==================== block 1
**config.mk**
```make
export PLATFORM = sky130hd
export DESIGN_NAME = copy_sequencer
export DESIGN_NICKNAME = d
export VERILOG_FILES = /design/src/rtl/ddp_pkg.sv /design/src/rtl/copy_pkt_fmt.sv /design/src/rtl/copy_sequencer.sv
export SDC_FILE = /design/constraint.sdc
export NUM_CORES = 1
export LEC_CHECK = 0
export CAP_MARGIN = 20
export CORE_MARGIN = 2
export CORE_UTILIZATION = 39
export CTS_CLUSTER_SIZE = 25
export DETAILED_ROUTE_END_ITERATION = 10
export GPL_ROUTABILITY_DRIVEN = 0
export MAX_ROUTING_LAYER = met4
export PLACE_DENSITY = 0.75
export SETUP_SLACK_MARGIN = 0.02
export SYNTH_ARGS = -nofsm -noshare
export SYNTH_HDL_FRONTEND = slang
export SYNTH_SLANG_ARGS = --single-unit
```
**constraint.sdc**
```tcl
create_clock -name CLK -period 3.2 [get_ports CLK]
set_input_delay 0.64 -clock CLK [delete_from_list [all_inputs] [get_ports CLK]]
set_output_delay 0.64 -clock CLK [all_outputs]
set_load 0.005 [all_outputs]
```
**src/rtl/ddp_pkg.sv**
```systemverilog
// Shared definitions for the data-driven pipeline copy stage.
//   PKT_IN_W / PKT_OUT_W : packet widths on the upstream and downstream side
//   Field constants      : bit positions within the 40-bit input packet
//   copy_seq_state_t     : copy_sequencer FSM states
package ddp_pkg;

    localparam int unsigned PKT_IN_W    = 40;
    localparam int unsigned PKT_OUT_W   = 38;

    localparam int unsigned DEST_MSB    = 28;
    localparam int unsigned DEST_LSB    = 22;
    localparam int unsigned LR_ORIG_BIT = 21;
    localparam int unsigned LR_COPY_BIT = 20;
    localparam int unsigned CPY_BIT     = 18;

    localparam int unsigned DEST_W      = DEST_MSB - DEST_LSB + 1;

    typedef enum logic [1:0] {
        EMPTY,
        ORIG,
        COPY
    } copy_seq_state_t;

endpackage

```
**src/rtl/copy_pkt_fmt.sv**
```systemverilog
// Combinational output formatter for the copy stage.
// Ports:
//   dl_i      : held 40-bit input packet
//   is_copy_i : 0 = original beat, 1 = copy beat (dest+1, copy LR bit)
//   pkt_o     : 38-bit output packet {DL[39:29], dest, lr, DL[19], DL[17:0]}
module copy_pkt_fmt
    import ddp_pkg::*;
(
    input  logic [PKT_IN_W-1:0]  dl_i,
    input  logic                 is_copy_i,
    output logic [PKT_OUT_W-1:0] pkt_o
);

    logic [DEST_W-1:0] dest_orig;
    logic [DEST_W-1:0] dest_inc;
    logic [DEST_W-1:0] dest_sel;
    logic              lr_sel;

    assign dest_orig = dl_i[DEST_MSB:DEST_LSB];
    // Wraps modulo 128: 7'h7F -> 7'h00.
    assign dest_inc  = dest_orig + DEST_W'(1);

    always_comb begin
        dest_sel = dest_orig;
        lr_sel   = dl_i[LR_ORIG_BIT];
        if (is_copy_i) begin
            dest_sel = dest_inc;
            lr_sel   = dl_i[LR_COPY_BIT];
        end
    end

    // The CPY flag itself is dropped from the output.
    assign pkt_o = {dl_i[PKT_IN_W-1:DEST_MSB+1], dest_sel, lr_sel,
                    dl_i[CPY_BIT+1], dl_i[CPY_BIT-1:0]};

endmodule

```
**src/rtl/copy_sequencer.sv**
```systemverilog
// Copy-stage sequencer: accepts one 40-bit packet per handshake, emits the
// original 38-bit packet and, when CPY is set, a second copy with dest+1.
// Ports:
//   CLK        : system clock
//   MR         : synchronous active-high master reset
//   Send_in    : upstream offers PACKET_IN
//   Ack_out    : block can accept (transfer in = Send_in && Ack_out)
//   PACKET_IN  : 40-bit input packet
//   Send_out   : PACKET_OUT valid
//   Ack_in     : downstream accepts (transfer out = Send_out && Ack_in)
//   PACKET_OUT : 38-bit formatted output packet
// Build option: COPY_SEQ_PIPE_EN lets a new packet load on the same edge as
// the final beat leaves, removing the bubble cycle between packets.
module copy_sequencer
    import ddp_pkg::*;
(
    input  logic                 CLK,
    input  logic                 MR,
    input  logic                 Send_in,
    output logic                 Ack_out,
    input  logic [PKT_IN_W-1:0]  PACKET_IN,
    output logic                 Send_out,
    input  logic                 Ack_in,
    output logic [PKT_OUT_W-1:0] PACKET_OUT
);

    copy_seq_state_t     state_q, state_d;
    logic [PKT_IN_W-1:0] dl_q, dl_d;
    logic                send_q, send_d;
    logic                xfer_in;
    logic                xfer_out;

    assign xfer_in  = Send_in && Ack_out;
    assign xfer_out = send_q && Ack_in;

`ifdef COPY_SEQ_PIPE_EN
    logic final_beat;

    // Final beat: the beat after which the packet is fully emitted.
    assign final_beat = ((state_q == ORIG) && !dl_q[CPY_BIT]) || (state_q == COPY);
    assign Ack_out    = !MR && ((state_q == EMPTY) || (final_beat && Ack_in));
`else
    assign Ack_out    = !MR && (state_q == EMPTY);
`endif

    always_comb begin
        state_d = state_q;
        dl_d    = dl_q;

        unique case (state_q)
            EMPTY: begin
                if (xfer_in) begin
                    state_d = ORIG;
                end
            end
            ORIG: begin
                if (xfer_out) begin
                    state_d = dl_q[CPY_BIT] ? COPY : EMPTY;
                end
            end
            COPY: begin
                if (xfer_out) begin
                    state_d = EMPTY;
                end
            end
            default: state_d = EMPTY;
        endcase

        // A transfer-in outside EMPTY only happens on a final beat (pipelined
        // build), so loading here overrides the EMPTY transition seamlessly.
        if (xfer_in) begin
            dl_d    = PACKET_IN;
            state_d = ORIG;
        end

        send_d = (state_d != EMPTY);
    end

    always_ff @(posedge CLK) begin
        if (MR) begin
            state_q <= EMPTY;
            dl_q    <= '0;
            send_q  <= 1'b0;
        end else begin
            state_q <= state_d;
            dl_q    <= dl_d;
            send_q  <= send_d;
        end
    end

    assign Send_out = send_q;

    copy_pkt_fmt u_fmt (
        .dl_i      (dl_q),
        .is_copy_i (state_q == COPY),
        .pkt_o     (PACKET_OUT)
    );

endmodule

```
### Metal layers overlaid, block 1

Scale: 4 px per µm. Only two layers are drawn.
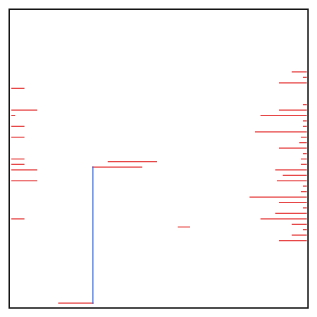
met4: shown in blue, wire length 34.0 µm. met3: shown in red, wire length 205 µm.

### Placed standard cells, block 1

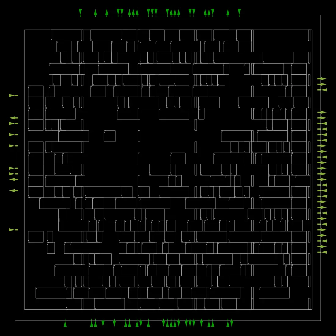
fin cells: 356
post-layout utilization of the core: 0.550
share of the final layout cell area in sequential cells: 0.329
number of fill cells: 478
CORE AREA: 4750 µm²

==> impl_metrics.xml <==
<?xml version="1.0" encoding="UTF-8"?>
<metrics>
  <group name="detailed_routing">
    <metric name="route.met2.wl" unit="mm">2.08</metric>
  </group>
  <group name="clock_network">
    <metric name="clock_path_buffers" unit="">2</metric>
    <metric name="cts_post_setup_buffers_inserted" unit="">0</metric>
  </group>
  <group name="layout">
    <metric name="flop-count" unit="">43</metric>
    <metric name="layout.area.comb" unit="µm²">732</metric>
    <metric name="fraction_of_final_layout_cells_sized_beyond_drive_strength_1" unit="">0.0415</metric>
  </group>
  <group name="setup_path">
    <metric name="critical_path.endpoint_type" unit="">primary output</metric>
    <metric name="timing.critical_path.slowest_cell_delay" unit="ns">0.59</metric>
  </group>
  <group name="power_and_ir_drop">
    <metric name="power-per-cell-area" unit="nW/µm²">405</metric>
    <metric name="power_switching_share" unit="">0.229</metric>
  </group>
  <group name="grt">
    <metric name="grt_pass1_vias" unit="">1455</metric>
    <metric name="globalRoute.busiestLayer" unit="">met2</metric>
  </group>
  <group name="final_timing">
    <metric name="setup_viol" unit="">0</metric>
    <metric name="clock.fmax" unit="GHz">0.341</metric>
  </group>
  <group name="place">
    <metric name="buffer_ports.inserted" unit="">83</metric>
  </group>
  <group name="job">
    <metric name="timing.max_cap.violations" unit="">0</metric>
  </group>
  <group name="die">
    <metric name="well_tap_count" unit="">67</metric>
    <metric name="fp_util" unit="">0.406</metric>
  </group>
  <group name="run_status">
    <metric name="run_status" unit="">finished clean</metric>
  </group>
</metrics>
==> kinds of logic after synthesis <==
| group | Yosys count | synth area share |
|---|---|---|
| AOI/OAI and AO/OA | 46 | 0.123 |
| xor gates and xnor gates | 6 | 0.0273 |
| adders and majority gates | 1 | 0.00649 |
| buffers and inverters | 48 | 0.178 |
| DFF | 43 | 0.446 |
| muxes | 2 | 0.0117 |
| and+or+nand+nor | 96 | 0.207 |
==> state kept, by name, summed over array words and instances, names as in the netlist <==
name / flops
dl_q: 40
state_q: 2
Send_out: 1

==================== block 2
[config.mk]
export PLATFORM = sky130hd
export DESIGN_NAME = gpmc_initiator
export DESIGN_NICKNAME = d
export VERILOG_FILES = /design/src/rtl/gpmc_initiator.sv
export SDC_FILE = /design/constraint.sdc
export NUM_CORES = 1
export LEC_CHECK = 0
export CORE_MARGIN = 1.5
export CORE_UTILIZATION = 41
export CTS_CLUSTER_SIZE = 16
export DETAILED_ROUTE_END_ITERATION = 16
export GPL_ROUTABILITY_DRIVEN = 0
export PLACE_DENSITY = 0.82
export SLEW_MARGIN = 20
export SYNTH_ARGS = -nofsm -noshare
export SYNTH_HDL_FRONTEND = slang
export SYNTH_SLANG_ARGS = --single-unit
[constraint.sdc]
create_clock -name clk -period 2.2 [get_ports clk]
set_clock_uncertainty 0.1 [all_clocks]
set_input_delay 0.44 -clock clk [delete_from_list [all_inputs] [get_ports clk]]
set_output_delay 0.44 -clock clk [all_outputs]
set_load 0.05 [all_outputs]
[src/rtl/gpmc_initiator.sv]
// gpmc_initiator
// Synchronous multiplexed GPMC bus master. A single command from a valid/ready
// port is turned into one GPMC access: an address phase (ADDR_CYC periods),
// a data phase (DATA_CYC periods) and a turnaround with chip select released
// (TURN_CYC periods). A GPMC period is two clk cycles: gpmc_clk is 0 in the
// first and 1 in the second, so every bus output changes on the falling edge
// and is stable when the target samples on the rising edge.
//
// Ports
//   clk, reset            system clock, synchronous active-high reset
//   cmd_valid/cmd_ready   command handshake (ready only while idle)
//   cmd_write             1 = write, 0 = read
//   cmd_addr, cmd_wdata   word address and write data, captured on acceptance
//   rsp_valid             one-cycle completion pulse, first turnaround cycle
//   rsp_rdata             last read data, held until the next read
//   gpmc_ad_out/_oe/_in   multiplexed address/data bus and its tristate enable
//   gpmc_advn, gpmc_csn1, gpmc_wein, gpmc_oen   active-low bus strobes
//   gpmc_clk              bus clock, clk/2 while busy, held low when idle
module gpmc_initiator #(
  parameter int ADDR_WIDTH = 5,
  parameter int DATA_WIDTH = 16,
  parameter int ADDR_CYC   = 1,
  parameter int DATA_CYC   = 1,
  parameter int TURN_CYC   = 1
) (
  input  logic                  clk,
  input  logic                  reset,
  input  logic                  cmd_valid,
  output logic                  cmd_ready,
  input  logic                  cmd_write,
  input  logic [ADDR_WIDTH-1:0] cmd_addr,
  input  logic [DATA_WIDTH-1:0] cmd_wdata,
  output logic                  rsp_valid,
  output logic [DATA_WIDTH-1:0] rsp_rdata,
  output logic [15:0]           gpmc_ad_out,
  output logic                  gpmc_ad_oe,
  input  logic [15:0]           gpmc_ad_in,
  output logic                  gpmc_advn,
  output logic                  gpmc_csn1,
  output logic                  gpmc_wein,
  output logic                  gpmc_oen,
  output logic                  gpmc_clk
);

  localparam int MAX_AD  = (ADDR_CYC > DATA_CYC) ? ADDR_CYC : DATA_CYC;
  localparam int MAX_CYC = (MAX_AD > TURN_CYC) ? MAX_AD : TURN_CYC;
  localparam int CNT_W   = $clog2(MAX_CYC + 1);

  typedef enum logic [1:0] {IDLE, ADDR, DATA, TURN} state_e;

  state_e                state_q, state_d;
  logic [CNT_W-1:0]      cnt_q, cnt_d;       // periods left in the current phase
  logic                  write_q, write_d;
  logic [DATA_WIDTH-1:0] wdata_q, wdata_d;
  logic                  ready_q, ready_d;
  logic                  rsp_valid_q, rsp_valid_d;
  logic [DATA_WIDTH-1:0] rdata_q, rdata_d;
  logic [15:0]           ad_out_q, ad_out_d;
  logic                  ad_oe_q, ad_oe_d;
  logic                  advn_q, advn_d;
  logic                  csn_q, csn_d;
  logic                  wein_q, wein_d;
  logic                  oen_q, oen_d;
  logic                  gclk_q, gclk_d;

  // NOTE: every signal gets a default before the case so no path leaves a
  // variable unassigned, which would otherwise infer a latch.
  always_comb begin
    state_d     = state_q;
    cnt_d       = cnt_q;
    write_d     = write_q;
    wdata_d     = wdata_q;
    ready_d     = ready_q;
    rsp_valid_d = 1'b0;
    rdata_d     = rdata_q;
    ad_out_d    = ad_out_q;
    ad_oe_d     = ad_oe_q;
    advn_d      = advn_q;
    csn_d       = csn_q;
    wein_d      = wein_q;
    oen_d       = oen_q;
    gclk_d      = gclk_q;

    case (state_q)
      IDLE: begin
        gclk_d = 1'b0;
        if (cmd_valid && ready_q) begin
          // The address phase values are loaded here so they appear on the
          // very next cycle; ad_out_q itself holds the captured address.
          state_d  = ADDR;
          cnt_d    = CNT_W'(ADDR_CYC);
          write_d  = cmd_write;
          wdata_d  = cmd_wdata;
          ready_d  = 1'b0;
          csn_d    = 1'b0;
          advn_d   = 1'b0;
          ad_oe_d  = 1'b1;
          ad_out_d = 16'(cmd_addr);
          wein_d   = !cmd_write;
          oen_d    = 1'b1;
        end
      end
      ADDR, DATA, TURN: begin
        gclk_d = !gclk_q;
        // Phase changes happen only at the end of the gpmc_clk-high cycle,
        // i.e. on a period boundary.
        if (gclk_q) begin
          if (cnt_q == CNT_W'(1)) begin
            case (state_q)
              ADDR: begin
                state_d = DATA;
                cnt_d   = CNT_W'(DATA_CYC);
                advn_d  = 1'b1;
                // ad_oe drops in the same edge that oen asserts, so the two
                // drivers never overlap on a read.
                if (write_q) begin
                  ad_oe_d  = 1'b1;
                  ad_out_d = 16'(wdata_q);
                  wein_d   = 1'b0;
                  oen_d    = 1'b1;
                end else begin
                  ad_oe_d  = 1'b0;
                  ad_out_d = 16'h0000;
                  wein_d   = 1'b1;
                  oen_d    = 1'b0;
                end
              end
              DATA: begin
                state_d     = TURN;
                cnt_d       = CNT_W'(TURN_CYC);
                csn_d       = 1'b1;
                advn_d      = 1'b1;
                wein_d      = 1'b1;
                oen_d       = 1'b1;
                ad_oe_d     = 1'b0;
                ad_out_d    = 16'h0000;
                rsp_valid_d = 1'b1;
                if (!write_q) rdata_d = DATA_WIDTH'(gpmc_ad_in);
              end
              default: begin
                state_d = IDLE;
                cnt_d   = '0;
                ready_d = 1'b1;
              end
            endcase
          end else begin
            cnt_d = cnt_q - CNT_W'(1);
          end
        end
      end
      default: state_d = IDLE;
    endcase
  end

  // NOTE: sequential state uses non-blocking assignments so every register
  // samples the pre-edge value of every other register.
  always_ff @(posedge clk) begin
    if (reset) begin
      state_q     <= IDLE;
      cnt_q       <= '0;
      write_q     <= 1'b0;
      wdata_q     <= '0;
      ready_q     <= 1'b1;
      rsp_valid_q <= 1'b0;
      rdata_q     <= '0;
      ad_out_q    <= 16'h0000;
      ad_oe_q     <= 1'b0;
      advn_q      <= 1'b1;
      csn_q       <= 1'b1;
      wein_q      <= 1'b1;
      oen_q       <= 1'b1;
      gclk_q      <= 1'b0;
    end else begin
      state_q     <= state_d;
      cnt_q       <= cnt_d;
      write_q     <= write_d;
      wdata_q     <= wdata_d;
      ready_q     <= ready_d;
      rsp_valid_q <= rsp_valid_d;
      rdata_q     <= rdata_d;
      ad_out_q    <= ad_out_d;
      ad_oe_q     <= ad_oe_d;
      advn_q      <= advn_d;
      csn_q       <= csn_d;
      wein_q      <= wein_d;
      oen_q       <= oen_d;
      gclk_q      <= gclk_d;
    end
  end

  assign cmd_ready   = ready_q;
  assign rsp_valid   = rsp_valid_q;
  assign rsp_rdata   = rdata_q;
  assign gpmc_ad_out = ad_out_q;
  assign gpmc_ad_oe  = ad_oe_q;
  assign gpmc_advn   = advn_q;
  assign gpmc_csn1   = csn_q;
  assign gpmc_wein   = wein_q;
  assign gpmc_oen    = oen_q;
  assign gpmc_clk    = gclk_q;

endmodule

### Wiring heat map, block 2

Scale: 4 px per µm. 16 x 16 tiles, from dark blue (low) to red (high), scaled to the fullest tile. Values are wire area over tile area, all layers added.
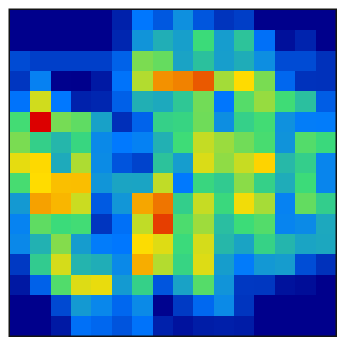
The mean over all tiles is 0.15. 27% of the tiles are over half the peak. The fullest tile reaches 0.45. 12% of the tiles are nearly empty. The emptiest ninth of the die: upper left.
vias: 2357
detailed-route wire length per cell: 13.6 µm
total routing usage reported by global routing: 0.199
sum of routed wire length over all layers: 6.22 mm

### Placed standard cells, block 2

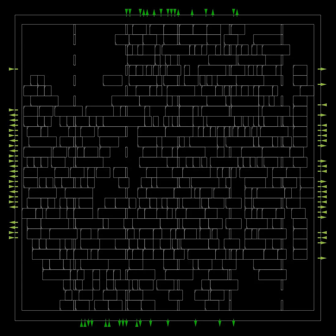
CORE AREA: 5920 µm²
total number of sequential cells: 60
share of the final layout cell area in sequential cells: 0.328
fin cells: 457

==> impl_metrics.xml <==
<?xml version="1.0" encoding="UTF-8"?>
<metrics>
  <group name="run_status">
    <metric name="run_status" unit="">finished clean</metric>
  </group>
  <group name="detailed_routing">
    <metric name="route.detailed.vias_per_inst" unit="">5.16</metric>
    <metric name="top_layer_used" unit="">met4</metric>
  </group>
  <group name="setup_path">
    <metric name="crit_chain" unit="">clkdlybuf4s50_1</metric>
    <metric name="worst-endpoint-arrival" unit="ns">1.60</metric>
    <metric name="cp_num_cells" unit="">1</metric>
    <metric name="critical_path.endpoint_type" unit="">primary output</metric>
    <metric name="timing.critical_path.to" unit="">gpmc_clk</metric>
  </group>
  <group name="worst_hold_path">
    <metric name="hold_path_class" unit="">flop to flop</metric>
  </group>
  <group name="layout">
    <metric name="area.growth.synth_to_final" unit="%">45.4</metric>
    <metric name="buffers" unit="">97</metric>
    <metric name="layout.filler_cells" unit="">508</metric>
    <metric name="n_multi_input_combinational_cell" unit="">205</metric>
    <metric name="layout.buffer.nonclock.area_share" unit="">0.256</metric>
    <metric name="num-nets-final" unit="">423</metric>
  </group>
  <group name="yosys">
    <metric name="ys_seq_frac" unit="">0.477</metric>
    <metric name="synth.avg_cell_area" unit="µm²">8.66</metric>
    <metric name="yosysWarnings" unit="">0</metric>
    <metric name="post_synth_inst_count" unit="">291</metric>
  </group>
  <group name="job">
    <metric name="timing.max_cap.violations" unit="">0</metric>
  </group>
  <group name="die">
    <metric name="io_pins" unit="">81</metric>
    <metric name="chip_area" unit="µm²">6620</metric>
    <metric name="well_tap_count" unit="">75</metric>
  </group>
  <group name="grt">
    <metric name="antenna_found_initial" unit="">0</metric>
    <metric name="globalRouteMet3Util" unit="">0.0697</metric>
    <metric name="grt_pass1_vias" unit="">2233</metric>
  </group>
  <group name="final_timing">
    <metric name="final.min_clock_period" unit="ns">2.14</metric>
    <metric name="final.period_utilization" unit="">0.973</metric>
    <metric name="fin_ws" unit="ns">0.0603</metric>
    <metric name="slew_headroom" unit="">0.649</metric>
    <metric name="grt_setup_unrepaired" unit="">no</metric>
    <metric name="clock.fmax" unit="GHz">0.467</metric>
  </group>
  <group name="clock_network">
    <metric name="clock_path_buffers" unit="">2</metric>
  </group>
  <group name="place">
    <metric name="pre_cts_slack" unit="ns">-0.0201</metric>
  </group>
</metrics>
## registers in the layout, summed over array words and instances (netlist names)
name and flops:
gpmc_csn1 1, gpmc_advn 1, gpmc_ad_out 16, cnt_q 1, rsp_valid 1, wdata_q 16, gpmc_wein 1, state_q 2
write_q 1, cmd_ready 1, gpmc_ad_oe 1, gpmc_oen 1, gpmc_clk 1, rsp_rdata 16
## cell families (layout without fill, tap and decap cells)
logic type,count (synthesis),count (layout)
compound gates,66,66
buf+inv,26,117
fa+ha+maj,5,5
simple gates,111,111
mux,23,23
flops,60,60

==================== block 3
### src/rtl/count_monitor_pkg.sv
// count_monitor_pkg: shared state type and default widths for the counter monitor.
// The optional wrap detection is controlled by COUNT_MONITOR_WRAP_EN in count_monitor.sv.
package count_monitor_pkg;

    localparam int DEF_WIDTH    = 4;
    localparam int DEF_SYNC_LEN = 2;
    localparam int DEF_CNT_W    = 8;

    // Run counter only has to reach SYNC_LEN, which is limited to 1..15.
    localparam int RUN_W = 4;

    typedef enum logic [1:0] {
        IDLE  = 2'd0,
        ARMED = 2'd1,
        SYNC  = 2'd2,
        LOCK  = 2'd3
    } cm_state_t;

endpackage

### src/rtl/count_monitor_if.sv
// count_monitor_if: observed counter signals plus the monitor's status outputs.
// master = the side presenting counter samples, slave = the monitor itself.
interface count_monitor_if
    import count_monitor_pkg::*;
#(
    parameter int WIDTH = DEF_WIDTH,
    parameter int CNT_W = DEF_CNT_W
) ();

    logic [WIDTH-1:0] q_in;
    logic             q_valid;
    logic             dut_reset;
    logic             locked;
    logic             err_pulse;
    logic [CNT_W-1:0] err_count;
    logic [CNT_W-1:0] wrap_count;
    logic [WIDTH-1:0] expected;

    modport master (
        output q_in,
        output q_valid,
        output dut_reset,
        input  locked,
        input  err_pulse,
        input  err_count,
        input  wrap_count,
        input  expected
    );

    modport slave (
        input  q_in,
        input  q_valid,
        input  dut_reset,
        output locked,
        output err_pulse,
        output err_count,
        output wrap_count,
        output expected
    );

endinterface

### src/rtl/count_monitor_sat_counter.sv
// sat_counter: saturating up-counter with synchronous clear.
// Once all-ones is reached further increments are dropped until reset clears it.
module sat_counter #(
    parameter int W = 8
) (
    input  logic         clk,
    input  logic         reset,
    input  logic         inc,
    output logic [W-1:0] count
);

    // Count up on inc, stick at all-ones, clear synchronously on reset.
    always_ff @(posedge clk) begin
        if (reset) begin
            count <= '0;
        end else if (inc && (count != '1)) begin
            count <= count + W'(1);
        end
    end

endmodule

### src/rtl/count_monitor.sv
// count_monitor: checks that a free-running counter advances by one each valid sample.
// Tracks lock, flags and counts sequence errors, and counts wrap-arounds.
// Define COUNT_MONITOR_WRAP_EN to build the wrap detector; otherwise wrap_count is 0.
module count_monitor
    import count_monitor_pkg::*;
#(
    parameter int WIDTH    = DEF_WIDTH,
    parameter int SYNC_LEN = DEF_SYNC_LEN,
    parameter int CNT_W    = DEF_CNT_W
) (
    input  logic            clk,
    input  logic            reset,
    count_monitor_if.slave  mon
);

    cm_state_t        state_q, state_d;
    logic [RUN_W-1:0] run_q, run_d;
    logic [WIDTH-1:0] exp_q, exp_d;
    logic             pulse_q, pulse_d;
    logic             err_inc;
    logic             match;
    logic [WIDTH-1:0] q_next;
    logic [RUN_W-1:0] run_inc;

    assign match   = (mon.q_in == exp_q);
    assign q_next  = mon.q_in + WIDTH'(1);
    assign run_inc = run_q + RUN_W'(1);

    // State, run length, prediction and error flag registers.
    always_ff @(posedge clk) begin
        if (reset) begin
            state_q <= IDLE;
            run_q   <= '0;
            exp_q   <= '0;
            pulse_q <= 1'b0;
        end else begin
            state_q <= state_d;
            run_q   <= run_d;
            exp_q   <= exp_d;
            pulse_q <= pulse_d;
        end
    end

    // Next-state logic: dut_reset wins, otherwise only valid samples move anything.
    always_comb begin
        state_d = state_q;
        run_d   = run_q;
        exp_d   = exp_q;
        pulse_d = 1'b0;
        err_inc = 1'b0;

        if (mon.dut_reset) begin
            state_d = ARMED;
            exp_d   = '0;
            run_d   = '0;
        end else if (mon.q_valid) begin
            exp_d = q_next;
            case (state_q)
                IDLE: begin
                    state_d = SYNC;
                    run_d   = '0;
                end
                ARMED: begin
                    if (mon.q_in == '0) begin
                        state_d = LOCK;
                    end else begin
                        pulse_d = 1'b1;
                        err_inc = 1'b1;
                        state_d = SYNC;
                        run_d   = '0;
                    end
                end
                SYNC: begin
                    if (match) begin
                        run_d = run_inc;
                        if (run_inc == RUN_W'(SYNC_LEN)) begin
                            state_d = LOCK;
                        end
                    end else begin
                        run_d = '0;
                    end
                end
                LOCK: begin
                    if (!match) begin
                        pulse_d = 1'b1;
                        err_inc = 1'b1;
                        state_d = SYNC;
                        run_d   = '0;
                    end
                end
                default: begin
                    state_d = IDLE;
                    run_d   = '0;
                end
            endcase
        end
    end

    sat_counter #(.W(CNT_W)) u_err_cnt (
        .clk   (clk),
        .reset (reset),
        .inc   (err_inc),
        .count (mon.err_count)
    );

`ifdef COUNT_MONITOR_WRAP_EN
    // In LOCK a matching 0 means the previous sample was all-ones, i.e. a wrap.
    logic wrap_inc;
    assign wrap_inc = mon.q_valid && !mon.dut_reset && (state_q == LOCK)
                      && match && (mon.q_in == '0);

    sat_counter #(.W(CNT_W)) u_wrap_cnt (
        .clk   (clk),
        .reset (reset),
        .inc   (wrap_inc),
        .count (mon.wrap_count)
    );
`else
    assign mon.wrap_count = '0;
`endif

    assign mon.locked    = (state_q == LOCK);
    assign mon.err_pulse = pulse_q;
    assign mon.expected  = exp_q;

endmodule

### src/flat_wrapper.sv
// flat-port wrapper written by rule: the top's interface ports become plain ports
module count_monitor_flat import count_monitor_pkg::*;
#(
    parameter int WIDTH    = DEF_WIDTH,
    parameter int SYNC_LEN = DEF_SYNC_LEN,
    parameter int CNT_W    = DEF_CNT_W
)
  (clk, reset, mon_q_in, mon_q_valid, mon_dut_reset, mon_locked, mon_err_pulse, mon_err_count, mon_wrap_count, mon_expected);
  count_monitor_if #(.WIDTH(WIDTH), .CNT_W(CNT_W)) mon_i ();
  input  logic clk;
  input  logic reset;
  input wire logic [$bits(mon_i.q_in)-1:0] mon_q_in;
  input wire logic [$bits(mon_i.q_valid)-1:0] mon_q_valid;
  input wire logic [$bits(mon_i.dut_reset)-1:0] mon_dut_reset;
  output wire logic [$bits(mon_i.locked)-1:0] mon_locked;
  output wire logic [$bits(mon_i.err_pulse)-1:0] mon_err_pulse;
  output wire logic [$bits(mon_i.err_count)-1:0] mon_err_count;
  output wire logic [$bits(mon_i.wrap_count)-1:0] mon_wrap_count;
  output wire logic [$bits(mon_i.expected)-1:0] mon_expected;
  assign mon_i.q_in = mon_q_in;
  assign mon_i.q_valid = mon_q_valid;
  assign mon_i.dut_reset = mon_dut_reset;
  assign mon_locked = mon_i.locked;
  assign mon_err_pulse = mon_i.err_pulse;
  assign mon_err_count = mon_i.err_count;
  assign mon_wrap_count = mon_i.wrap_count;
  assign mon_expected = mon_i.expected;
  count_monitor #(.WIDTH(WIDTH), .SYNC_LEN(SYNC_LEN), .CNT_W(CNT_W)) u_core (.clk(clk), .reset(reset), .mon(mon_i));
endmodule
### config.mk
export PLATFORM = sky130hd
export DESIGN_NAME = count_monitor_flat
export DESIGN_NICKNAME = d
export VERILOG_FILES = /design/src/rtl/count_monitor_pkg.sv /design/src/rtl/count_monitor_if.sv /design/src/rtl/count_monitor_sat_counter.sv /design/src/rtl/count_monitor.sv /design/src/flat_wrapper.sv
export SDC_FILE = /design/constraint.sdc
export NUM_CORES = 1
export LEC_CHECK = 0
export CORE_UTILIZATION = 45
export CTS_CLUSTER_SIZE = 12
export DETAILED_ROUTE_END_ITERATION = 10
export PLACE_DENSITY_LB_ADDON = 0.15
export REMOVE_ABC_BUFFERS = 1
export SLEW_MARGIN = 20
export SYNTH_ARGS = -nofsm -noshare
export SYNTH_HDL_FRONTEND = slang
export SYNTH_SLANG_ARGS = --single-unit
### constraint.sdc
create_clock -name clk -period 2.4 [get_ports clk]
set_input_delay 0.24 -clock clk [delete_from_list [all_inputs] [get_ports clk]]
set_output_delay 0.24 -clock clk [all_outputs]
set_load 0.05 [all_outputs]
### Metal layers overlaid, block 3

Scale: 8 px per µm. Only two layers are drawn.
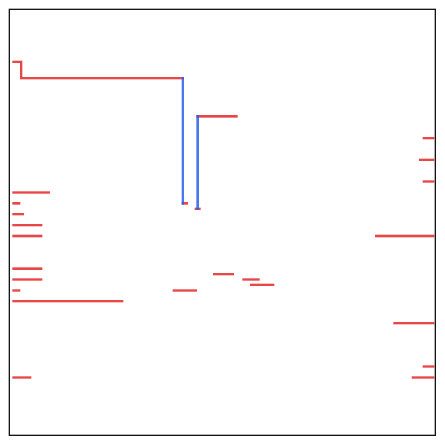
met4: shown in blue, wire length 27.2 µm. met3: shown in red, wire length 94.0 µm.
total routing usage reported by global routing: 0.175
vias: 963
detailed-route wire length per cell: 11.8 µm

==> impl_metrics.xml <==
<?xml version="1.0" encoding="UTF-8"?>
<metrics>
  <group name="layout">
    <metric name="buffers" unit="">23</metric>
    <metric name="layout.buffer.nonclock.area_share" unit="">0.159</metric>
  </group>
  <group name="detailed_routing">
    <metric name="drt-met1-wl" unit="mm">1.11</metric>
    <metric name="route.final.wire_length" unit="mm">2.20</metric>
  </group>
  <group name="setup_path">
    <metric name="worstSetupStartpoint" unit="">u_core.state_q[0]</metric>
    <metric name="origin_of_the_critical_flop_to_flop_path" unit="">u_core.mon.expected[1]</metric>
    <metric name="r2r_setup_slack" unit="ns">0.57</metric>
  </group>
  <group name="place">
    <metric name="placed_cells_incl_taps" unit="">182</metric>
  </group>
  <group name="yosys">
    <metric name="ys_seq_frac" unit="">0.324</metric>
    <metric name="synth_largest_type_area_fraction" unit="">0.324</metric>
    <metric name="post_synth_inst_count" unit="">133</metric>
  </group>
  <group name="grt">
    <metric name="grt_pass1_vias" unit="">860</metric>
  </group>
  <group name="power_and_ir_drop">
    <metric name="power-per-cell-area" unit="nW/µm²">442</metric>
    <metric name="share_clk_of_total_power" unit="">0.263</metric>
  </group>
  <group name="run_status">
    <metric name="run_status" unit="">finished clean</metric>
  </group>
</metrics>
### Placed standard cells, block 3

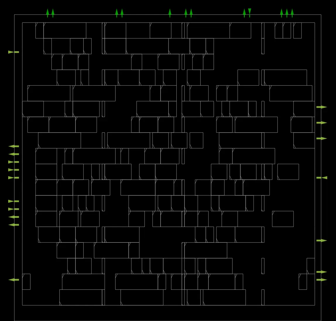
CORE AREA: 2480 µm²
number of fill cells: 237
share of the final layout cell area in sequential cells: 0.268
Tap Cells: 30
total number of sequential cells: 19

-- per-stage QoR --
stage	hold WS (ns)	total power [mW]	area, µm²
after floorplan	0.309	0.427	1130
after CTS	0.485	0.635	1420
after global routing	0.527	0.656	1420
after detailed placement	0.469	0.469	1390
final	0.477	0.627	1420
after global placement	0.460	0.467	1390
-- critical path, cell delays in order, from the launching register on --
cell	delay [ns]
dfxtp_1	0.40
ha_1	0.28
clkdlybuf4s50_1	0.84
-- state kept, by name, indices dropped and copies added, names as in the netlist --
register and flops:
u_core.mon.err_pulse 1, u_core.mon.expected 4, u_core.run_q 4, u_core.state_q 2, u_core.u_err_cnt.count 8

==================== block 4
### Placed standard cells, block 4

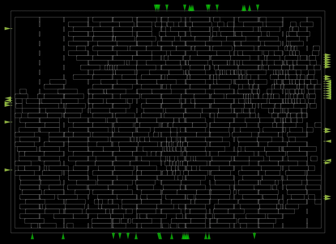
[src/rtl/accum_pkg.sv]
// Shared constants for the accum5 operation sequencer: opcodes, the
// instruction word layout, result width and the FSM state encoding.
package accum_pkg;

    // Instruction word is {m[3:0], a[3:0], b[3:0], cin}.
    localparam int INSTR_W = 13;
    localparam int CIN_LSB = 0;
    localparam int B_LSB   = 1;
    localparam int A_LSB   = 5;
    localparam int M_LSB   = 9;

    // Captured result word is {of, r[3:0]}.
    localparam int RES_W = 5;

    localparam logic [3:0] OP_ADD  = 4'b0000;
    localparam logic [3:0] OP_SUB  = 4'b0001;
    localparam logic [3:0] OP_CMP  = 4'b0010;
    localparam logic [3:0] OP_AND  = 4'b0011;
    localparam logic [3:0] OP_OR   = 4'b0100;
    localparam logic [3:0] OP_NOT  = 4'b0101;
    localparam logic [3:0] OP_INC  = 4'b0110;
    localparam logic [3:0] OP_DEC  = 4'b0111;
    localparam logic [3:0] OP_SHL0 = 4'b1000;
    localparam logic [3:0] OP_SHL1 = 4'b1001;
    localparam logic [3:0] OP_SHR0 = 4'b1010;
    localparam logic [3:0] OP_SHR1 = 4'b1011;
    localparam logic [3:0] OP_SLA  = 4'b1100;
    localparam logic [3:0] OP_SRA  = 4'b1101;
    localparam logic [3:0] OP_ROL  = 4'b1110;
    localparam logic [3:0] OP_ROR  = 4'b1111;

    typedef enum logic [1:0] {
        IDLE  = 2'd0,
        ISSUE = 2'd1,
        DRAIN = 2'd2,
        DONE  = 2'd3
    } state_t;

endpackage

[src/rtl/accum_op_sequencer_if.sv]
// Operand/opcode and response signals between the sequencer (master)
// and the accum5 datapath (slave).
interface accum_op_sequencer_if;

    logic [3:0] a;
    logic [3:0] b;
    logic [3:0] m;
    logic       cin;
    logic       issue_vld;
    logic [3:0] r;
    logic       of;

    modport master (output a, b, m, cin, issue_vld, input r, of);
    modport slave  (input a, b, m, cin, issue_vld, output r, of);

endinterface

[src/rtl/accum_seq_ram.sv]
// Simple storage array: one synchronous write port, one asynchronous read
// port. Used for both the program store and the result store.
module accum_seq_ram #(
    parameter int WIDTH = 13,
    parameter int DEPTH = 16,
    parameter int AW    = 4
) (
    input  logic             clk,
    input  logic             we,
    input  logic [AW-1:0]    waddr,
    input  logic [WIDTH-1:0] wdata,
    input  logic [AW-1:0]    raddr,
    output logic [WIDTH-1:0] rdata
);

    logic [WIDTH-1:0] mem [DEPTH];

    // Write port.
    // NOTE: storage has no reset; contents survive nReset and are stale until written.
    always_ff @(posedge clk) begin
        if (we) begin
            mem[waddr] <= wdata;
        end
    end

    assign rdata = mem[raddr];

endmodule

[src/rtl/accum_op_sequencer.sv]
// Programmable issue engine for accum5: runs a loaded list of operations,
// one per clock, and stores each {of, r} response by index for readback.
module accum_op_sequencer
    import accum_pkg::*;
#(
    parameter int DEPTH   = 16,
    parameter int AW      = 4,
    parameter int ACC_LAT = 1
) (
    input  logic                 Clk,
    input  logic                 nReset,
    input  logic                 prog_we,
    input  logic [AW-1:0]        prog_addr,
    input  logic [INSTR_W-1:0]   prog_data,
    input  logic                 start,
    input  logic [AW:0]          len,
    accum_op_sequencer_if.master acc,
    input  logic [AW-1:0]        res_addr,
    output logic [RES_W-1:0]     res_data,
    output logic                 busy,
    output logic                 done,
    output logic [AW:0]          of_count
);

    localparam logic [AW:0] DEPTH_LEN = (AW + 1)'(DEPTH);

    state_t               state;
    logic [AW-1:0]        idx;
    logic [AW:0]          run_len;
    logic [AW:0]          len_clamped;
    logic                 last_issue;
    logic                 prog_wr;
    logic [INSTR_W-1:0]   prog_word;
    logic [ACC_LAT-1:0]   pipe_vld;
    logic [AW-1:0]        pipe_idx [ACC_LAT];
    logic                 drain_busy;
    logic                 cap_we;
    logic [RES_W-1:0]     res_rdata;

    assign len_clamped = (len > DEPTH_LEN) ? DEPTH_LEN : len;
    assign last_issue  = ({1'b0, idx} == (run_len - 1'b1));
    assign prog_wr     = nReset && prog_we && (state == IDLE);
    // A capture on the reset edge is dropped so an abandoned run writes nothing more.
    assign cap_we      = nReset && pipe_vld[ACC_LAT-1];

    accum_seq_ram #(.WIDTH(INSTR_W), .DEPTH(DEPTH), .AW(AW)) u_prog_ram (
        .clk   (Clk),
        .we    (prog_wr),
        .waddr (prog_addr),
        .wdata (prog_data),
        .raddr (idx),
        .rdata (prog_word)
    );

    accum_seq_ram #(.WIDTH(RES_W), .DEPTH(DEPTH), .AW(AW)) u_res_ram (
        .clk   (Clk),
        .we    (cap_we),
        .waddr (pipe_idx[ACC_LAT-1]),
        .wdata ({acc.of, acc.r}),
        .raddr (res_addr),
        .rdata (res_rdata)
    );

    // Results still in flight ahead of the tail stage keep the engine in DRAIN.
    // NOTE: every always_comb output gets a default first so no latch is inferred.
    always_comb begin
        drain_busy = 1'b0;
        for (int i = 0; i < ACC_LAT - 1; i++) begin
            drain_busy = drain_busy | pipe_vld[i];
        end
    end

    // Shift {vld, idx} of each issued op along until accum5's response is valid.
    // NOTE: sequential state uses non-blocking assignments only.
    always_ff @(posedge Clk) begin
        if (!nReset) begin
            pipe_vld <= '0;
            for (int i = 0; i < ACC_LAT; i++) begin
                pipe_idx[i] <= '0;
            end
        end else begin
            pipe_vld[0] <= (state == ISSUE);
            pipe_idx[0] <= idx;
            for (int i = 1; i < ACC_LAT; i++) begin
                pipe_vld[i] <= pipe_vld[i-1];
                pipe_idx[i] <= pipe_idx[i-1];
            end
        end
    end

    // Run control FSM with registered operand, status and counter outputs.
    always_ff @(posedge Clk) begin
        if (!nReset) begin
            state         <= IDLE;
            idx           <= '0;
            run_len       <= '0;
            acc.a         <= '0;
            acc.b         <= '0;
            acc.m         <= '0;
            acc.cin       <= 1'b0;
            acc.issue_vld <= 1'b0;
            busy          <= 1'b0;
            done          <= 1'b0;
            of_count      <= '0;
        end else begin
            // Operands are zero and idle unless ISSUE drives a real op below.
            acc.a         <= '0;
            acc.b         <= '0;
            acc.m         <= '0;
            acc.cin       <= 1'b0;
            acc.issue_vld <= 1'b0;
            done          <= 1'b0;

            if (cap_we && acc.of && (of_count != '1)) begin
                of_count <= of_count + (AW + 1)'(1);
            end

            case (state)
                IDLE: begin
                    if (start) begin
                        of_count <= '0;
                        run_len  <= len_clamped;
                        idx      <= '0;
                        if (len_clamped == '0) begin
                            state <= DONE;
                        end else begin
                            state <= ISSUE;
                            busy  <= 1'b1;
                        end
                    end
                end
                ISSUE: begin
                    acc.m         <= prog_word[M_LSB +: 4];
                    acc.a         <= prog_word[A_LSB +: 4];
                    acc.b         <= prog_word[B_LSB +: 4];
                    acc.cin       <= prog_word[CIN_LSB];
                    acc.issue_vld <= 1'b1;
                    if (last_issue) begin
                        state <= DRAIN;
                    end else begin
                        idx <= idx + 1'b1;
                    end
                end
                DRAIN: begin
                    // Only the tail (captured on this edge) may still be valid.
                    if (!drain_busy) begin
                        state <= DONE;
                        busy  <= 1'b0;
                    end
                end
                DONE: begin
                    done  <= 1'b1;
                    state <= IDLE;
                end
                default: state <= IDLE;
            endcase
        end
    end

    // Registered result readback, one cycle behind res_addr.
    always_ff @(posedge Clk) begin
        if (!nReset) begin
            res_data <= '0;
        end else begin
            res_data <= res_rdata;
        end
    end

endmodule
[src/flat_wrapper.sv]
// flat-port wrapper written by rule: the top's interface ports become plain ports
module accum_op_sequencer_flat import accum_pkg::*;
#(
    parameter int DEPTH   = 16,
    parameter int AW      = 4,
    parameter int ACC_LAT = 1
)
  (Clk, nReset, prog_we, prog_addr, prog_data, start, len, res_addr, res_data, busy, done, of_count, acc_a, acc_b, acc_m, acc_cin, acc_issue_vld, acc_r, acc_of);
  accum_op_sequencer_if acc_i ();
  input  logic Clk;
  input  logic nReset;
  input  logic prog_we;
  input  logic [AW-1:0] prog_addr;
  input  logic [INSTR_W-1:0] prog_data;
  input  logic start;
  input  logic [AW:0] len;
  input  logic [AW-1:0] res_addr;
  output logic [RES_W-1:0] res_data;
  output logic busy;
  output logic done;
  output logic [AW:0] of_count;
  output wire logic [$bits(acc_i.a)-1:0] acc_a;
  output wire logic [$bits(acc_i.b)-1:0] acc_b;
  output wire logic [$bits(acc_i.m)-1:0] acc_m;
  output wire logic [$bits(acc_i.cin)-1:0] acc_cin;
  output wire logic [$bits(acc_i.issue_vld)-1:0] acc_issue_vld;
  input wire logic [$bits(acc_i.r)-1:0] acc_r;
  input wire logic [$bits(acc_i.of)-1:0] acc_of;
  assign acc_a = acc_i.a;
  assign acc_b = acc_i.b;
  assign acc_m = acc_i.m;
  assign acc_cin = acc_i.cin;
  assign acc_issue_vld = acc_i.issue_vld;
  assign acc_i.r = acc_r;
  assign acc_i.of = acc_of;
  accum_op_sequencer #(.DEPTH(DEPTH), .AW(AW), .ACC_LAT(ACC_LAT)) u_core (.Clk(Clk), .nReset(nReset), .prog_we(prog_we), .prog_addr(prog_addr), .prog_data(prog_data), .start(start), .len(len), .acc(acc_i), .res_addr(res_addr), .res_data(res_data), .busy(busy), .done(done), .of_count(of_count));
endmodule
[config.mk]
export PLATFORM = sky130hd
export DESIGN_NAME = accum_op_sequencer_flat
export DESIGN_NICKNAME = d
export VERILOG_FILES = /design/src/rtl/accum_pkg.sv /design/src/rtl/accum_op_sequencer_if.sv /design/src/rtl/accum_seq_ram.sv /design/src/rtl/accum_op_sequencer.sv /design/src/flat_wrapper.sv
export SDC_FILE = /design/constraint.sdc
export NUM_CORES = 1
export LEC_CHECK = 0
export ABC_CLOCK_PERIOD_IN_PS = 2850
export CAP_MARGIN = 15
export CORE_ASPECT_RATIO = 0.7
export CORE_MARGIN = 2
export CORE_UTILIZATION = 60
export DETAILED_ROUTE_END_ITERATION = 8
export PLACE_DENSITY = 0.79
export SLEW_MARGIN = 20
export SYNTH_ARGS = -nofsm -noshare
export SYNTH_HDL_FRONTEND = slang
export SYNTH_SLANG_ARGS = --single-unit
[constraint.sdc]
create_clock -name Clk -period 2.85 [get_ports Clk]
set_input_delay 0.57 -clock Clk [delete_from_list [all_inputs] [get_ports Clk]]
set_output_delay 0.57 -clock Clk [all_outputs]
set_load 0.005 [all_outputs]
==> impl_metrics.xml <==
<?xml version="1.0" encoding="UTF-8"?>
<metrics>
  <group name="run_status">
    <metric name="run_status" unit="">finished clean</metric>
  </group>
  <group name="place">
    <metric name="placedInstanceArea" unit="µm²">14000</metric>
    <metric name="routabilityCongestion" unit="">0.907</metric>
  </group>
  <group name="layout">
    <metric name="fraction_of_final_layout_cells_sized_beyond_drive_strength_1" unit="">0.213</metric>
    <metric name="layout.buffer.nonclock.area_share" unit="">0.0671</metric>
    <metric name="clock_cell_area_share" unit="">0.0598</metric>
    <metric name="area.growth.synth_to_final" unit="%">16.4</metric>
  </group>
  <group name="clock_network">
    <metric name="cts_resized" unit="">0</metric>
    <metric name="cts_num_sinks" unit="">329</metric>
    <metric name="clock_tree.root_cell" unit="">clkbuf_16</metric>
  </group>
  <group name="yosys">
    <metric name="most_area_hungry_cell_type_in_the_yosys_netlist" unit="">edfxtp_1</metric>
    <metric name="post_synth_inst_count" unit="">613</metric>
    <metric name="ys_seq_frac" unit="">0.743</metric>
  </group>
  <group name="final_timing">
    <metric name="fin_ws" unit="ns">0.569</metric>
    <metric name="fin_skew" unit="ns">0.0223</metric>
    <metric name="slew_headroom" unit="">0.542</metric>
  </group>
  <group name="detailed_routing">
    <metric name="route.met3.wl" unit="mm">2.90</metric>
    <metric name="top_layer_used" unit="">met4</metric>
    <metric name="drc" unit="">0</metric>
    <metric name="route.detailed.vias_per_inst" unit="">6.39</metric>
    <metric name="route.final.wire_length" unit="mm">27.0</metric>
    <metric name="remaining_antenna_violation_count_after_routing" unit="">0</metric>
  </group>
  <group name="power_and_ir_drop">
    <metric name="vdd.ir_drop.worst" unit="µV">730</metric>
    <metric name="netSwitchingPower" unit="mW">2.16</metric>
    <metric name="share_clk_of_total_power" unit="">0.365</metric>
    <metric name="p_seq_frac" unit="">0.540</metric>
    <metric name="p_comb" unit="mW">0.956</metric>
  </group>
  <group name="setup_path">
    <metric name="timing.critical_path.slowest_cell_delay" unit="ns">0.64</metric>
    <metric name="critPathRequiredTime" unit="ns">3.28</metric>
    <metric name="critical_path.max_fanout" unit="">22</metric>
    <metric name="critical_path.slowest_cell" unit="">mux4_1</metric>
  </group>
  <group name="job">
    <metric name="timing.max_cap.violations" unit="">0</metric>
  </group>
  <group name="die">
    <metric name="rows" unit="">44</metric>
  </group>
</metrics>
Notes on 'Placed standard cells' of block 4 above:
Tap Cells: 276
total number of sequential cells: 329
fin cells: 1023

==> final timing paths <==
kind              slack, ns                from            endpoint
hold reg to reg        0.51  u_core.of_count[1]  u_core.of_count[1]
setup reg to reg       0.57       u_core.idx[0]     u_core.acc.a[1]
hold / removal         0.51  u_core.of_count[1]  u_core.of_count[1]
setup / recovery       0.57       u_core.idx[0]     u_core.acc.a[1]

==================== block 5
### Metal layers overlaid, block 5

Scale: 4 px per µm. Only two layers are drawn.
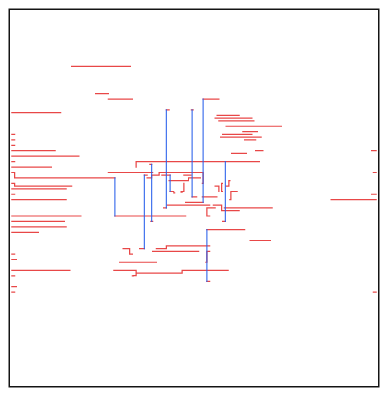
### Wiring heat map, block 5

Scale: 4 px per µm. 18 x 19 tiles, from dark blue (low) to red (high), scaled to the fullest tile. Values are wire area over tile area, all layers added.
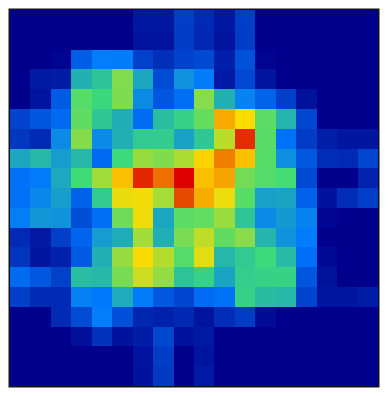
[src/rtl/rv_ctrl_pkg.sv]
// Shared types and encodings for the RV32I multi-cycle control sequencer:
// ALU operator encoding, major opcodes, FSM states and datapath mux selects.
package rv_ctrl_pkg;

    localparam int unsigned OPC_W   = 7;
    localparam int unsigned STATE_W = 3;
    localparam int unsigned OPER_W  = 4;

    // ALU operator encoding consumed by the existing datapath
    typedef enum logic [OPER_W-1:0] {
        ALU_ADD  = 4'd0,
        ALU_SUB  = 4'd1,
        ALU_SLL  = 4'd2,
        ALU_SLT  = 4'd3,
        ALU_SLTU = 4'd4,
        ALU_XOR  = 4'd5,
        ALU_SRL  = 4'd6,
        ALU_SRA  = 4'd7,
        ALU_OR   = 4'd8,
        ALU_AND  = 4'd9,
        ALU_EQ   = 4'd10,
        ALU_NE   = 4'd11,
        ALU_LT   = 4'd12,
        ALU_GE   = 4'd13,
        ALU_LTU  = 4'd14,
        ALU_GEU  = 4'd15
    } operator_t;

    // Major opcodes (IR[6:0])
    localparam logic [OPC_W-1:0] OPC_OP     = 7'b0110011;
    localparam logic [OPC_W-1:0] OPC_OP_IMM = 7'b0010011;
    localparam logic [OPC_W-1:0] OPC_LUI    = 7'b0110111;
    localparam logic [OPC_W-1:0] OPC_AUIPC  = 7'b0010111;
    localparam logic [OPC_W-1:0] OPC_LOAD   = 7'b0000011;
    localparam logic [OPC_W-1:0] OPC_STORE  = 7'b0100011;
    localparam logic [OPC_W-1:0] OPC_BRANCH = 7'b1100011;
    localparam logic [OPC_W-1:0] OPC_JAL    = 7'b1101111;
    localparam logic [OPC_W-1:0] OPC_JALR   = 7'b1100111;
    localparam logic [OPC_W-1:0] OPC_SYSTEM = 7'b1110011;

    typedef enum logic [STATE_W-1:0] {
        S_IDLE      = 3'd0,
        S_FETCH     = 3'd1,
        S_DECODE    = 3'd2,
        S_EXECUTE   = 3'd3,
        S_MEM       = 3'd4,
        S_WRITEBACK = 3'd5,
        S_TRAP      = 3'd6
    } state_t;

    // alu_src_a select
    localparam logic [1:0] SRC_A_PC   = 2'b00;
    localparam logic [1:0] SRC_A_RS1  = 2'b01;
    localparam logic [1:0] SRC_A_ZERO = 2'b10;

    // write_from select
    localparam logic [1:0] WF_ALU = 2'b00;
    localparam logic [1:0] WF_MEM = 2'b01;
    localparam logic [1:0] WF_PC4 = 2'b10;

    // pc_select
    localparam logic [1:0] PC_PLUS4 = 2'b00;
    localparam logic [1:0] PC_IMM   = 2'b01;
    localparam logic [1:0] PC_ALU   = 2'b10;

    // True for the nine supported major opcodes plus SYSTEM
    function automatic logic is_known_opcode(input logic [OPC_W-1:0] opc);
        case (opc)
            OPC_OP, OPC_OP_IMM, OPC_LUI, OPC_AUIPC, OPC_LOAD, OPC_STORE,
            OPC_BRANCH, OPC_JAL, OPC_JALR, OPC_SYSTEM: is_known_opcode = 1'b1;
            default:                                   is_known_opcode = 1'b0;
        endcase
    endfunction

endpackage

[src/rtl/rv_alu_decode.sv]
// Combinational IR field decode into ALU operator and operand selects.
// Ports: opc/funct3/funct7 - IR fields; opcode - ALU operator;
//        alu_src_a/alu_src_b - operand selects; illegal - unsupported encoding.
module rv_alu_decode
    import rv_ctrl_pkg::*;
(
    input  logic [6:0] opc,
    input  logic [2:0] funct3,
    input  logic [6:0] funct7,
    output operator_t  opcode,
    output logic [1:0] alu_src_a,
    output logic       alu_src_b,
    output logic       illegal
);

    // Unknown opcodes fall through to ADD/PC/imm so reset IR (0) yields idle controls
    always_comb begin
        opcode    = ALU_ADD;
        alu_src_a = SRC_A_PC;
        alu_src_b = 1'b0;
        illegal   = 1'b0;
        case (opc)
            OPC_OP: begin
                alu_src_a = SRC_A_RS1;
                alu_src_b = 1'b1;
                if (funct7 == 7'b0000000) begin
                    case (funct3)
                        3'b000:  opcode = ALU_ADD;
                        3'b001:  opcode = ALU_SLL;
                        3'b010:  opcode = ALU_SLT;
                        3'b011:  opcode = ALU_SLTU;
                        3'b100:  opcode = ALU_XOR;
                        3'b101:  opcode = ALU_SRL;
                        3'b110:  opcode = ALU_OR;
                        default: opcode = ALU_AND;
                    endcase
                end else if (funct7 == 7'b0100000 && funct3 == 3'b000) begin
                    opcode = ALU_SUB;
                end else if (funct7 == 7'b0100000 && funct3 == 3'b101) begin
                    opcode = ALU_SRA;
                end else begin
                    illegal = 1'b1;
                end
            end
            OPC_OP_IMM: begin
                alu_src_a = SRC_A_RS1;
                case (funct3)
                    3'b000:  opcode = ALU_ADD;
                    3'b001:  opcode = ALU_SLL;
                    3'b010:  opcode = ALU_SLT;
                    3'b011:  opcode = ALU_SLTU;
                    3'b100:  opcode = ALU_XOR;
                    3'b101:  opcode = funct7[5] ? ALU_SRA : ALU_SRL;
                    3'b110:  opcode = ALU_OR;
                    default: opcode = ALU_AND;
                endcase
            end
            OPC_LUI:   alu_src_a = SRC_A_ZERO;
            OPC_AUIPC: alu_src_a = SRC_A_PC;
            OPC_LOAD, OPC_STORE, OPC_JALR: alu_src_a = SRC_A_RS1;
            OPC_JAL, OPC_SYSTEM: alu_src_a = SRC_A_PC;
            OPC_BRANCH: begin
                alu_src_a = SRC_A_RS1;
                alu_src_b = 1'b1;
                case (funct3)
                    3'b000:  opcode = ALU_EQ;
                    3'b001:  opcode = ALU_NE;
                    3'b100:  opcode = ALU_LT;
                    3'b101:  opcode = ALU_GE;
                    3'b110:  opcode = ALU_LTU;
                    3'b111:  opcode = ALU_GEU;
                    default: illegal = 1'b1;
                endcase
            end
            default: illegal = 1'b1;
        endcase
    end

endmodule

[src/rtl/rv_multicycle_ctrl.sv]
// Multi-cycle RV32I control sequencer: registered IR, fetch/decode/execute/
// mem/writeback FSM, memory handshakes with ack-wait timeout, sticky traps.
// Ports: clk, rst_n; start (IDLE -> FETCH); instruction/imem_ack/imem_req
// (fetch); dmem_ack/dmem_read/dmem_write (data); zeros/flag_lt/flag_ltu
// (branch flags); opcode, alu_src_a/b, reg_write, write_from, pc_write,
// pc_select (datapath controls); busy; illegal_instr, timeout_err (sticky).
module rv_multicycle_ctrl
    import rv_ctrl_pkg::*;
#(
    parameter int unsigned TIMEOUT_CYCLES = 255,
    parameter int unsigned XLEN           = 32
) (
    input  logic            clk,
    input  logic            rst_n,
    input  logic            start,
    input  logic [XLEN-1:0] instruction,
    input  logic            imem_ack,
    input  logic            dmem_ack,
    input  logic            zeros,
    input  logic            flag_lt,
    input  logic            flag_ltu,
    output logic            imem_req,
    output logic            dmem_read,
    output logic            dmem_write,
    output operator_t       opcode,
    output logic [1:0]      alu_src_a,
    output logic            alu_src_b,
    output logic            reg_write,
    output logic [1:0]      write_from,
    output logic            pc_write,
    output logic [1:0]      pc_select,
    output logic            busy,
    output logic            illegal_instr,
    output logic            timeout_err
);

    localparam int unsigned CNT_W = (TIMEOUT_CYCLES < 2) ? 1 : $clog2(TIMEOUT_CYCLES + 1);
    localparam bit          TIMEOUT_EN = (TIMEOUT_CYCLES != 0);
    // Counter value in the last tolerated wait cycle; the next miss would reach the limit
    localparam logic [CNT_W-1:0] CNT_LAST =
        CNT_W'((TIMEOUT_CYCLES == 0) ? 0 : TIMEOUT_CYCLES - 1);

    if (XLEN != 32) begin : g_xlen_check
        $error("rv_multicycle_ctrl: XLEN must be 32");
    end

    state_t            state, state_d;
    logic [XLEN-1:0]   ir, ir_d;
    logic [CNT_W-1:0]  cnt, cnt_d;
    logic              illegal_q, illegal_d;
    logic              timeout_q, timeout_d;

    logic [6:0] opc;
    logic [2:0] funct3;
    logic       dec_illegal;
    logic       wait_expired;
    logic       branch_taken;
    logic       ir_unused;

    assign opc          = ir[6:0];
    assign funct3       = ir[14:12];
    assign wait_expired = TIMEOUT_EN && (cnt == CNT_LAST);
    // Register/immediate fields belong to the datapath, not the sequencer
    assign ir_unused    = ^{ir[24:15], ir[11:7]};

    rv_alu_decode u_alu_decode (
        .opc       (opc),
        .funct3    (funct3),
        .funct7    (ir[31:25]),
        .opcode    (opcode),
        .alu_src_a (alu_src_a),
        .alu_src_b (alu_src_b),
        .illegal   (dec_illegal)
    );

    // Branch condition from this cycle's ALU flags
    always_comb begin
        case (funct3)
            3'b000:  branch_taken = zeros;
            3'b001:  branch_taken = !zeros;
            3'b100:  branch_taken = flag_lt;
            3'b101:  branch_taken = !flag_lt;
            3'b110:  branch_taken = flag_ltu;
            3'b111:  branch_taken = !flag_ltu;
            default: branch_taken = 1'b0;
        endcase
    end

    // State, IR, wait counter and sticky trap flags
    always_ff @(posedge clk or negedge rst_n) begin
        if (!rst_n) begin
            state     <= S_IDLE;
            ir        <= '0;
            cnt       <= '0;
            illegal_q <= 1'b0;
            timeout_q <= 1'b0;
        end else begin
            state     <= state_d;
            ir        <= ir_d;
            cnt       <= cnt_d;
            illegal_q <= illegal_d;
            timeout_q <= timeout_d;
        end
    end

    // Next-state logic
    always_comb begin
        state_d   = state;
        ir_d      = ir;
        illegal_d = illegal_q;
        timeout_d = timeout_q;
        case (state)
            S_IDLE: if (start) state_d = S_FETCH;
            S_FETCH: begin
                if (imem_ack) begin
                    ir_d    = instruction;
                    state_d = S_DECODE;
                end else if (wait_expired) begin
                    timeout_d = 1'b1;
                    state_d   = S_TRAP;
                end
            end
            S_DECODE: begin
                if (!is_known_opcode(opc)) begin
                    illegal_d = 1'b1;
                    state_d   = S_TRAP;
                end else if (opc == OPC_SYSTEM) begin
                    state_d = S_IDLE;
                end else begin
                    state_d = S_EXECUTE;
                end
            end
            S_EXECUTE: begin
                if (dec_illegal) begin
                    illegal_d = 1'b1;
                    state_d   = S_TRAP;
                end else begin
                    case (opc)
                        OPC_OP, OPC_OP_IMM, OPC_LUI, OPC_AUIPC: state_d = S_WRITEBACK;
                        OPC_LOAD, OPC_STORE:                    state_d = S_MEM;
                        OPC_BRANCH, OPC_JAL, OPC_JALR:          state_d = S_FETCH;
                        default: begin
                            illegal_d = 1'b1;
                            state_d   = S_TRAP;
                        end
                    endcase
                end
            end
            S_MEM: begin
                if (dmem_ack) begin
                    state_d = (opc == OPC_LOAD) ? S_WRITEBACK : S_FETCH;
                end else if (wait_expired) begin
                    timeout_d = 1'b1;
                    state_d   = S_TRAP;
                end
            end
            S_WRITEBACK: state_d = S_FETCH;
            S_TRAP:      state_d = S_TRAP;
            default:     state_d = S_IDLE;
        endcase

        // Wait counter restarts on every state change, counts missed acks otherwise
        if (state_d != state) begin
            cnt_d = '0;
        end else if (state == S_FETCH || state == S_MEM) begin
            cnt_d = cnt + 1'b1;
        end else begin
            cnt_d = cnt;
        end
    end

    // Output decode
    always_comb begin
        imem_req   = 1'b0;
        dmem_read  = 1'b0;
        dmem_write = 1'b0;
        reg_write  = 1'b0;
        write_from = WF_ALU;
        pc_write   = 1'b0;
        pc_select  = PC_PLUS4;
        busy       = (state != S_IDLE) && (state != S_TRAP);
        case (state)
            S_FETCH: imem_req = 1'b1;
            S_EXECUTE: begin
                if (!dec_illegal) begin
                    case (opc)
                        OPC_BRANCH: begin
                            pc_write  = 1'b1;
                            pc_select = branch_taken ? PC_IMM : PC_PLUS4;
                        end
                        OPC_JAL: begin
                            reg_write  = 1'b1;
                            write_from = WF_PC4;
                            pc_write   = 1'b1;
                            pc_select  = PC_IMM;
                        end
                        OPC_JALR: begin
                            reg_write  = 1'b1;
                            write_from = WF_PC4;
                            pc_write   = 1'b1;
                            pc_select  = PC_ALU;
                        end
                        default: ;
                    endcase
                end
            end
            S_MEM: begin
                if (opc == OPC_LOAD) begin
                    dmem_read = 1'b1;
                end else begin
                    dmem_write = 1'b1;
                    pc_write   = dmem_ack;
                end
            end
            S_WRITEBACK: begin
                reg_write  = 1'b1;
                write_from = (opc == OPC_LOAD) ? WF_MEM : WF_ALU;
                pc_write   = 1'b1;
            end
            default: ;
        endcase
    end

    assign illegal_instr = illegal_q;
    assign timeout_err   = timeout_q;

endmodule

[config.mk]
export PLATFORM = sky130hd
export DESIGN_NAME = rv_multicycle_ctrl
export DESIGN_NICKNAME = d
export VERILOG_FILES = /design/src/rtl/rv_ctrl_pkg.sv /design/src/rtl/rv_alu_decode.sv /design/src/rtl/rv_multicycle_ctrl.sv
export SDC_FILE = /design/constraint.sdc
export NUM_CORES = 1
export LEC_CHECK = 0
export ABC_CLOCK_PERIOD_IN_PS = 2000
export CORE_AREA = 10 10 82 84
export DETAILED_ROUTE_END_ITERATION = 16
export DIE_AREA = 0 0 92 94
export PLACE_DENSITY = 0.88
export SYNTH_ARGS = -nofsm -noshare
export SYNTH_HDL_FRONTEND = slang
export SYNTH_SLANG_ARGS = --single-unit
[constraint.sdc]
create_clock -name clk -period 2 [get_ports clk]
set_input_delay 0.6 -clock clk [delete_from_list [all_inputs] [get_ports clk]]
set_output_delay 0.6 -clock clk [all_outputs]
set_load 0.05 [all_outputs]
==> impl_metrics.xml <==
<?xml version="1.0" encoding="UTF-8"?>
<metrics>
  <group name="yosys">
    <metric name="yosysWarnings" unit="">0</metric>
    <metric name="top_cells_by_area" unit="">dfrtp_1 34%, nor2_1 5.3%, nand2_1 5.1%</metric>
    <metric name="synth.cellmix.simpleShare" unit="">0.306</metric>
    <metric name="post_synthesis_cell_area" unit="µm²">2220</metric>
  </group>
  <group name="run_status">
    <metric name="violations_in_the_final_reports" unit="">setup timing</metric>
    <metric name="run_status" unit="">finished with violations</metric>
  </group>
  <group name="layout">
    <metric name="area.growth.synth_to_final" unit="%">68.7</metric>
  </group>
  <group name="grt">
    <metric name="grt_pass1_vias" unit="">2384</metric>
    <metric name="pin_count_of_the_biggest_net_entering_global_routing" unit="">31</metric>
  </group>
  <group name="die">
    <metric name="chip_area" unit="µm²">8650</metric>
  </group>
  <group name="setup_path">
    <metric name="timing.rr.end" unit="">cnt[2]</metric>
  </group>
  <group name="detailed_routing">
    <metric name="top_layer_used" unit="">met4</metric>
  </group>
  <group name="final_timing">
    <metric name="fin_ws" unit="ns">-0.555</metric>
    <metric name="clock.fmax" unit="GHz">0.391</metric>
    <metric name="setup_viol" unit="">19</metric>
    <metric name="final.period_utilization" unit="">1.28</metric>
  </group>
  <group name="job">
    <metric name="number_of_openroad_warnings" unit="">45</metric>
  </group>
  <group name="worst_hold_path">
    <metric name="hp-start" unit="">timeout_err</metric>
  </group>
</metrics>
Notes on 'Metal layers overlaid' of block 5 above:
met3: shown in red, wire length 547 µm. met4: shown in blue, wire length 146 µm.

Notes on 'Wiring heat map' of block 5 above:
The densest ninth of the die: centre. The mean over all tiles is 0.14. The fullest tile reaches 0.64. 16% of the tiles are over half the peak. The emptiest ninth of the die: upper right. 31% of the tiles are nearly empty.
vias: 2364
detailed-route wire length per cell: 18.7 µm
total routing usage reported by global routing: 0.162
sum of routed wire length over all layers: 7.68 mm

==> through the flow <==
| stage | cell area (µm²) | util | total power, mW | worst slack, ns | hold slack [ns] |
|---|---|---|---|---|---|
| finish | 3740 | 0.737 | 5.20 | -0.555 | 0.483 |
| global route | 3740 | 0.737 | 5.47 | -0.632 | 0.491 |
| detailed placement | 3270 | 0.645 | 4.00 | -0.449 | 0.461 |
| global placement | 3270 | 0.645 | 3.89 | -0.441 | 0.443 |
| CTS | 3590 | 0.707 | 4.81 | -0.527 | 0.476 |
| floorplan | 2410 | - | 2.96 | -0.274 | 0.304 |

==================== block 6
### Placed standard cells, block 6

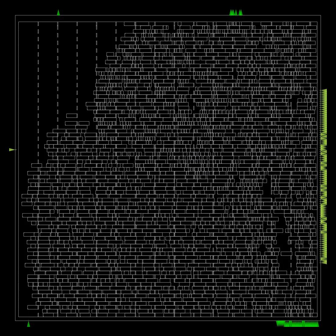
### Metal layers overlaid, block 6

Scale: 1.5 px per µm. Only two layers are drawn.
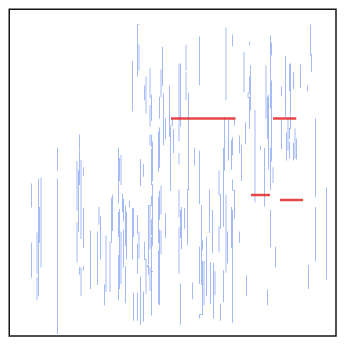
### Wiring heat map, block 6

Scale: 1.5 px per µm. 22 x 22 tiles, from dark blue (low) to red (high), scaled to the fullest tile. Values are wire area over tile area, all layers added.
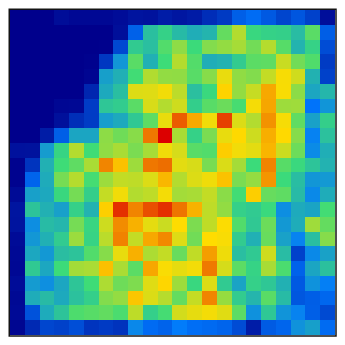
===== src/rtl/psum_mux_acc_pkg.sv =====
// Shared defaults, FSM encoding and small helpers for the psum mux/accumulator.
// Latency: n/a (declarations only).
// Backpressure: n/a.
package psum_mux_acc_pkg;

    localparam int NUM_MAC_DEF     = 3;
    localparam int PSUM_ADDR_WIDTH = 4;
    localparam int DEPTH_DEF       = 16;
    localparam int PSUM_WIDTH_DEF  = 24;
    localparam int ACC_WIDTH_DEF   = 28;

    // ACC: accumulate lane psums; FLUSH: keep accumulating until lanes are idle
    // and the pipeline is empty; DRAIN: stream the array out to GLB.
    typedef enum logic [1:0] {
        ST_ACC   = 2'd0,
        ST_FLUSH = 2'd1,
        ST_DRAIN = 2'd2
    } state_e;

    // Width of a lane index/pointer; at least one bit even for a single lane.
    function automatic int ptr_width(input int n);
        return (n > 1) ? $clog2(n) : 1;
    endfunction

endpackage


===== src/rtl/psum_mux_acc_rr_arbiter.sv =====
// Round-robin arbiter: one-hot grant to the first requester at/after the pointer.
// Latency: grant is combinational; pointer advances on the clock after a grant.
// Backpressure: en_i low suppresses all grants and freezes the pointer.
module psum_mux_acc_rr_arbiter
    import psum_mux_acc_pkg::*;
#(
    parameter int N = NUM_MAC_DEF
) (
    input  logic                      clk,
    input  logic                      rst_n,
    input  logic                      en_i,
    input  logic [N-1:0]              req_i,
    output logic [N-1:0]              gnt_o,
    output logic                      gnt_vld_o,
    output logic [ptr_width(N)-1:0]   gnt_idx_o
);

    localparam int PW = ptr_width(N);
    localparam logic [PW:0] N_W = (PW + 1)'(N);

    logic [PW-1:0] ptr_q;
    logic [PW-1:0] ptr_d;
    logic [PW:0]   cand;
    logic [PW:0]   nxt;

    // Search from the pointer upward with wrap; the first requester wins.
    always_comb begin
        gnt_o     = '0;
        gnt_vld_o = 1'b0;
        gnt_idx_o = '0;
        cand      = '0;
        for (int k = 0; k < N; k++) begin
            cand = {1'b0, ptr_q} + (PW + 1)'(k);
            if (cand >= N_W) begin
                cand = cand - N_W;
            end
            if (en_i && !gnt_vld_o && req_i[cand[PW-1:0]]) begin
                gnt_vld_o             = 1'b1;
                gnt_o[cand[PW-1:0]]   = 1'b1;
                gnt_idx_o             = cand[PW-1:0];
            end
        end
    end

    // Pointer moves to the lane just after the winner so it goes last next time.
    always_comb begin
        ptr_d = ptr_q;
        nxt   = {1'b0, gnt_idx_o} + 1'b1;
        if (gnt_vld_o) begin
            ptr_d = (nxt >= N_W) ? '0 : nxt[PW-1:0];
        end
    end

    // Pointer register.
    always_ff @(posedge clk) begin
        if (!rst_n) begin
            ptr_q <= '0;
        end else begin
            ptr_q <= ptr_d;
        end
    end

endmodule


===== src/rtl/psum_mux_acc.sv =====
// Psum mux/accumulator: RR-arbitrates MAC lanes into a signed psum array, drains the row to GLB.
// Latency: grant same cycle as Val, array updated 2 cycles later; drain streams 1 word/cycle, no bubbles.
// Backpressure: Rdy is the lane grant (none during DRAIN); drain word held while GLBMUX_Rdy low. Option: PSUM_SAT_EN.
module psum_mux_acc
    import psum_mux_acc_pkg::*;
#(
    parameter int NUM_MAC    = NUM_MAC_DEF,
    parameter int ADDR_WIDTH = PSUM_ADDR_WIDTH,
    parameter int DEPTH      = DEPTH_DEF,
    parameter int PSUM_WIDTH = PSUM_WIDTH_DEF,
    parameter int ACC_WIDTH  = ACC_WIDTH_DEF
) (
    input  logic                           clk,
    input  logic                           rst_n,
    input  logic [NUM_MAC-1:0]             MACMUX_Val,
    input  logic [NUM_MAC*ADDR_WIDTH-1:0]  MACMUX_Addr,
    input  logic [NUM_MAC*PSUM_WIDTH-1:0]  MACMUX_Psum,
    input  logic [NUM_MAC-1:0]             MACMUX_Empty,
    output logic [NUM_MAC-1:0]             MUXMAC_Rdy,
    input  logic                           PEBMUX_Drain,
    output logic                           MUXGLB_Val,
    output logic [ADDR_WIDTH-1:0]          MUXGLB_Addr,
    output logic [ACC_WIDTH-1:0]           MUXGLB_Psum,
    input  logic                           GLBMUX_Rdy,
    output logic                           MUX_DrainDone,
    output logic                           MUX_Ovf
);

    localparam int PTR_W = ptr_width(NUM_MAC);
    localparam logic [ADDR_WIDTH-1:0] LAST_ADDR = ADDR_WIDTH'(DEPTH - 1);

    state_e                        state_q;
    logic                          drain_req_q;
    logic                          glb_vld_q;
    logic [ADDR_WIDTH-1:0]         glb_addr_q;
    logic signed [ACC_WIDTH-1:0]   glb_psum_q;
    logic                          done_q;

    logic                          s1_vld_q;
    logic [ADDR_WIDTH-1:0]         s1_addr_q;
    logic signed [ACC_WIDTH-1:0]   s1_psum_q;

    logic signed [ACC_WIDTH-1:0]   acc_mem_q [DEPTH];

    logic [NUM_MAC-1:0]            gnt;
    logic                          gnt_vld;
    logic [PTR_W-1:0]              gnt_idx;
    logic                          grant_en;
    logic [ADDR_WIDTH-1:0]         lane_addr;
    logic signed [PSUM_WIDTH-1:0]  lane_psum;
    logic                          addr_ok;
    logic                          flush_clear;
    logic                          glb_hs;
    logic [ADDR_WIDTH-1:0]         next_addr;
    logic signed [ACC_WIDTH-1:0]   acc_old;
    logic signed [ACC_WIDTH-1:0]   acc_new;

    // ------------------------------------------------------------------
    // Arbitration: lanes are granted in ACC and FLUSH; DRAIN owns the array.
    // ------------------------------------------------------------------
    assign grant_en = rst_n && (state_q != ST_DRAIN);

    psum_mux_acc_rr_arbiter #(
        .N (NUM_MAC)
    ) u_rr_arbiter (
        .clk       (clk),
        .rst_n     (rst_n),
        .en_i      (grant_en),
        .req_i     (MACMUX_Val),
        .gnt_o     (gnt),
        .gnt_vld_o (gnt_vld),
        .gnt_idx_o (gnt_idx)
    );

    assign MUXMAC_Rdy = gnt;
    assign lane_addr  = MACMUX_Addr[gnt_idx*ADDR_WIDTH +: ADDR_WIDTH];
    assign lane_psum  = MACMUX_Psum[gnt_idx*PSUM_WIDTH +: PSUM_WIDTH];

    // Out-of-range addresses are still granted (the lane must not stall) but
    // never reach the array. With a fully populated address space every
    // address is valid.
    generate
        if (DEPTH < (1 << ADDR_WIDTH)) begin : g_addr_rng
            assign addr_ok = ({1'b0, lane_addr} < (ADDR_WIDTH + 1)'(DEPTH));
        end else begin : g_addr_full
            assign addr_ok = 1'b1;
        end
    endgenerate

    // FLUSH may only hand over to DRAIN once no lane can still produce a
    // psum and the last granted psum has been written into the array.
    assign flush_clear = (&MACMUX_Empty) && !(|MACMUX_Val) && !s1_vld_q;
    assign glb_hs      = (state_q == ST_DRAIN) && glb_vld_q && GLBMUX_Rdy;
    assign next_addr   = glb_addr_q + 1'b1;

    // ------------------------------------------------------------------
    // Accumulate adder: wrap by default, clamp to the signed range when
    // PSUM_SAT_EN is defined.
    // ------------------------------------------------------------------
    assign acc_old = acc_mem_q[s1_addr_q];

`ifdef PSUM_SAT_EN
    localparam logic signed [ACC_WIDTH-1:0] ACC_MAX = {1'b0, {(ACC_WIDTH - 1){1'b1}}};
    localparam logic signed [ACC_WIDTH-1:0] ACC_MIN = {1'b1, {(ACC_WIDTH - 1){1'b0}}};

    logic signed [ACC_WIDTH:0] acc_wide;
    logic                      sat_ovf;
    logic                      sat_hit;
    logic                      ovf_q;

    assign acc_wide = (ACC_WIDTH + 1)'(acc_old) + (ACC_WIDTH + 1)'(s1_psum_q);
    assign sat_ovf  = acc_wide[ACC_WIDTH] ^ acc_wide[ACC_WIDTH-1];
    assign acc_new  = !sat_ovf ? acc_wide[ACC_WIDTH-1:0]
                               : (acc_wide[ACC_WIDTH] ? ACC_MIN : ACC_MAX);
    assign sat_hit  = s1_vld_q && sat_ovf;

    // Sticky overflow: any clamp sets it, the end of a drain clears it.
    always_ff @(posedge clk) begin
        if (!rst_n) begin
            ovf_q <= 1'b0;
        end else if (sat_hit) begin
            ovf_q <= 1'b1;
        end else if (done_q) begin
            ovf_q <= 1'b0;
        end
    end

    assign MUX_Ovf = ovf_q;
`else
    assign acc_new = acc_old + s1_psum_q;
    assign MUX_Ovf = 1'b0;
`endif

    // ------------------------------------------------------------------
    // Stage 1: capture the granted psum, sign-extended to accumulator width.
    // ------------------------------------------------------------------
    // Pipeline register between the grant and the array update.
    always_ff @(posedge clk) begin
        if (!rst_n) begin
            s1_vld_q  <= 1'b0;
            s1_addr_q <= '0;
            s1_psum_q <= '0;
        end else begin
            s1_vld_q  <= gnt_vld && addr_ok;
            s1_addr_q <= lane_addr;
            s1_psum_q <= ACC_WIDTH'(lane_psum);
        end
    end

    // Array: read-add-write of one entry per cycle, cleared entry by entry as
    // the drain hands words to GLB. The two never overlap: DRAIN is only
    // entered with stage 1 empty and grants are blocked while draining.
    always_ff @(posedge clk) begin
        if (!rst_n) begin
            for (int i = 0; i < DEPTH; i++) begin
                acc_mem_q[i] <= '0;
            end
        end else begin
            if (s1_vld_q) begin
                acc_mem_q[s1_addr_q] <= acc_new;
            end
            if (glb_hs) begin
                acc_mem_q[glb_addr_q] <= '0;
            end
        end
    end

    // ------------------------------------------------------------------
    // Control FSM with registered drain outputs.
    // ------------------------------------------------------------------
    // The drain request latch is re-armed on entry to DRAIN, so any request
    // arriving while the current row streams out is kept for the next row.
    always_ff @(posedge clk) begin
        if (!rst_n) begin
            state_q     <= ST_ACC;
            drain_req_q <= 1'b0;
            glb_vld_q   <= 1'b0;
            glb_addr_q  <= '0;
            glb_psum_q  <= '0;
            done_q      <= 1'b0;
        end else begin
            done_q <= 1'b0;
            if (PEBMUX_Drain) begin
                drain_req_q <= 1'b1;
            end
            case (state_q)
                ST_ACC: begin
                    if (drain_req_q) begin
                        state_q <= ST_FLUSH;
                    end
                end
                ST_FLUSH: begin
                    if (flush_clear) begin
                        state_q     <= ST_DRAIN;
                        drain_req_q <= PEBMUX_Drain;
                        glb_vld_q   <= 1'b1;
                        glb_addr_q  <= '0;
                        glb_psum_q  <= acc_mem_q[0];
                    end
                end
                ST_DRAIN: begin
                    if (glb_hs) begin
                        if (glb_addr_q == LAST_ADDR) begin
                            state_q    <= ST_ACC;
                            glb_vld_q  <= 1'b0;
                            glb_addr_q <= '0;
                            glb_psum_q <= '0;
                            done_q     <= 1'b1;
                        end else begin
                            glb_addr_q <= next_addr;
                            glb_psum_q <= acc_mem_q[next_addr];
                        end
                    end
                end
                default: begin
                    state_q <= ST_ACC;
                end
            endcase
        end
    end

    assign MUXGLB_Val    = glb_vld_q;
    assign MUXGLB_Addr   = glb_addr_q;
    assign MUXGLB_Psum   = glb_psum_q;
    assign MUX_DrainDone = done_q;

endmodule

===== config.mk =====
export PLATFORM = sky130hd
export DESIGN_NAME = psum_mux_acc
export DESIGN_NICKNAME = d
export VERILOG_FILES = /design/src/rtl/psum_mux_acc_pkg.sv /design/src/rtl/psum_mux_acc_rr_arbiter.sv /design/src/rtl/psum_mux_acc.sv
export SDC_FILE = /design/constraint.sdc
export NUM_CORES = 1
export LEC_CHECK = 0
export CAP_MARGIN = 40
export CORE_MARGIN = 2
export CORE_UTILIZATION = 58
export DETAILED_ROUTE_END_ITERATION = 10
export DONT_BUFFER_PORTS = 1
export PLACE_DENSITY = 0.75
export SETUP_SLACK_MARGIN = 0.5
export SYNTH_ARGS = -nofsm -noshare
export SYNTH_HDL_FRONTEND = slang
export SYNTH_SLANG_ARGS = --single-unit

===== constraint.sdc =====
create_clock -name clk -period 4.5 [get_ports clk]
set_input_delay 0.9 -clock clk [delete_from_list [all_inputs] [get_ports clk]]
set_output_delay 0.9 -clock clk [all_outputs]
set_load 0.05 [all_outputs]

==> impl_metrics.xml <==
<?xml version="1.0" encoding="UTF-8"?>
<metrics>
  <group name="run_status">
    <metric name="run_status" unit="">finished clean</metric>
  </group>
  <group name="clock_network">
    <metric name="cts_buffers" unit="">54</metric>
    <metric name="clk_latency" unit="ns">0.62</metric>
    <metric name="clock_path_buffers" unit="">3</metric>
  </group>
  <group name="final_timing">
    <metric name="fin_skew" unit="ns">0.0252</metric>
    <metric name="clock.fmax" unit="GHz">0.242</metric>
  </group>
  <group name="layout">
    <metric name="fraction_of_final_layout_cells_sized_beyond_drive_strength_1" unit="">0.265</metric>
    <metric name="final_common_cell" unit="">dfxtp_1</metric>
    <metric name="insertedDiodeCount" unit="">2</metric>
    <metric name="buffers" unit="">218</metric>
    <metric name="most-common-layout-cells" unit="">511 x dfxtp_1, 272 x a22o_1, 254 x mux4_2</metric>
  </group>
  <group name="die">
    <metric name="chip_area" unit="µm²">47000</metric>
  </group>
  <group name="power_and_ir_drop">
    <metric name="seq_power" unit="mW">4.77</metric>
    <metric name="power-top-group" unit="">the clock network</metric>
    <metric name="p_leak" unit="nW">11.1</metric>
    <metric name="power-per-cell-area" unit="nW/µm²">363</metric>
  </group>
  <group name="grt">
    <metric name="antenna_found_initial" unit="">7</metric>
    <metric name="grt_pass1_vias" unit="">22442</metric>
    <metric name="pin_count_of_the_biggest_net_entering_global_routing" unit="">219</metric>
  </group>
  <group name="yosys">
    <metric name="post_synthesis_cell_area" unit="µm²">26300</metric>
    <metric name="synthAdderAreaFrac" unit="">0.0178</metric>
    <metric name="post_synth_inst_count" unit="">2453</metric>
    <metric name="ys_sh_mux" unit="">0.250</metric>
    <metric name="edf_count" unit="">0</metric>
    <metric name="synth_largest_type_area_fraction" unit="">0.393</metric>
  </group>
  <group name="setup_path">
    <metric name="timing.critical_path.to" unit="">acc_mem_q[3][26]</metric>
    <metric name="worstSetupStartpoint" unit="">s1_addr_q[0]</metric>
  </group>
  <group name="place">
    <metric name="placedInstanceArea" unit="µm²">27800</metric>
  </group>
  <group name="detailed_routing">
    <metric name="drt_first_pass_iters" unit="">6</metric>
    <metric name="route.detailed.vias_per_inst" unit="">7.43</metric>
  </group>
</metrics>
Notes on 'Placed standard cells' of block 6 above:
Tap Cells: 592
post-layout utilization of the core: 0.698

Notes on 'Metal layers overlaid' of block 6 above:
met5: shown in red, wire length 80.0 µm. met4: shown in blue, wire length 4660 µm.

Notes on 'Wiring heat map' of block 6 above:
The fullest tile reaches 0.81. 11% of the tiles are nearly empty. The emptiest ninth of the die: upper left. The densest ninth of the die: centre.
vias: 23289
detailed-route wire length per cell: 29.5 µm

[layer usage]
layer | vias up | routed length (µm) | track usage
met2 | 1985 | 40300 | 0.573
li1 | 9571 | - | -
met4 | 8 | 4660 | 0.176
met5 | - | 80 | 0
met3 | 424 | 14900 | 0.127
met1 | 11301 | 32600 | 0.504
[what timing repair did]
item,in CTS,in global routing
hold endpoints to repair,0,0
gates cloned,1,6
resized,48,61
buffers inserted,20,24
endpoints found under the setup margin,236,236
pin swaps,11,32

==================== block 7
### Wiring heat map, block 7

Scale: 1.5 px per µm. 17 x 23 tiles, from dark blue (low) to red (high), scaled to the fullest tile. Values are wire area over tile area, all layers added.
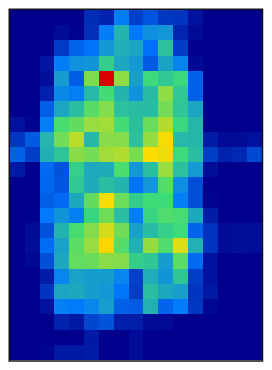
==> config.mk <==
export PLATFORM = sky130hd
export DESIGN_NAME = dpram_be
export DESIGN_NICKNAME = d
export VERILOG_FILES = /design/src/rtl/dpram_pkg.sv /design/src/rtl/dpram_lane.sv /design/src/rtl/dpram_be.sv
export SDC_FILE = /design/constraint.sdc
export NUM_CORES = 1
export LEC_CHECK = 0
export ABC_AREA = 1
export CORE_ASPECT_RATIO = 1.4
export CORE_MARGIN = 2
export CORE_UTILIZATION = 31
export CTS_CLUSTER_DIAMETER = 50
export DETAILED_ROUTE_END_ITERATION = 8
export SETUP_SLACK_MARGIN = 0.2
export SYNTH_ARGS = -nofsm -noshare
export SYNTH_HDL_FRONTEND = slang
export SYNTH_SLANG_ARGS = --single-unit
export TNS_END_PERCENT = 10
==> constraint.sdc <==
create_clock -name clk -period 3.2 [get_ports clk]
set_input_delay 0.32 -clock clk [delete_from_list [all_inputs] [get_ports clk]]
set_output_delay 0.32 -clock clk [all_outputs]
set_load 0.02 [all_outputs]
==> src/rtl/dpram_pkg.sv <==
// Shared constants, state type and sizing helper for the byte-enabled dual-port RAM.
package dpram_pkg;

  localparam int RDW_READ_FIRST  = 0;
  localparam int RDW_WRITE_FIRST = 1;

  typedef enum logic {
    ST_CLEAR = 1'b0,
    ST_READY = 1'b1
  } state_e;

  function automatic int nbytes(input int data_width, input int byte_width);
    return data_width / byte_width;
  endfunction

endpackage

==> src/rtl/dpram_lane.sv <==
// One byte lane of the RAM: storage array, registered read port and the
// read-during-write bypass used in write-first mode.
module dpram_lane
  import dpram_pkg::*;
#(
  parameter int ADDR_WIDTH = 4,
  parameter int BYTE_WIDTH = 8,
  parameter int RDW_MODE   = 0
) (
  input  logic                  clk,
  input  logic                  rst_n,
  input  logic                  we,
  input  logic [ADDR_WIDTH-1:0] waddr,
  input  logic [BYTE_WIDTH-1:0] wdata,
  input  logic                  re,
  input  logic [ADDR_WIDTH-1:0] raddr,
  output logic [BYTE_WIDTH-1:0] rdata
);

  localparam int DEPTH = 2 ** ADDR_WIDTH;

  logic [BYTE_WIDTH-1:0] mem_q [DEPTH];
  logic [BYTE_WIDTH-1:0] rdata_d;
  logic [BYTE_WIDTH-1:0] rdata_q;
  logic                  bypass;

  always_comb begin
    bypass = (RDW_MODE == RDW_WRITE_FIRST) && we && (waddr == raddr);
    if (!re) begin
      rdata_d = rdata_q;
    end else if (bypass) begin
      rdata_d = wdata;
    end else begin
      rdata_d = mem_q[raddr];
    end
  end

  // The array is deliberately not reset; the top-level clear sequencer handles that.
  always_ff @(posedge clk) begin
    if (we) begin
      mem_q[waddr] <= wdata;
    end
  end

  always_ff @(posedge clk) begin
    if (!rst_n) begin
      rdata_q <= '0;
    end else begin
      rdata_q <= rdata_d;
    end
  end

  assign rdata = rdata_q;

endmodule

==> src/rtl/dpram_be.sv <==
// Single-clock dual-port RAM with byte enables, selectable read-during-write,
// optional output register and a post-reset clear sequencer.
module dpram_be
  import dpram_pkg::*;
#(
  parameter int                    ADDR_WIDTH     = 4,
  parameter int                    DATA_WIDTH     = 16,
  parameter int                    BYTE_WIDTH     = 8,
  parameter int                    RDW_MODE       = 0,
  parameter int                    OUT_REG        = 0,
  parameter int                    CLEAR_ON_RESET = 1,
  parameter logic [DATA_WIDTH-1:0] CLEAR_VALUE    = '0,
  localparam int                   NBYTES         = nbytes(DATA_WIDTH, BYTE_WIDTH)
) (
  input  logic                  clk,
  input  logic                  rst_n,
  input  logic                  wren,
  input  logic [ADDR_WIDTH-1:0] wraddr,
  input  logic [DATA_WIDTH-1:0] wrdata,
  input  logic [NBYTES-1:0]     wrbe,
  input  logic                  rden,
  input  logic [ADDR_WIDTH-1:0] rdaddr,
  output logic [DATA_WIDTH-1:0] rddata,
  output logic                  rdvalid,
  output logic                  busy
);

  if ((DATA_WIDTH % BYTE_WIDTH) != 0) begin : g_bad_width
    $error("dpram_be: DATA_WIDTH must be a multiple of BYTE_WIDTH");
  end

  localparam logic [ADDR_WIDTH-1:0] CNT_LAST    = '1;
  localparam state_e                RESET_STATE =
    state_e'((CLEAR_ON_RESET != 0) ? ST_CLEAR : ST_READY);

  state_e                state_q;
  state_e                state_d;
  logic [ADDR_WIDTH-1:0] cnt_q;
  logic [ADDR_WIDTH-1:0] cnt_d;
  logic                  clearing;
  logic                  rd_req;
  logic [NBYTES-1:0]     lane_we;
  logic [ADDR_WIDTH-1:0] mem_waddr;
  logic [DATA_WIDTH-1:0] mem_wdata;
  logic [DATA_WIDTH-1:0] lane_data;

  always_comb begin
    clearing = (state_q == ST_CLEAR);
    rd_req   = rden && (state_q == ST_READY);
    state_d  = state_q;
    cnt_d    = cnt_q;
    case (state_q)
      ST_CLEAR: begin
        cnt_d = cnt_q + 1'b1;
        if (cnt_q == CNT_LAST) begin
          state_d = ST_READY;
        end else begin
          state_d = ST_CLEAR;
        end
      end
      ST_READY: begin
        state_d = ST_READY;
        cnt_d   = cnt_q;
      end
      default: begin
        state_d = RESET_STATE;
        cnt_d   = '0;
      end
    endcase
  end

  always_ff @(posedge clk) begin
    if (!rst_n) begin
      state_q <= RESET_STATE;
      cnt_q   <= '0;
    end else begin
      state_q <= state_d;
      cnt_q   <= cnt_d;
    end
  end

  // The clear sequencer owns the write port while busy; user requests are dropped.
  always_comb begin
    if (clearing) begin
      mem_waddr = cnt_q;
      mem_wdata = CLEAR_VALUE;
      lane_we   = {NBYTES{rst_n}};
    end else begin
      mem_waddr = wraddr;
      mem_wdata = wrdata;
      lane_we   = wrbe & {NBYTES{wren && rst_n && (state_q == ST_READY)}};
    end
  end

  for (genvar i = 0; i < NBYTES; i++) begin : g_lane
    dpram_lane #(
      .ADDR_WIDTH (ADDR_WIDTH),
      .BYTE_WIDTH (BYTE_WIDTH),
      .RDW_MODE   (RDW_MODE)
    ) u_lane (
      .clk   (clk),
      .rst_n (rst_n),
      .we    (lane_we[i]),
      .waddr (mem_waddr),
      .wdata (mem_wdata[i*BYTE_WIDTH +: BYTE_WIDTH]),
      .re    (rd_req),
      .raddr (rdaddr),
      .rdata (lane_data[i*BYTE_WIDTH +: BYTE_WIDTH])
    );
  end

  if (OUT_REG != 0) begin : g_out_reg
    logic                  stage_vld_d;
    logic                  stage_vld_q;
    logic                  rdvalid_d;
    logic                  rdvalid_q;
    logic [DATA_WIDTH-1:0] rddata_d;
    logic [DATA_WIDTH-1:0] rddata_q;

    always_comb begin
      stage_vld_d = rd_req;
      rdvalid_d   = stage_vld_q;
      if (stage_vld_q) begin
        rddata_d = lane_data;
      end else begin
        rddata_d = rddata_q;
      end
    end

    always_ff @(posedge clk) begin
      if (!rst_n) begin
        stage_vld_q <= 1'b0;
        rdvalid_q   <= 1'b0;
        rddata_q    <= '0;
      end else begin
        stage_vld_q <= stage_vld_d;
        rdvalid_q   <= rdvalid_d;
        rddata_q    <= rddata_d;
      end
    end

    assign rddata  = rddata_q;
    assign rdvalid = rdvalid_q;
  end else begin : g_no_out_reg
    logic rdvalid_d;
    logic rdvalid_q;

    always_comb begin
      rdvalid_d = rd_req;
    end

    always_ff @(posedge clk) begin
      if (!rst_n) begin
        rdvalid_q <= 1'b0;
      end else begin
        rdvalid_q <= rdvalid_d;
      end
    end

    // Lane read registers only load on a read, so they already hold between reads.
    assign rddata  = lane_data;
    assign rdvalid = rdvalid_q;
  end

  assign busy = (state_q == ST_CLEAR);

endmodule

==> impl_metrics.xml <==
<?xml version="1.0" encoding="UTF-8"?>
<metrics>
  <group name="layout">
    <metric name="largest_register_ff_count" unit="">256</metric>
    <metric name="seq_share" unit="">0.620</metric>
    <metric name="comb-cell-share" unit="">0.220</metric>
    <metric name="flop-count" unit="">278</metric>
    <metric name="flip_flop_and_latch_area" unit="µm²">8130</metric>
    <metric name="post-route-cell-area" unit="µm²">13100</metric>
    <metric name="area.growth.synth_to_final" unit="%">12.4</metric>
    <metric name="buffers" unit="">60</metric>
  </group>
  <group name="place">
    <metric name="dp.final_hpwl" unit="mm">20.0</metric>
  </group>
  <group name="yosys">
    <metric name="yosys_aoi_share" unit="">0.00569</metric>
    <metric name="yosysUniqueCellTypes" unit="">23</metric>
    <metric name="ys_sh_mux" unit="">0</metric>
    <metric name="post_synth_main_logic_family" unit="">simple AND/OR/NAND/NOR gates</metric>
  </group>
  <group name="final_timing">
    <metric name="final.period_utilization" unit="">0.793</metric>
    <metric name="hold_viol_final" unit="">0</metric>
  </group>
  <group name="grt">
    <metric name="grt-ovfl-total" unit="">0</metric>
    <metric name="antenna_found_initial" unit="">0</metric>
    <metric name="globalRouteMet3Util" unit="">0.0139</metric>
  </group>
  <group name="setup_path">
    <metric name="critical_path.slowest_cell" unit="">a31oi_2</metric>
    <metric name="cp_num_cells" unit="">4</metric>
    <metric name="cp_common_cell" unit="">nor2_1</metric>
  </group>
  <group name="job">
    <metric name="timing.max_cap.violations" unit="">0</metric>
  </group>
  <group name="run_status">
    <metric name="run_status" unit="">finished clean</metric>
  </group>
  <group name="die">
    <metric name="chip_area" unit="µm²">39200</metric>
    <metric name="floorplan.core_area" unit="µm²">37300</metric>
  </group>
  <group name="detailed_routing">
    <metric name="detailedRoute.firstIterationViolations" unit="">658</metric>
  </group>
  <group name="worst_hold_path">
    <metric name="hold_path_end" unit="">rdvalid</metric>
  </group>
  <group name="clock_network">
    <metric name="cts_hold_repair.buffers" unit="">0</metric>
  </group>
</metrics>
Notes on 'Wiring heat map' of block 7 above:
14% of the tiles are over half the peak. The fullest tile reaches 0.56. The mean over all tiles is 0.12. 35% of the tiles are nearly empty.

[power by group]
group / internal (mW) / total (mW) / switching, mW / leakage [nW]
Sequential: 3.96 / 3.97 / 0.0123 / 2.68
Combinational: 0.123 / 0.407 / 0.284 / 1.96
Clock: 1.51 / 2.74 / 1.23 / 0.352
Total: 5.59 / 7.11 / 1.52 / 5.00
[layer usage]
metal  vias up  routed length (µm)
met3        85                 976
met2       222               15600
met5         -                   0
met4         0                1610
met1      3638               11100
li1       3659                   -

==================== block 8
--- config.mk ---
export PLATFORM = sky130hd
export DESIGN_NAME = uart_tx_arbiter
export DESIGN_NICKNAME = d
export VERILOG_FILES = /design/src/rtl/uart_tx_arbiter.sv
export SDC_FILE = /design/constraint.sdc
export NUM_CORES = 1
export LEC_CHECK = 0
export CAP_MARGIN = 20
export CORE_ASPECT_RATIO = 0.8
export CORE_MARGIN = 1
export CORE_UTILIZATION = 47
export CTS_BUF_LIST = sky130_fd_sc_hd__clkbuf_8
export DETAILED_ROUTE_END_ITERATION = 8
export PLACE_DENSITY = 0.82
export SYNTH_ARGS = -nofsm -noshare
export SYNTH_HDL_FRONTEND = slang
export SYNTH_SLANG_ARGS = --single-unit
--- constraint.sdc ---
create_clock -name clk -period 2.81 [get_ports clk]
set_clock_uncertainty 0.1 [all_clocks]
set_input_delay 0.4215 -clock clk [delete_from_list [all_inputs] [get_ports clk]]
set_output_delay 0.4215 -clock clk [all_outputs]
set_load 0.02 [all_outputs]
--- src/rtl/uart_tx_arbiter.sv ---
// uart_tx_arbiter: round-robin, lock-holding arbiter sharing one uart_tx between byte-stream requesters
module uart_tx_arbiter #(
    parameter int NUM_REQ      = 4,
    parameter int PAYLOAD_BITS = 8,
    parameter int LOCK_TIMEOUT = 1024
) (
    input  logic                            clk,
    input  logic                            reset,
    input  logic [NUM_REQ-1:0]              req_valid,
    input  logic [NUM_REQ-1:0]              req_last,
    input  logic [NUM_REQ*PAYLOAD_BITS-1:0] req_data,
    output logic [NUM_REQ-1:0]              req_ready,
    output logic [$clog2(NUM_REQ)-1:0]      grant_id,
    output logic                            locked,
    output logic                            uart_tx_en,
    output logic [PAYLOAD_BITS-1:0]         uart_tx_data,
    input  logic                            uart_tx_busy
);
    localparam int IW = $clog2(NUM_REQ);
    localparam int CW = $clog2(LOCK_TIMEOUT);
    typedef enum logic [2:0] {IDLE, SEND, WAIT_START, WAIT_DONE, HOLD} state_t;
    state_t state_q, state_d;
    logic [IW-1:0] ptr_q, ptr_d, grant_q, grant_d, pick, idx;
    logic [PAYLOAD_BITS-1:0] data_q, data_d;
    logic [CW-1:0] cnt_q, cnt_d;
    logic locked_q, locked_d, last_q, last_d, found, accept;

    // State and datapath registers
    always_ff @(posedge clk) begin
        if (reset) begin
            state_q  <= IDLE;
            ptr_q    <= IW'(NUM_REQ - 1);
            grant_q  <= '0;
            locked_q <= 1'b0;
            data_q   <= '0;
            last_q   <= 1'b0;
            cnt_q    <= '0;
        end else begin
            state_q  <= state_d;
            ptr_q    <= ptr_d;
            grant_q  <= grant_d;
            locked_q <= locked_d;
            data_q   <= data_d;
            last_q   <= last_d;
            cnt_q    <= cnt_d;
        end
    end

    // Round-robin search: the first valid requester after the pointer wins
    always_comb begin
        pick  = ptr_q;
        found = 1'b0;
        idx   = '0;
        for (int k = NUM_REQ; k >= 1; k--) begin
            idx = IW'((int'(ptr_q) + k) % NUM_REQ);
            if (req_valid[idx]) begin
                found = 1'b1;
                pick  = idx;
            end
        end
    end

    // Next state: arbitration, frame sequencing against busy, lock hold and timeout
    always_comb begin
        state_d  = state_q;
        ptr_d    = ptr_q;
        grant_d  = grant_q;
        locked_d = locked_q;
        data_d   = data_q;
        last_d   = last_q;
        cnt_d    = cnt_q;
        accept   = 1'b0;
        case (state_q)
            IDLE: if (!uart_tx_busy && found) begin
                accept   = 1'b1;
                grant_d  = pick;
                locked_d = 1'b1;
                state_d  = SEND;
            end
            SEND: state_d = WAIT_START;
            WAIT_START: if (uart_tx_busy) state_d = WAIT_DONE;
            WAIT_DONE: if (!uart_tx_busy) begin
                if (last_q) begin
                    state_d  = IDLE;
                    locked_d = 1'b0;
                    ptr_d    = grant_q;
                end else begin
                    state_d = HOLD;
                    cnt_d   = '0;
                end
            end
            HOLD: if (cnt_q == CW'(LOCK_TIMEOUT - 2)) begin
                state_d  = IDLE;
                locked_d = 1'b0;
                ptr_d    = grant_q;
            end else if (req_valid[grant_q]) begin
                accept  = 1'b1;
                state_d = SEND;
            end else begin
                cnt_d = cnt_q + 1'b1;
            end
            default: state_d = IDLE;
        endcase
        if (accept) begin
            data_d = req_data[int'(grant_d)*PAYLOAD_BITS +: PAYLOAD_BITS];
            last_d = req_last[grant_d];
        end
    end

    // Outputs: one-hot accept strobe, send strobe in SEND, registered owner/lock/data
    always_comb begin
        req_ready    = (accept && !reset) ? (NUM_REQ'(1) << grant_d) : '0;
        uart_tx_en   = state_q == SEND;
        grant_id     = grant_q;
        locked       = locked_q;
        uart_tx_data = data_q;
    end
endmodule

### Wiring heat map, block 8

Scale: 6 px per µm. 14 x 11 tiles, from dark blue (low) to red (high), scaled to the fullest tile. Values are wire area over tile area, all layers added.
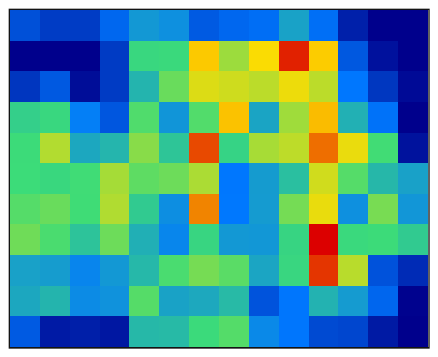
33% of the tiles are over half the peak. The mean over all tiles is 0.19. The fullest tile reaches 0.47. The emptiest ninth of the die: upper left. 5.8% of the tiles are nearly empty.

[area by class of cell]
class | count | area [µm²]
repair buffers | 85 | 774
clock buffers | 3 | 41.3
fillers | 269 | 901
clock inverters | 1 | 3.75
flip-flops and latches | 27 | 541
multi-input cells | 151 | 1150
inverters | 2 | 7.51
well taps | 42 | 52.6
[worst max path at each step]
stage,endpoint,slack [ns],depth (start not counted)
4_1_cts,req_ready[0],0.02,7
2_1_floorplan,req_ready[2],0.13,6
5_1_grt,req_ready[1],0.01,8
3_5_place_dp,req_ready[0],-0.60,7
3_3_place_gp,req_ready[0],-0.56,7
6_report,req_ready[2],0.09,7
==> impl_metrics.xml <==
<?xml version="1.0" encoding="UTF-8"?>
<metrics>
  <group name="clock_network">
    <metric name="cts_hold_repair.buffers" unit="">0</metric>
    <metric name="cts_num_sinks" unit="">27</metric>
    <metric name="cts_resized" unit="">28</metric>
    <metric name="clock_path_buffers" unit="">2</metric>
  </group>
  <group name="place">
    <metric name="buffer_ports.inserted" unit="">58</metric>
  </group>
  <group name="run_status">
    <metric name="run_status" unit="">finished clean</metric>
  </group>
  <group name="detailed_routing">
    <metric name="vias" unit="">1717</metric>
    <metric name="drt-met1-wl" unit="mm">2.19</metric>
    <metric name="drc" unit="">0</metric>
    <metric name="route.met2.wl" unit="mm">2.05</metric>
    <metric name="top_layer_used" unit="">met4</metric>
  </group>
  <group name="layout">
    <metric name="top_register" unit="">cnt_q</metric>
    <metric name="num-nets-final" unit="">315</metric>
  </group>
  <group name="final_timing">
    <metric name="setup_viol" unit="">0</metric>
  </group>
  <group name="setup_path">
    <metric name="timing.critical_path.slowest_cell_delay" unit="ns">0.48</metric>
  </group>
  <group name="grt">
    <metric name="pin_count_of_the_biggest_net_entering_global_routing" unit="">19</metric>
  </group>
  <group name="power_and_ir_drop">
    <metric name="p_seq_frac" unit="">0.355</metric>
  </group>
  <group name="worst_hold_path">
    <metric name="worst_hold_path.num_cells" unit="">2</metric>
    <metric name="hold_path_end" unit="">uart_tx_data[1]</metric>
  </group>
</metrics>

==================== block 9
<file path="src/rtl/wf_capture_seq.sv">
// Round-robin capture sequencer sharing one IQ sampler write port among NWF CIC channels.
// Optional CIC settling flush after each sampler reset: define WF_CAPTURE_FLUSH_EN.
module wf_capture_seq #(
  parameter  int NWF     = 4,
  parameter  int DEPTH   = 1024,
  parameter  int FLUSH_N = 8,
  localparam int SELW    = (NWF > 1) ? $clog2(NWF) : 1
) (
  input  logic            adc_clk,
  input  logic            rst_A,
  input  logic [NWF-1:0]  start_A,
  input  logic [NWF-1:0]  contin_A,
  input  logic [NWF-1:0]  avail_A,
  output logic            samp_rst_A,
  output logic            samp_wr_A,
  output logic [SELW-1:0] samp_sel_A,
  output logic [NWF-1:0]  done_A,
  output logic            busy_A,
  output logic [NWF-1:0]  pend_A
);

  localparam int CW = $clog2(DEPTH) + 1;
  localparam logic [CW-1:0] CNT_LAST = CW'(DEPTH - 1);

  localparam logic [2:0] S_IDLE  = 3'd0;
  localparam logic [2:0] S_RST   = 3'd1;
`ifdef WF_CAPTURE_FLUSH_EN
  localparam logic [2:0] S_FLUSH = 3'd2;
  localparam logic [7:0] FL_LAST = 8'(FLUSH_N - 1);
`endif
  localparam logic [2:0] S_CAP   = 3'd3;
  localparam logic [2:0] S_FIN   = 3'd4;

  if (NWF < 1 || NWF > 8 || DEPTH < 2 || DEPTH > 8192 || (DEPTH & (DEPTH - 1)) != 0 ||
      FLUSH_N < 1 || FLUSH_N > 255) begin : g_param_chk
    $error("wf_capture_seq: parameter out of range");
  end

  logic [2:0]      state;
  logic [SELW-1:0] last;
  logic [CW-1:0]   cnt;
`ifdef WF_CAPTURE_FLUSH_EN
  logic [7:0]      fcnt;
`endif

  logic            avail_sel;
  logic            gnt_found;
  logic [SELW-1:0] gnt_idx;
  logic [NWF-1:0]  take;

  assign avail_sel = avail_A[samp_sel_A];

  // Scan from last+1 around the ring; the first pending channel wins.
  always_comb begin
    logic [SELW-1:0] ci;
    int c;
    gnt_found = 1'b0;
    gnt_idx   = '0;
    ci        = '0;
    c         = 0;
    for (int i = 1; i <= NWF; i++) begin
      c = int'(last) + i;
      if (c >= NWF) c = c - NWF;
      ci = SELW'(c);
      if (!gnt_found && pend_A[ci]) begin
        gnt_found = 1'b1;
        gnt_idx   = ci;
      end
    end
  end

  always_comb begin
    take = '0;
    if (state == S_IDLE && gnt_found) take[gnt_idx] = 1'b1;
  end

  // A start coinciding with its own grant wins, re-queuing the channel.
  always_ff @(posedge adc_clk) begin
    if (rst_A) pend_A <= '0;
    else       pend_A <= (pend_A & ~take) | start_A;
  end

  always_ff @(posedge adc_clk) begin
    if (rst_A) begin
      state      <= S_IDLE;
      samp_sel_A <= '0;
      last       <= SELW'(NWF - 1);
      cnt        <= '0;
`ifdef WF_CAPTURE_FLUSH_EN
      fcnt       <= '0;
`endif
    end else begin
      case (state)
        S_IDLE: if (gnt_found) begin
          samp_sel_A <= gnt_idx;
          last       <= gnt_idx;
          state      <= S_RST;
        end
        S_RST: begin
          cnt   <= '0;
`ifdef WF_CAPTURE_FLUSH_EN
          fcnt  <= '0;
          state <= S_FLUSH;
`else
          state <= S_CAP;
`endif
        end
`ifdef WF_CAPTURE_FLUSH_EN
        S_FLUSH: if (avail_sel) begin
          if (fcnt == FL_LAST) begin
            fcnt  <= '0;
            cnt   <= '0;
            state <= S_CAP;
          end else begin
            fcnt  <= fcnt + 8'd1;
          end
        end
`endif
        S_CAP: if (avail_sel) begin
          cnt <= cnt + CW'(1);
          if (cnt == CNT_LAST) state <= S_FIN;
        end
        // Continuous wrap re-enters CAP without a sampler reset or flush.
        S_FIN: begin
          if (contin_A[samp_sel_A]) begin
            cnt   <= '0;
            state <= S_CAP;
          end else begin
            state <= S_IDLE;
          end
        end
        default: state <= S_IDLE;
      endcase
    end
  end

  assign samp_rst_A = (state == S_RST);
  assign samp_wr_A  = (state == S_CAP) && avail_sel;
  assign busy_A     = (state != S_IDLE);

  always_comb begin
    done_A = '0;
    if (state == S_FIN) done_A[samp_sel_A] = 1'b1;
  end

endmodule

</file>
<file path="config.mk">
export PLATFORM = sky130hd
export DESIGN_NAME = wf_capture_seq
export DESIGN_NICKNAME = d
export VERILOG_FILES = /design/src/rtl/wf_capture_seq.sv
export SDC_FILE = /design/constraint.sdc
export NUM_CORES = 1
export LEC_CHECK = 0
export ABC_CLOCK_PERIOD_IN_PS = 3090
export CAP_MARGIN = 30
export CORE_MARGIN = 8
export CORE_UTILIZATION = 54
export DETAILED_ROUTE_END_ITERATION = 8
export GPL_ROUTABILITY_DRIVEN = 0
export PLACE_DENSITY = 0.85
export SLEW_MARGIN = 25
export SYNTH_ARGS = -nofsm -noshare
export SYNTH_HDL_FRONTEND = slang
export SYNTH_SLANG_ARGS = --single-unit
export TNS_END_PERCENT = 5
</file>
<file path="constraint.sdc">
create_clock -name adc_clk -period 3.09 [get_ports adc_clk]
set_input_delay 0.927 -clock adc_clk [delete_from_list [all_inputs] [get_ports adc_clk]]
set_output_delay 0.927 -clock adc_clk [all_outputs]
set_load 0.02 [all_outputs]
</file>
### Wiring heat map, block 9

Scale: 6 px per µm. 13 x 13 tiles, from dark blue (low) to red (high), scaled to the fullest tile. Values are wire area over tile area, all layers added.
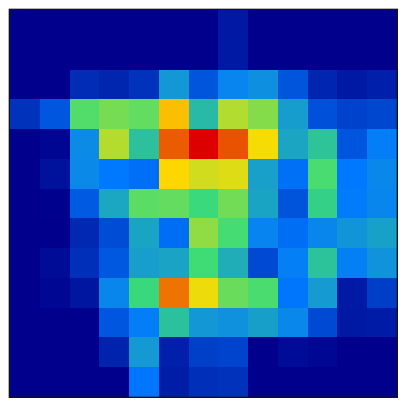
The fullest tile reaches 0.55. 33% of the tiles are nearly empty. The densest ninth of the die: centre. The emptiest ninth of the die: lower left.
vias: 1213
sum of routed wire length over all layers: 3.09 mm

==> impl_metrics.xml <==
<?xml version="1.0" encoding="UTF-8"?>
<metrics>
  <group name="job">
    <metric name="number_of_openroad_warnings" unit="">27</metric>
  </group>
  <group name="yosys">
    <metric name="most_area_hungry_cell_type_in_the_yosys_netlist" unit="">dfxtp_1</metric>
    <metric name="post_synth_inst_count" unit="">151</metric>
    <metric name="synth.avg_cell_area" unit="µm²">8.39</metric>
  </group>
  <group name="grt">
    <metric name="antenna_found_initial" unit="">0</metric>
    <metric name="globalRoute.busiestLayer" unit="">met2</metric>
    <metric name="globalRouteMet3Util" unit="">0.0378</metric>
    <metric name="grt_pass1_vias" unit="">1062</metric>
  </group>
  <group name="final_timing">
    <metric name="setup_viol" unit="">0</metric>
    <metric name="final.min_clock_period" unit="ns">2.98</metric>
    <metric name="timing.final.max_slew_violations" unit="">0</metric>
    <metric name="clock.fmax" unit="GHz">0.336</metric>
  </group>
  <group name="clock_network">
    <metric name="clock_path_buffers" unit="">2</metric>
    <metric name="cts_num_sinks" unit="">22</metric>
    <metric name="cts_resized" unit="">4</metric>
    <metric name="cts.reportedPaths.clkPinSlew" unit="ns">0.13</metric>
    <metric name="clock_tree.root_cell" unit="">clkbuf_4</metric>
  </group>
  <group name="layout">
    <metric name="post-route-cell-area" unit="µm²">1580</metric>
  </group>
  <group name="power_and_ir_drop">
    <metric name="p_seq_frac" unit="">0.512</metric>
    <metric name="share_clk_of_total_power" unit="">0.253</metric>
    <metric name="pwr.group.clock" unit="mW">0.160</metric>
  </group>
  <group name="place">
    <metric name="pre_cts_slack" unit="ns">-0.297</metric>
  </group>
  <group name="run_status">
    <metric name="run_status" unit="">finished clean</metric>
  </group>
  <group name="setup_path">
    <metric name="cp_num_buf_inv" unit="">2</metric>
    <metric name="critical-path-top-delay-family" unit="">buffers and inverters</metric>
  </group>
</metrics>
### Placed standard cells, block 9

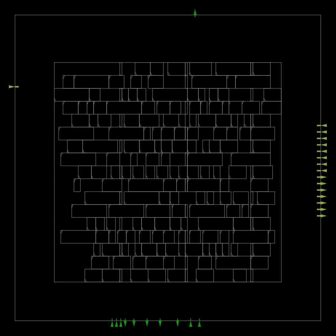
CORE AREA: 2210 µm²
number of fill cells: 187

-- worst reg2reg max path: stages (launching register included) --
cell and delay [ns]:
dfxtp_1 0.54, mux4_2 0.62, and2_4 0.19, o2bb2ai_1 0.19, nand3_1 0.14, mux2_1 0.32
-- final cells by class --
type,instances,area (µm²),area share
Clock buffer,4,36.3,0.0230
Inverter,4,15.0,0.00952
Multi-Input combinational cell,119,781,0.495
Sequential cell,22,440,0.279
Tap cell,28,35.0,0.0222
Timing Repair Buffer,28,270,0.171

==================== block 10
### Wiring heat map, block 10

Scale: 3 px per µm. 26 x 19 tiles, from dark blue (low) to red (high), scaled to the fullest tile. Values are wire area over tile area, all layers added.
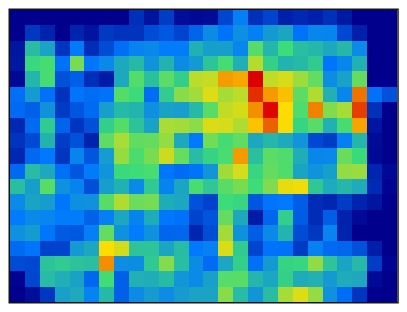
<file path="src/rtl/wb_pkg.sv">
// Shared types and constants for the register-file writeback arbiter.
//   reg_idx_t   : 5-bit integer register index
//   xlen_t      : 32-bit register data
//   arb_state_t : arbitration state (PRI_ALU = ALU has priority, FORCE_LU = long unit forced)
//   REG_ZERO    : index of the hard-wired zero register
package wb_pkg;

  typedef logic [4:0]  reg_idx_t;
  typedef logic [31:0] xlen_t;

  typedef enum logic [0:0] {
    PRI_ALU,
    FORCE_LU
  } arb_state_t;

  localparam reg_idx_t REG_ZERO = 5'd0;

endpackage

</file>
<file path="src/rtl/wb_scoreboard.sv">
// Busy scoreboard for registers awaiting long-latency results, plus the
// outstanding long-op counter and the issue hazard.
// Ports:
//   clk, rsta                 : clock, asynchronous active-low reset
//   i_iss_valid, i_iss_rd     : long op issued (qualified internally by hazard)
//   i_clr_valid, i_clr_rd     : long-unit result committing to the register file
//   i_lu_xfer                 : long-unit writeback accepted this cycle
//   i_chk_rs1/rs2/rd          : decode-stage registers to check
//   o_hazard                  : issue stall (combinational)
//   o_pend_cnt                : outstanding long ops
module wb_scoreboard
  import wb_pkg::*;
#(
  parameter int unsigned MAX_PEND = 4
) (
  input  logic       clk,
  input  logic       rsta,
  input  logic       i_iss_valid,
  input  reg_idx_t   i_iss_rd,
  input  logic       i_clr_valid,
  input  reg_idx_t   i_clr_rd,
  input  logic       i_lu_xfer,
  input  reg_idx_t   i_chk_rs1,
  input  reg_idx_t   i_chk_rs2,
  input  reg_idx_t   i_chk_rd,
  output logic       o_hazard,
  output logic [3:0] o_pend_cnt
);

  localparam logic [3:0] PendMax = 4'(MAX_PEND);

  logic [31:0] r_busy_q, w_busy_d;
  logic [3:0]  r_pend_q, w_pend_d;
  logic        w_hazard;
  logic        w_iss;

  assign w_hazard = r_busy_q[i_chk_rs1] | r_busy_q[i_chk_rs2] | r_busy_q[i_chk_rd] |
                    (r_pend_q == PendMax);
  // An issue while stalled is not a real issue; it must not touch the state.
  assign w_iss    = i_iss_valid && !w_hazard;

  always_comb begin
    w_busy_d = r_busy_q;
    if (i_clr_valid && (i_clr_rd != REG_ZERO)) w_busy_d[i_clr_rd] = 1'b0;
    // Set is applied after clear so a same-edge reissue keeps the register busy.
    if (w_iss && (i_iss_rd != REG_ZERO)) w_busy_d[i_iss_rd] = 1'b1;
    w_busy_d[0] = 1'b0;
  end

  always_comb begin
    w_pend_d = r_pend_q;
    if (w_iss && !i_lu_xfer && (r_pend_q != PendMax)) begin
      w_pend_d = r_pend_q + 4'd1;
    end else if (!w_iss && i_lu_xfer && (r_pend_q != 4'd0)) begin
      w_pend_d = r_pend_q - 4'd1;
    end
  end

  always_ff @(posedge clk or negedge rsta) begin
    if (!rsta) begin
      r_busy_q <= '0;
      r_pend_q <= '0;
    end else begin
      r_busy_q <= w_busy_d;
      r_pend_q <= w_pend_d;
    end
  end

  assign o_hazard   = w_hazard;
  assign o_pend_cnt = r_pend_q;

endmodule

</file>
<file path="src/rtl/wb_arbiter.sv">
// Shares the single register-file write port between the ALU (source 0) and
// the long-latency unit (source 1), with starvation protection for source 1,
// and tracks registers awaiting long-latency results.
// Ports:
//   clk, rsta                        : clock, asynchronous active-low reset
//   i_alu_valid/o_alu_ready/rd/data  : ALU writeback handshake
//   i_lu_valid/o_lu_ready/rd/data    : long-unit writeback handshake
//   i_iss_valid, i_iss_rd            : long op issue
//   i_chk_rs1/rs2/rd, o_hazard       : decode-stage hazard check
//   o_RegWrite/o_write_reg/o_write_data : registered register-file write port
//   o_pend_cnt                       : outstanding long ops
module wb_arbiter
  import wb_pkg::*;
#(
  parameter int unsigned MAX_WAIT = 4,
  parameter int unsigned MAX_PEND = 4
) (
  input  logic       clk,
  input  logic       rsta,
  input  logic       i_alu_valid,
  output logic       o_alu_ready,
  input  reg_idx_t   i_alu_rd,
  input  xlen_t      i_alu_data,
  input  logic       i_lu_valid,
  output logic       o_lu_ready,
  input  reg_idx_t   i_lu_rd,
  input  xlen_t      i_lu_data,
  input  logic       i_iss_valid,
  input  reg_idx_t   i_iss_rd,
  input  reg_idx_t   i_chk_rs1,
  input  reg_idx_t   i_chk_rs2,
  input  reg_idx_t   i_chk_rd,
  output logic       o_hazard,
  output logic       o_RegWrite,
  output reg_idx_t   o_write_reg,
  output xlen_t      o_write_data,
  output logic [3:0] o_pend_cnt
);

  localparam logic [3:0] WaitLast = 4'(MAX_WAIT - 1);

  arb_state_t r_state_q, w_state_d;
  logic [3:0] r_wait_q, w_wait_d;
  logic       r_regwrite_q;
  reg_idx_t   r_write_reg_q;
  xlen_t      r_write_data_q;
  logic       r_wb_from_lu_q;
  logic       w_alu_xfer;
  logic       w_lu_xfer;

  always_comb begin
    o_alu_ready = 1'b1;
    o_lu_ready  = i_lu_valid && !i_alu_valid;
    w_state_d   = r_state_q;
    unique case (r_state_q)
      PRI_ALU: begin
        if (i_lu_valid && !o_lu_ready && (r_wait_q == WaitLast)) w_state_d = FORCE_LU;
      end
      FORCE_LU: begin
        o_alu_ready = 1'b0;
        o_lu_ready  = 1'b1;
        // Leaves on the forced transfer, or if the request was withdrawn.
        w_state_d   = PRI_ALU;
      end
      default: w_state_d = PRI_ALU;
    endcase
  end

  assign w_alu_xfer = i_alu_valid && o_alu_ready;
  assign w_lu_xfer  = i_lu_valid && o_lu_ready;

  always_comb begin
    w_wait_d = r_wait_q;
    if (!i_lu_valid || w_lu_xfer) begin
      w_wait_d = 4'd0;
    end else if (r_wait_q != 4'hf) begin
      w_wait_d = r_wait_q + 4'd1;
    end
  end

  always_ff @(posedge clk or negedge rsta) begin
    if (!rsta) begin
      r_state_q      <= PRI_ALU;
      r_wait_q       <= '0;
      r_regwrite_q   <= 1'b0;
      r_write_reg_q  <= REG_ZERO;
      r_write_data_q <= '0;
      r_wb_from_lu_q <= 1'b0;
    end else begin
      r_state_q      <= w_state_d;
      r_wait_q       <= w_wait_d;
      r_wb_from_lu_q <= w_lu_xfer;
      if (w_lu_xfer) begin
        r_regwrite_q   <= (i_lu_rd != REG_ZERO);
        r_write_reg_q  <= i_lu_rd;
        r_write_data_q <= i_lu_data;
      end else if (w_alu_xfer) begin
        r_regwrite_q   <= (i_alu_rd != REG_ZERO);
        r_write_reg_q  <= i_alu_rd;
        r_write_data_q <= i_alu_data;
      end else begin
        r_regwrite_q   <= 1'b0;
      end
    end
  end

  // Busy is cleared on the edge the register file commits the long result.
  wb_scoreboard #(
    .MAX_PEND (MAX_PEND)
  ) u_scoreboard (
    .clk         (clk),
    .rsta        (rsta),
    .i_iss_valid (i_iss_valid),
    .i_iss_rd    (i_iss_rd),
    .i_clr_valid (r_regwrite_q && r_wb_from_lu_q),
    .i_clr_rd    (r_write_reg_q),
    .i_lu_xfer   (w_lu_xfer),
    .i_chk_rs1   (i_chk_rs1),
    .i_chk_rs2   (i_chk_rs2),
    .i_chk_rd    (i_chk_rd),
    .o_hazard    (o_hazard),
    .o_pend_cnt  (o_pend_cnt)
  );

  assign o_RegWrite   = r_regwrite_q;
  assign o_write_reg  = r_write_reg_q;
  assign o_write_data = r_write_data_q;

endmodule
</file>
<file path="config.mk">
export PLATFORM = sky130hd
export DESIGN_NAME = wb_arbiter
export DESIGN_NICKNAME = d
export VERILOG_FILES = /design/src/rtl/wb_pkg.sv /design/src/rtl/wb_scoreboard.sv /design/src/rtl/wb_arbiter.sv
export SDC_FILE = /design/constraint.sdc
export NUM_CORES = 1
export LEC_CHECK = 0
export ABC_AREA = 1
export CAP_MARGIN = 20
export CORE_ASPECT_RATIO = 0.75
export CORE_UTILIZATION = 40
export CTS_BUF_LIST = sky130_fd_sc_hd__clkbuf_16
export DETAILED_ROUTE_END_ITERATION = 8
export HOLD_SLACK_MARGIN = 0.1
export PLACE_DENSITY = 0.7
export SLEW_MARGIN = 20
export SYNTH_ARGS = -nofsm -noshare
export SYNTH_HDL_FRONTEND = slang
export SYNTH_SLANG_ARGS = --single-unit
</file>
<file path="constraint.sdc">
create_clock -name clk -period 5.25 [get_ports clk]
set_input_delay 1.05 -clock clk [delete_from_list [all_inputs] [get_ports clk]]
set_output_delay 1.05 -clock clk [all_outputs]
set_load 0.01 [all_outputs]
</file>
==> impl_metrics.xml <==
<?xml version="1.0" encoding="UTF-8"?>
<metrics>
  <group name="setup_path">
    <metric name="timing.rr.end" unit="">u_scoreboard.o_pend_cnt[3]</metric>
    <metric name="critical_path.max_fanout" unit="">9</metric>
    <metric name="cp_num_buf_inv" unit="">3</metric>
    <metric name="origin_of_the_critical_flop_to_flop_path" unit="">r_state_q</metric>
    <metric name="critPathKind" unit="">input port to primary output</metric>
    <metric name="cp_num_cells" unit="">9</metric>
    <metric name="critPathRequiredTime" unit="ns">4.20</metric>
  </group>
  <group name="clock_network">
    <metric name="clock_path_buffers" unit="">2</metric>
    <metric name="cts_buffers" unit="">9</metric>
    <metric name="cts_post_setup_buffers_inserted" unit="">0</metric>
  </group>
  <group name="layout">
    <metric name="post-route-cell-area" unit="µm²">6630</metric>
    <metric name="stdcell_count" unit="">987</metric>
    <metric name="largest_register_ff_count" unit="">32</metric>
  </group>
  <group name="power_and_ir_drop">
    <metric name="internal_power" unit="mW">1.36</metric>
    <metric name="overall_power" unit="mW">2.09</metric>
  </group>
  <group name="final_timing">
    <metric name="slew_headroom" unit="">0.512</metric>
    <metric name="fin_ws" unit="ns">0.787</metric>
  </group>
  <group name="yosys">
    <metric name="synth_largest_type_area_fraction" unit="">0.408</metric>
    <metric name="ys_sh_mux" unit="">0</metric>
    <metric name="yosys_aoi_share" unit="">0.0953</metric>
    <metric name="ys_seq_frac" unit="">0.408</metric>
    <metric name="asyncSetResetFlopFracSynth" unit="">1.00</metric>
    <metric name="most_area_hungry_cell_type_in_the_yosys_netlist" unit="">dfrtp_1</metric>
  </group>
  <group name="die">
    <metric name="dieWidth" unit="µm">129</metric>
    <metric name="floorplan.core_area" unit="µm²">11700</metric>
    <metric name="rows" unit="">34</metric>
  </group>
  <group name="run_status">
    <metric name="run_status" unit="">finished clean</metric>
  </group>
  <group name="detailed_routing">
    <metric name="route.detailed.vias_per_inst" unit="">5.20</metric>
    <metric name="detailedRoute.firstIterationViolations" unit="">463</metric>
  </group>
</metrics>
About 'Wiring heat map' of block 10:
22% of the tiles are over half the peak. The mean over all tiles is 0.22. 8.7% of the tiles are nearly empty.
vias: 5134
sum of routed wire length over all layers: 16.8 mm
detailed-route wire length per cell: 17.0 µm
total routing usage reported by global routing: 0.283

==> area by class of cell <==
class                           instances  area [µm²]  area share
Sequential cell                        79        1980       0.298
Clock inverter                          7        63.8     0.00962
Multi-Input combinational cell        496        2360       0.355
Clock buffer                            9         225      0.0340
Inverter                               86         335      0.0506
Timing Repair Buffer                  148        1470       0.222
Tap cell                              162         203      0.0306
==> metal layers <==
metal	vias to the layer above	part of all wire	GRT usage	routed length, µm
met5	-	0	0	0
met2	179	0.45	0.425	7520
li1	2493	-	-	-
met3	28	0.071	0.0562	1190
met1	2434	0.46	0.406	7730
met4	0	0.020	0.0887	337


==> layout pictures side by side <==
Placed standard cells.
Plate I
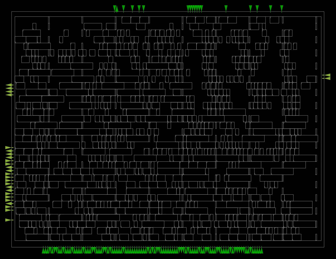
Plate II
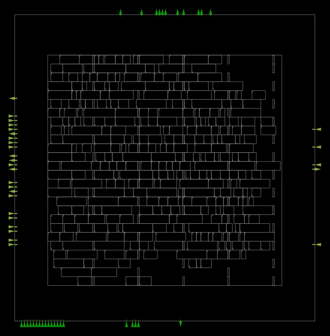
Plate III
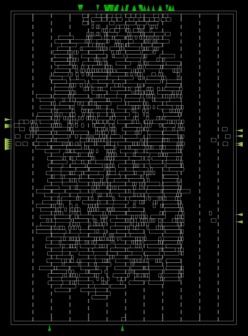
Plate IV
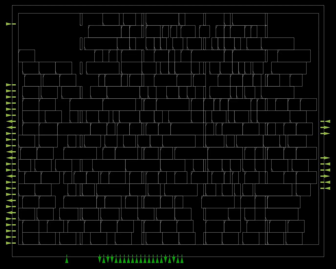
Of these, fewest cells: Plate IV
Of these, most cells: Plate III
Plate I -> block 10
Plate III -> block 7
Plate II -> block 5
Plate IV -> block 8


==> notes/layouts.md <==
Pictures saved along the way, in no particular order.

Metal layers overlaid.
shot_01.png
Scale: 6 px per µm. Only two layers are drawn.
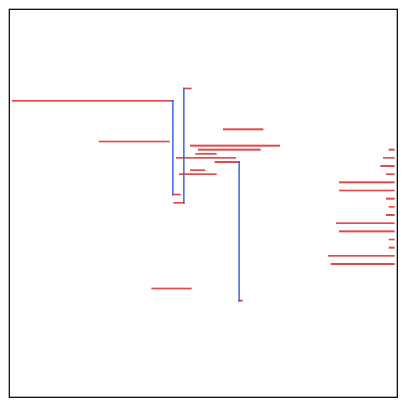
shot_02.png
Scale: 3 px per µm. Only two layers are drawn.
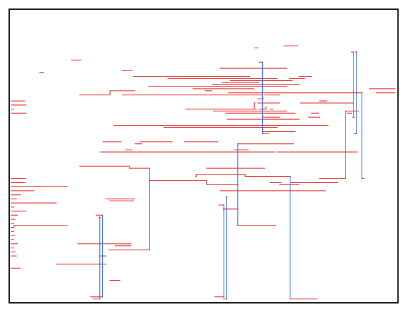
shot_03.png
Scale: 4 px per µm. Only two layers are drawn.
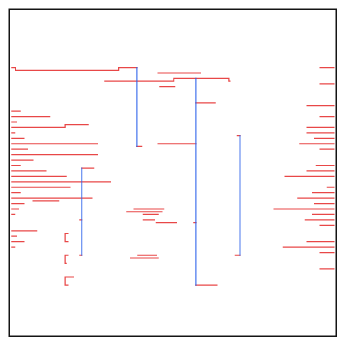
shot_04.png
Scale: 6 px per µm. Only two layers are drawn.
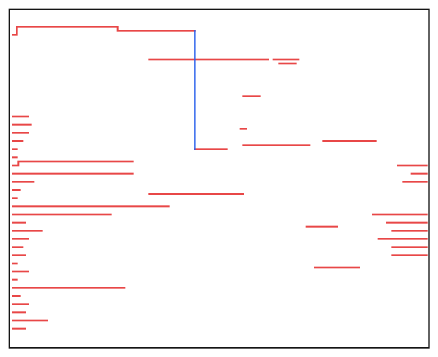
shot_05.png
Scale: 1.5 px per µm. Only two layers are drawn.
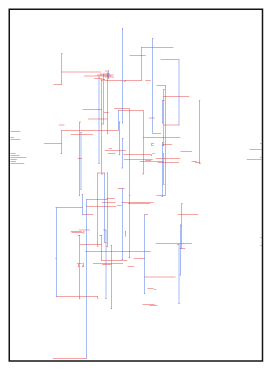
shot_06.png
Scale: 2 px per µm. Only two layers are drawn.
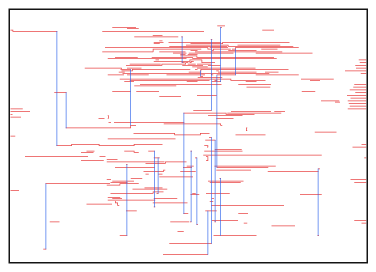
- largest die: shot_05.png
- least wire: shot_01.png
block 2 -> shot_03.png
block 10 -> shot_02.png
block 7 -> shot_05.png
block 8 -> shot_04.png
block 4 -> shot_06.png
block 9 -> shot_01.png

Key to shot_04.png:
met3: shown in red, wire length 317 µm. met4: shown in blue, wire length 19.7 µm.

Power figures rest on the tool's default switching activity, not on a simulated workload.
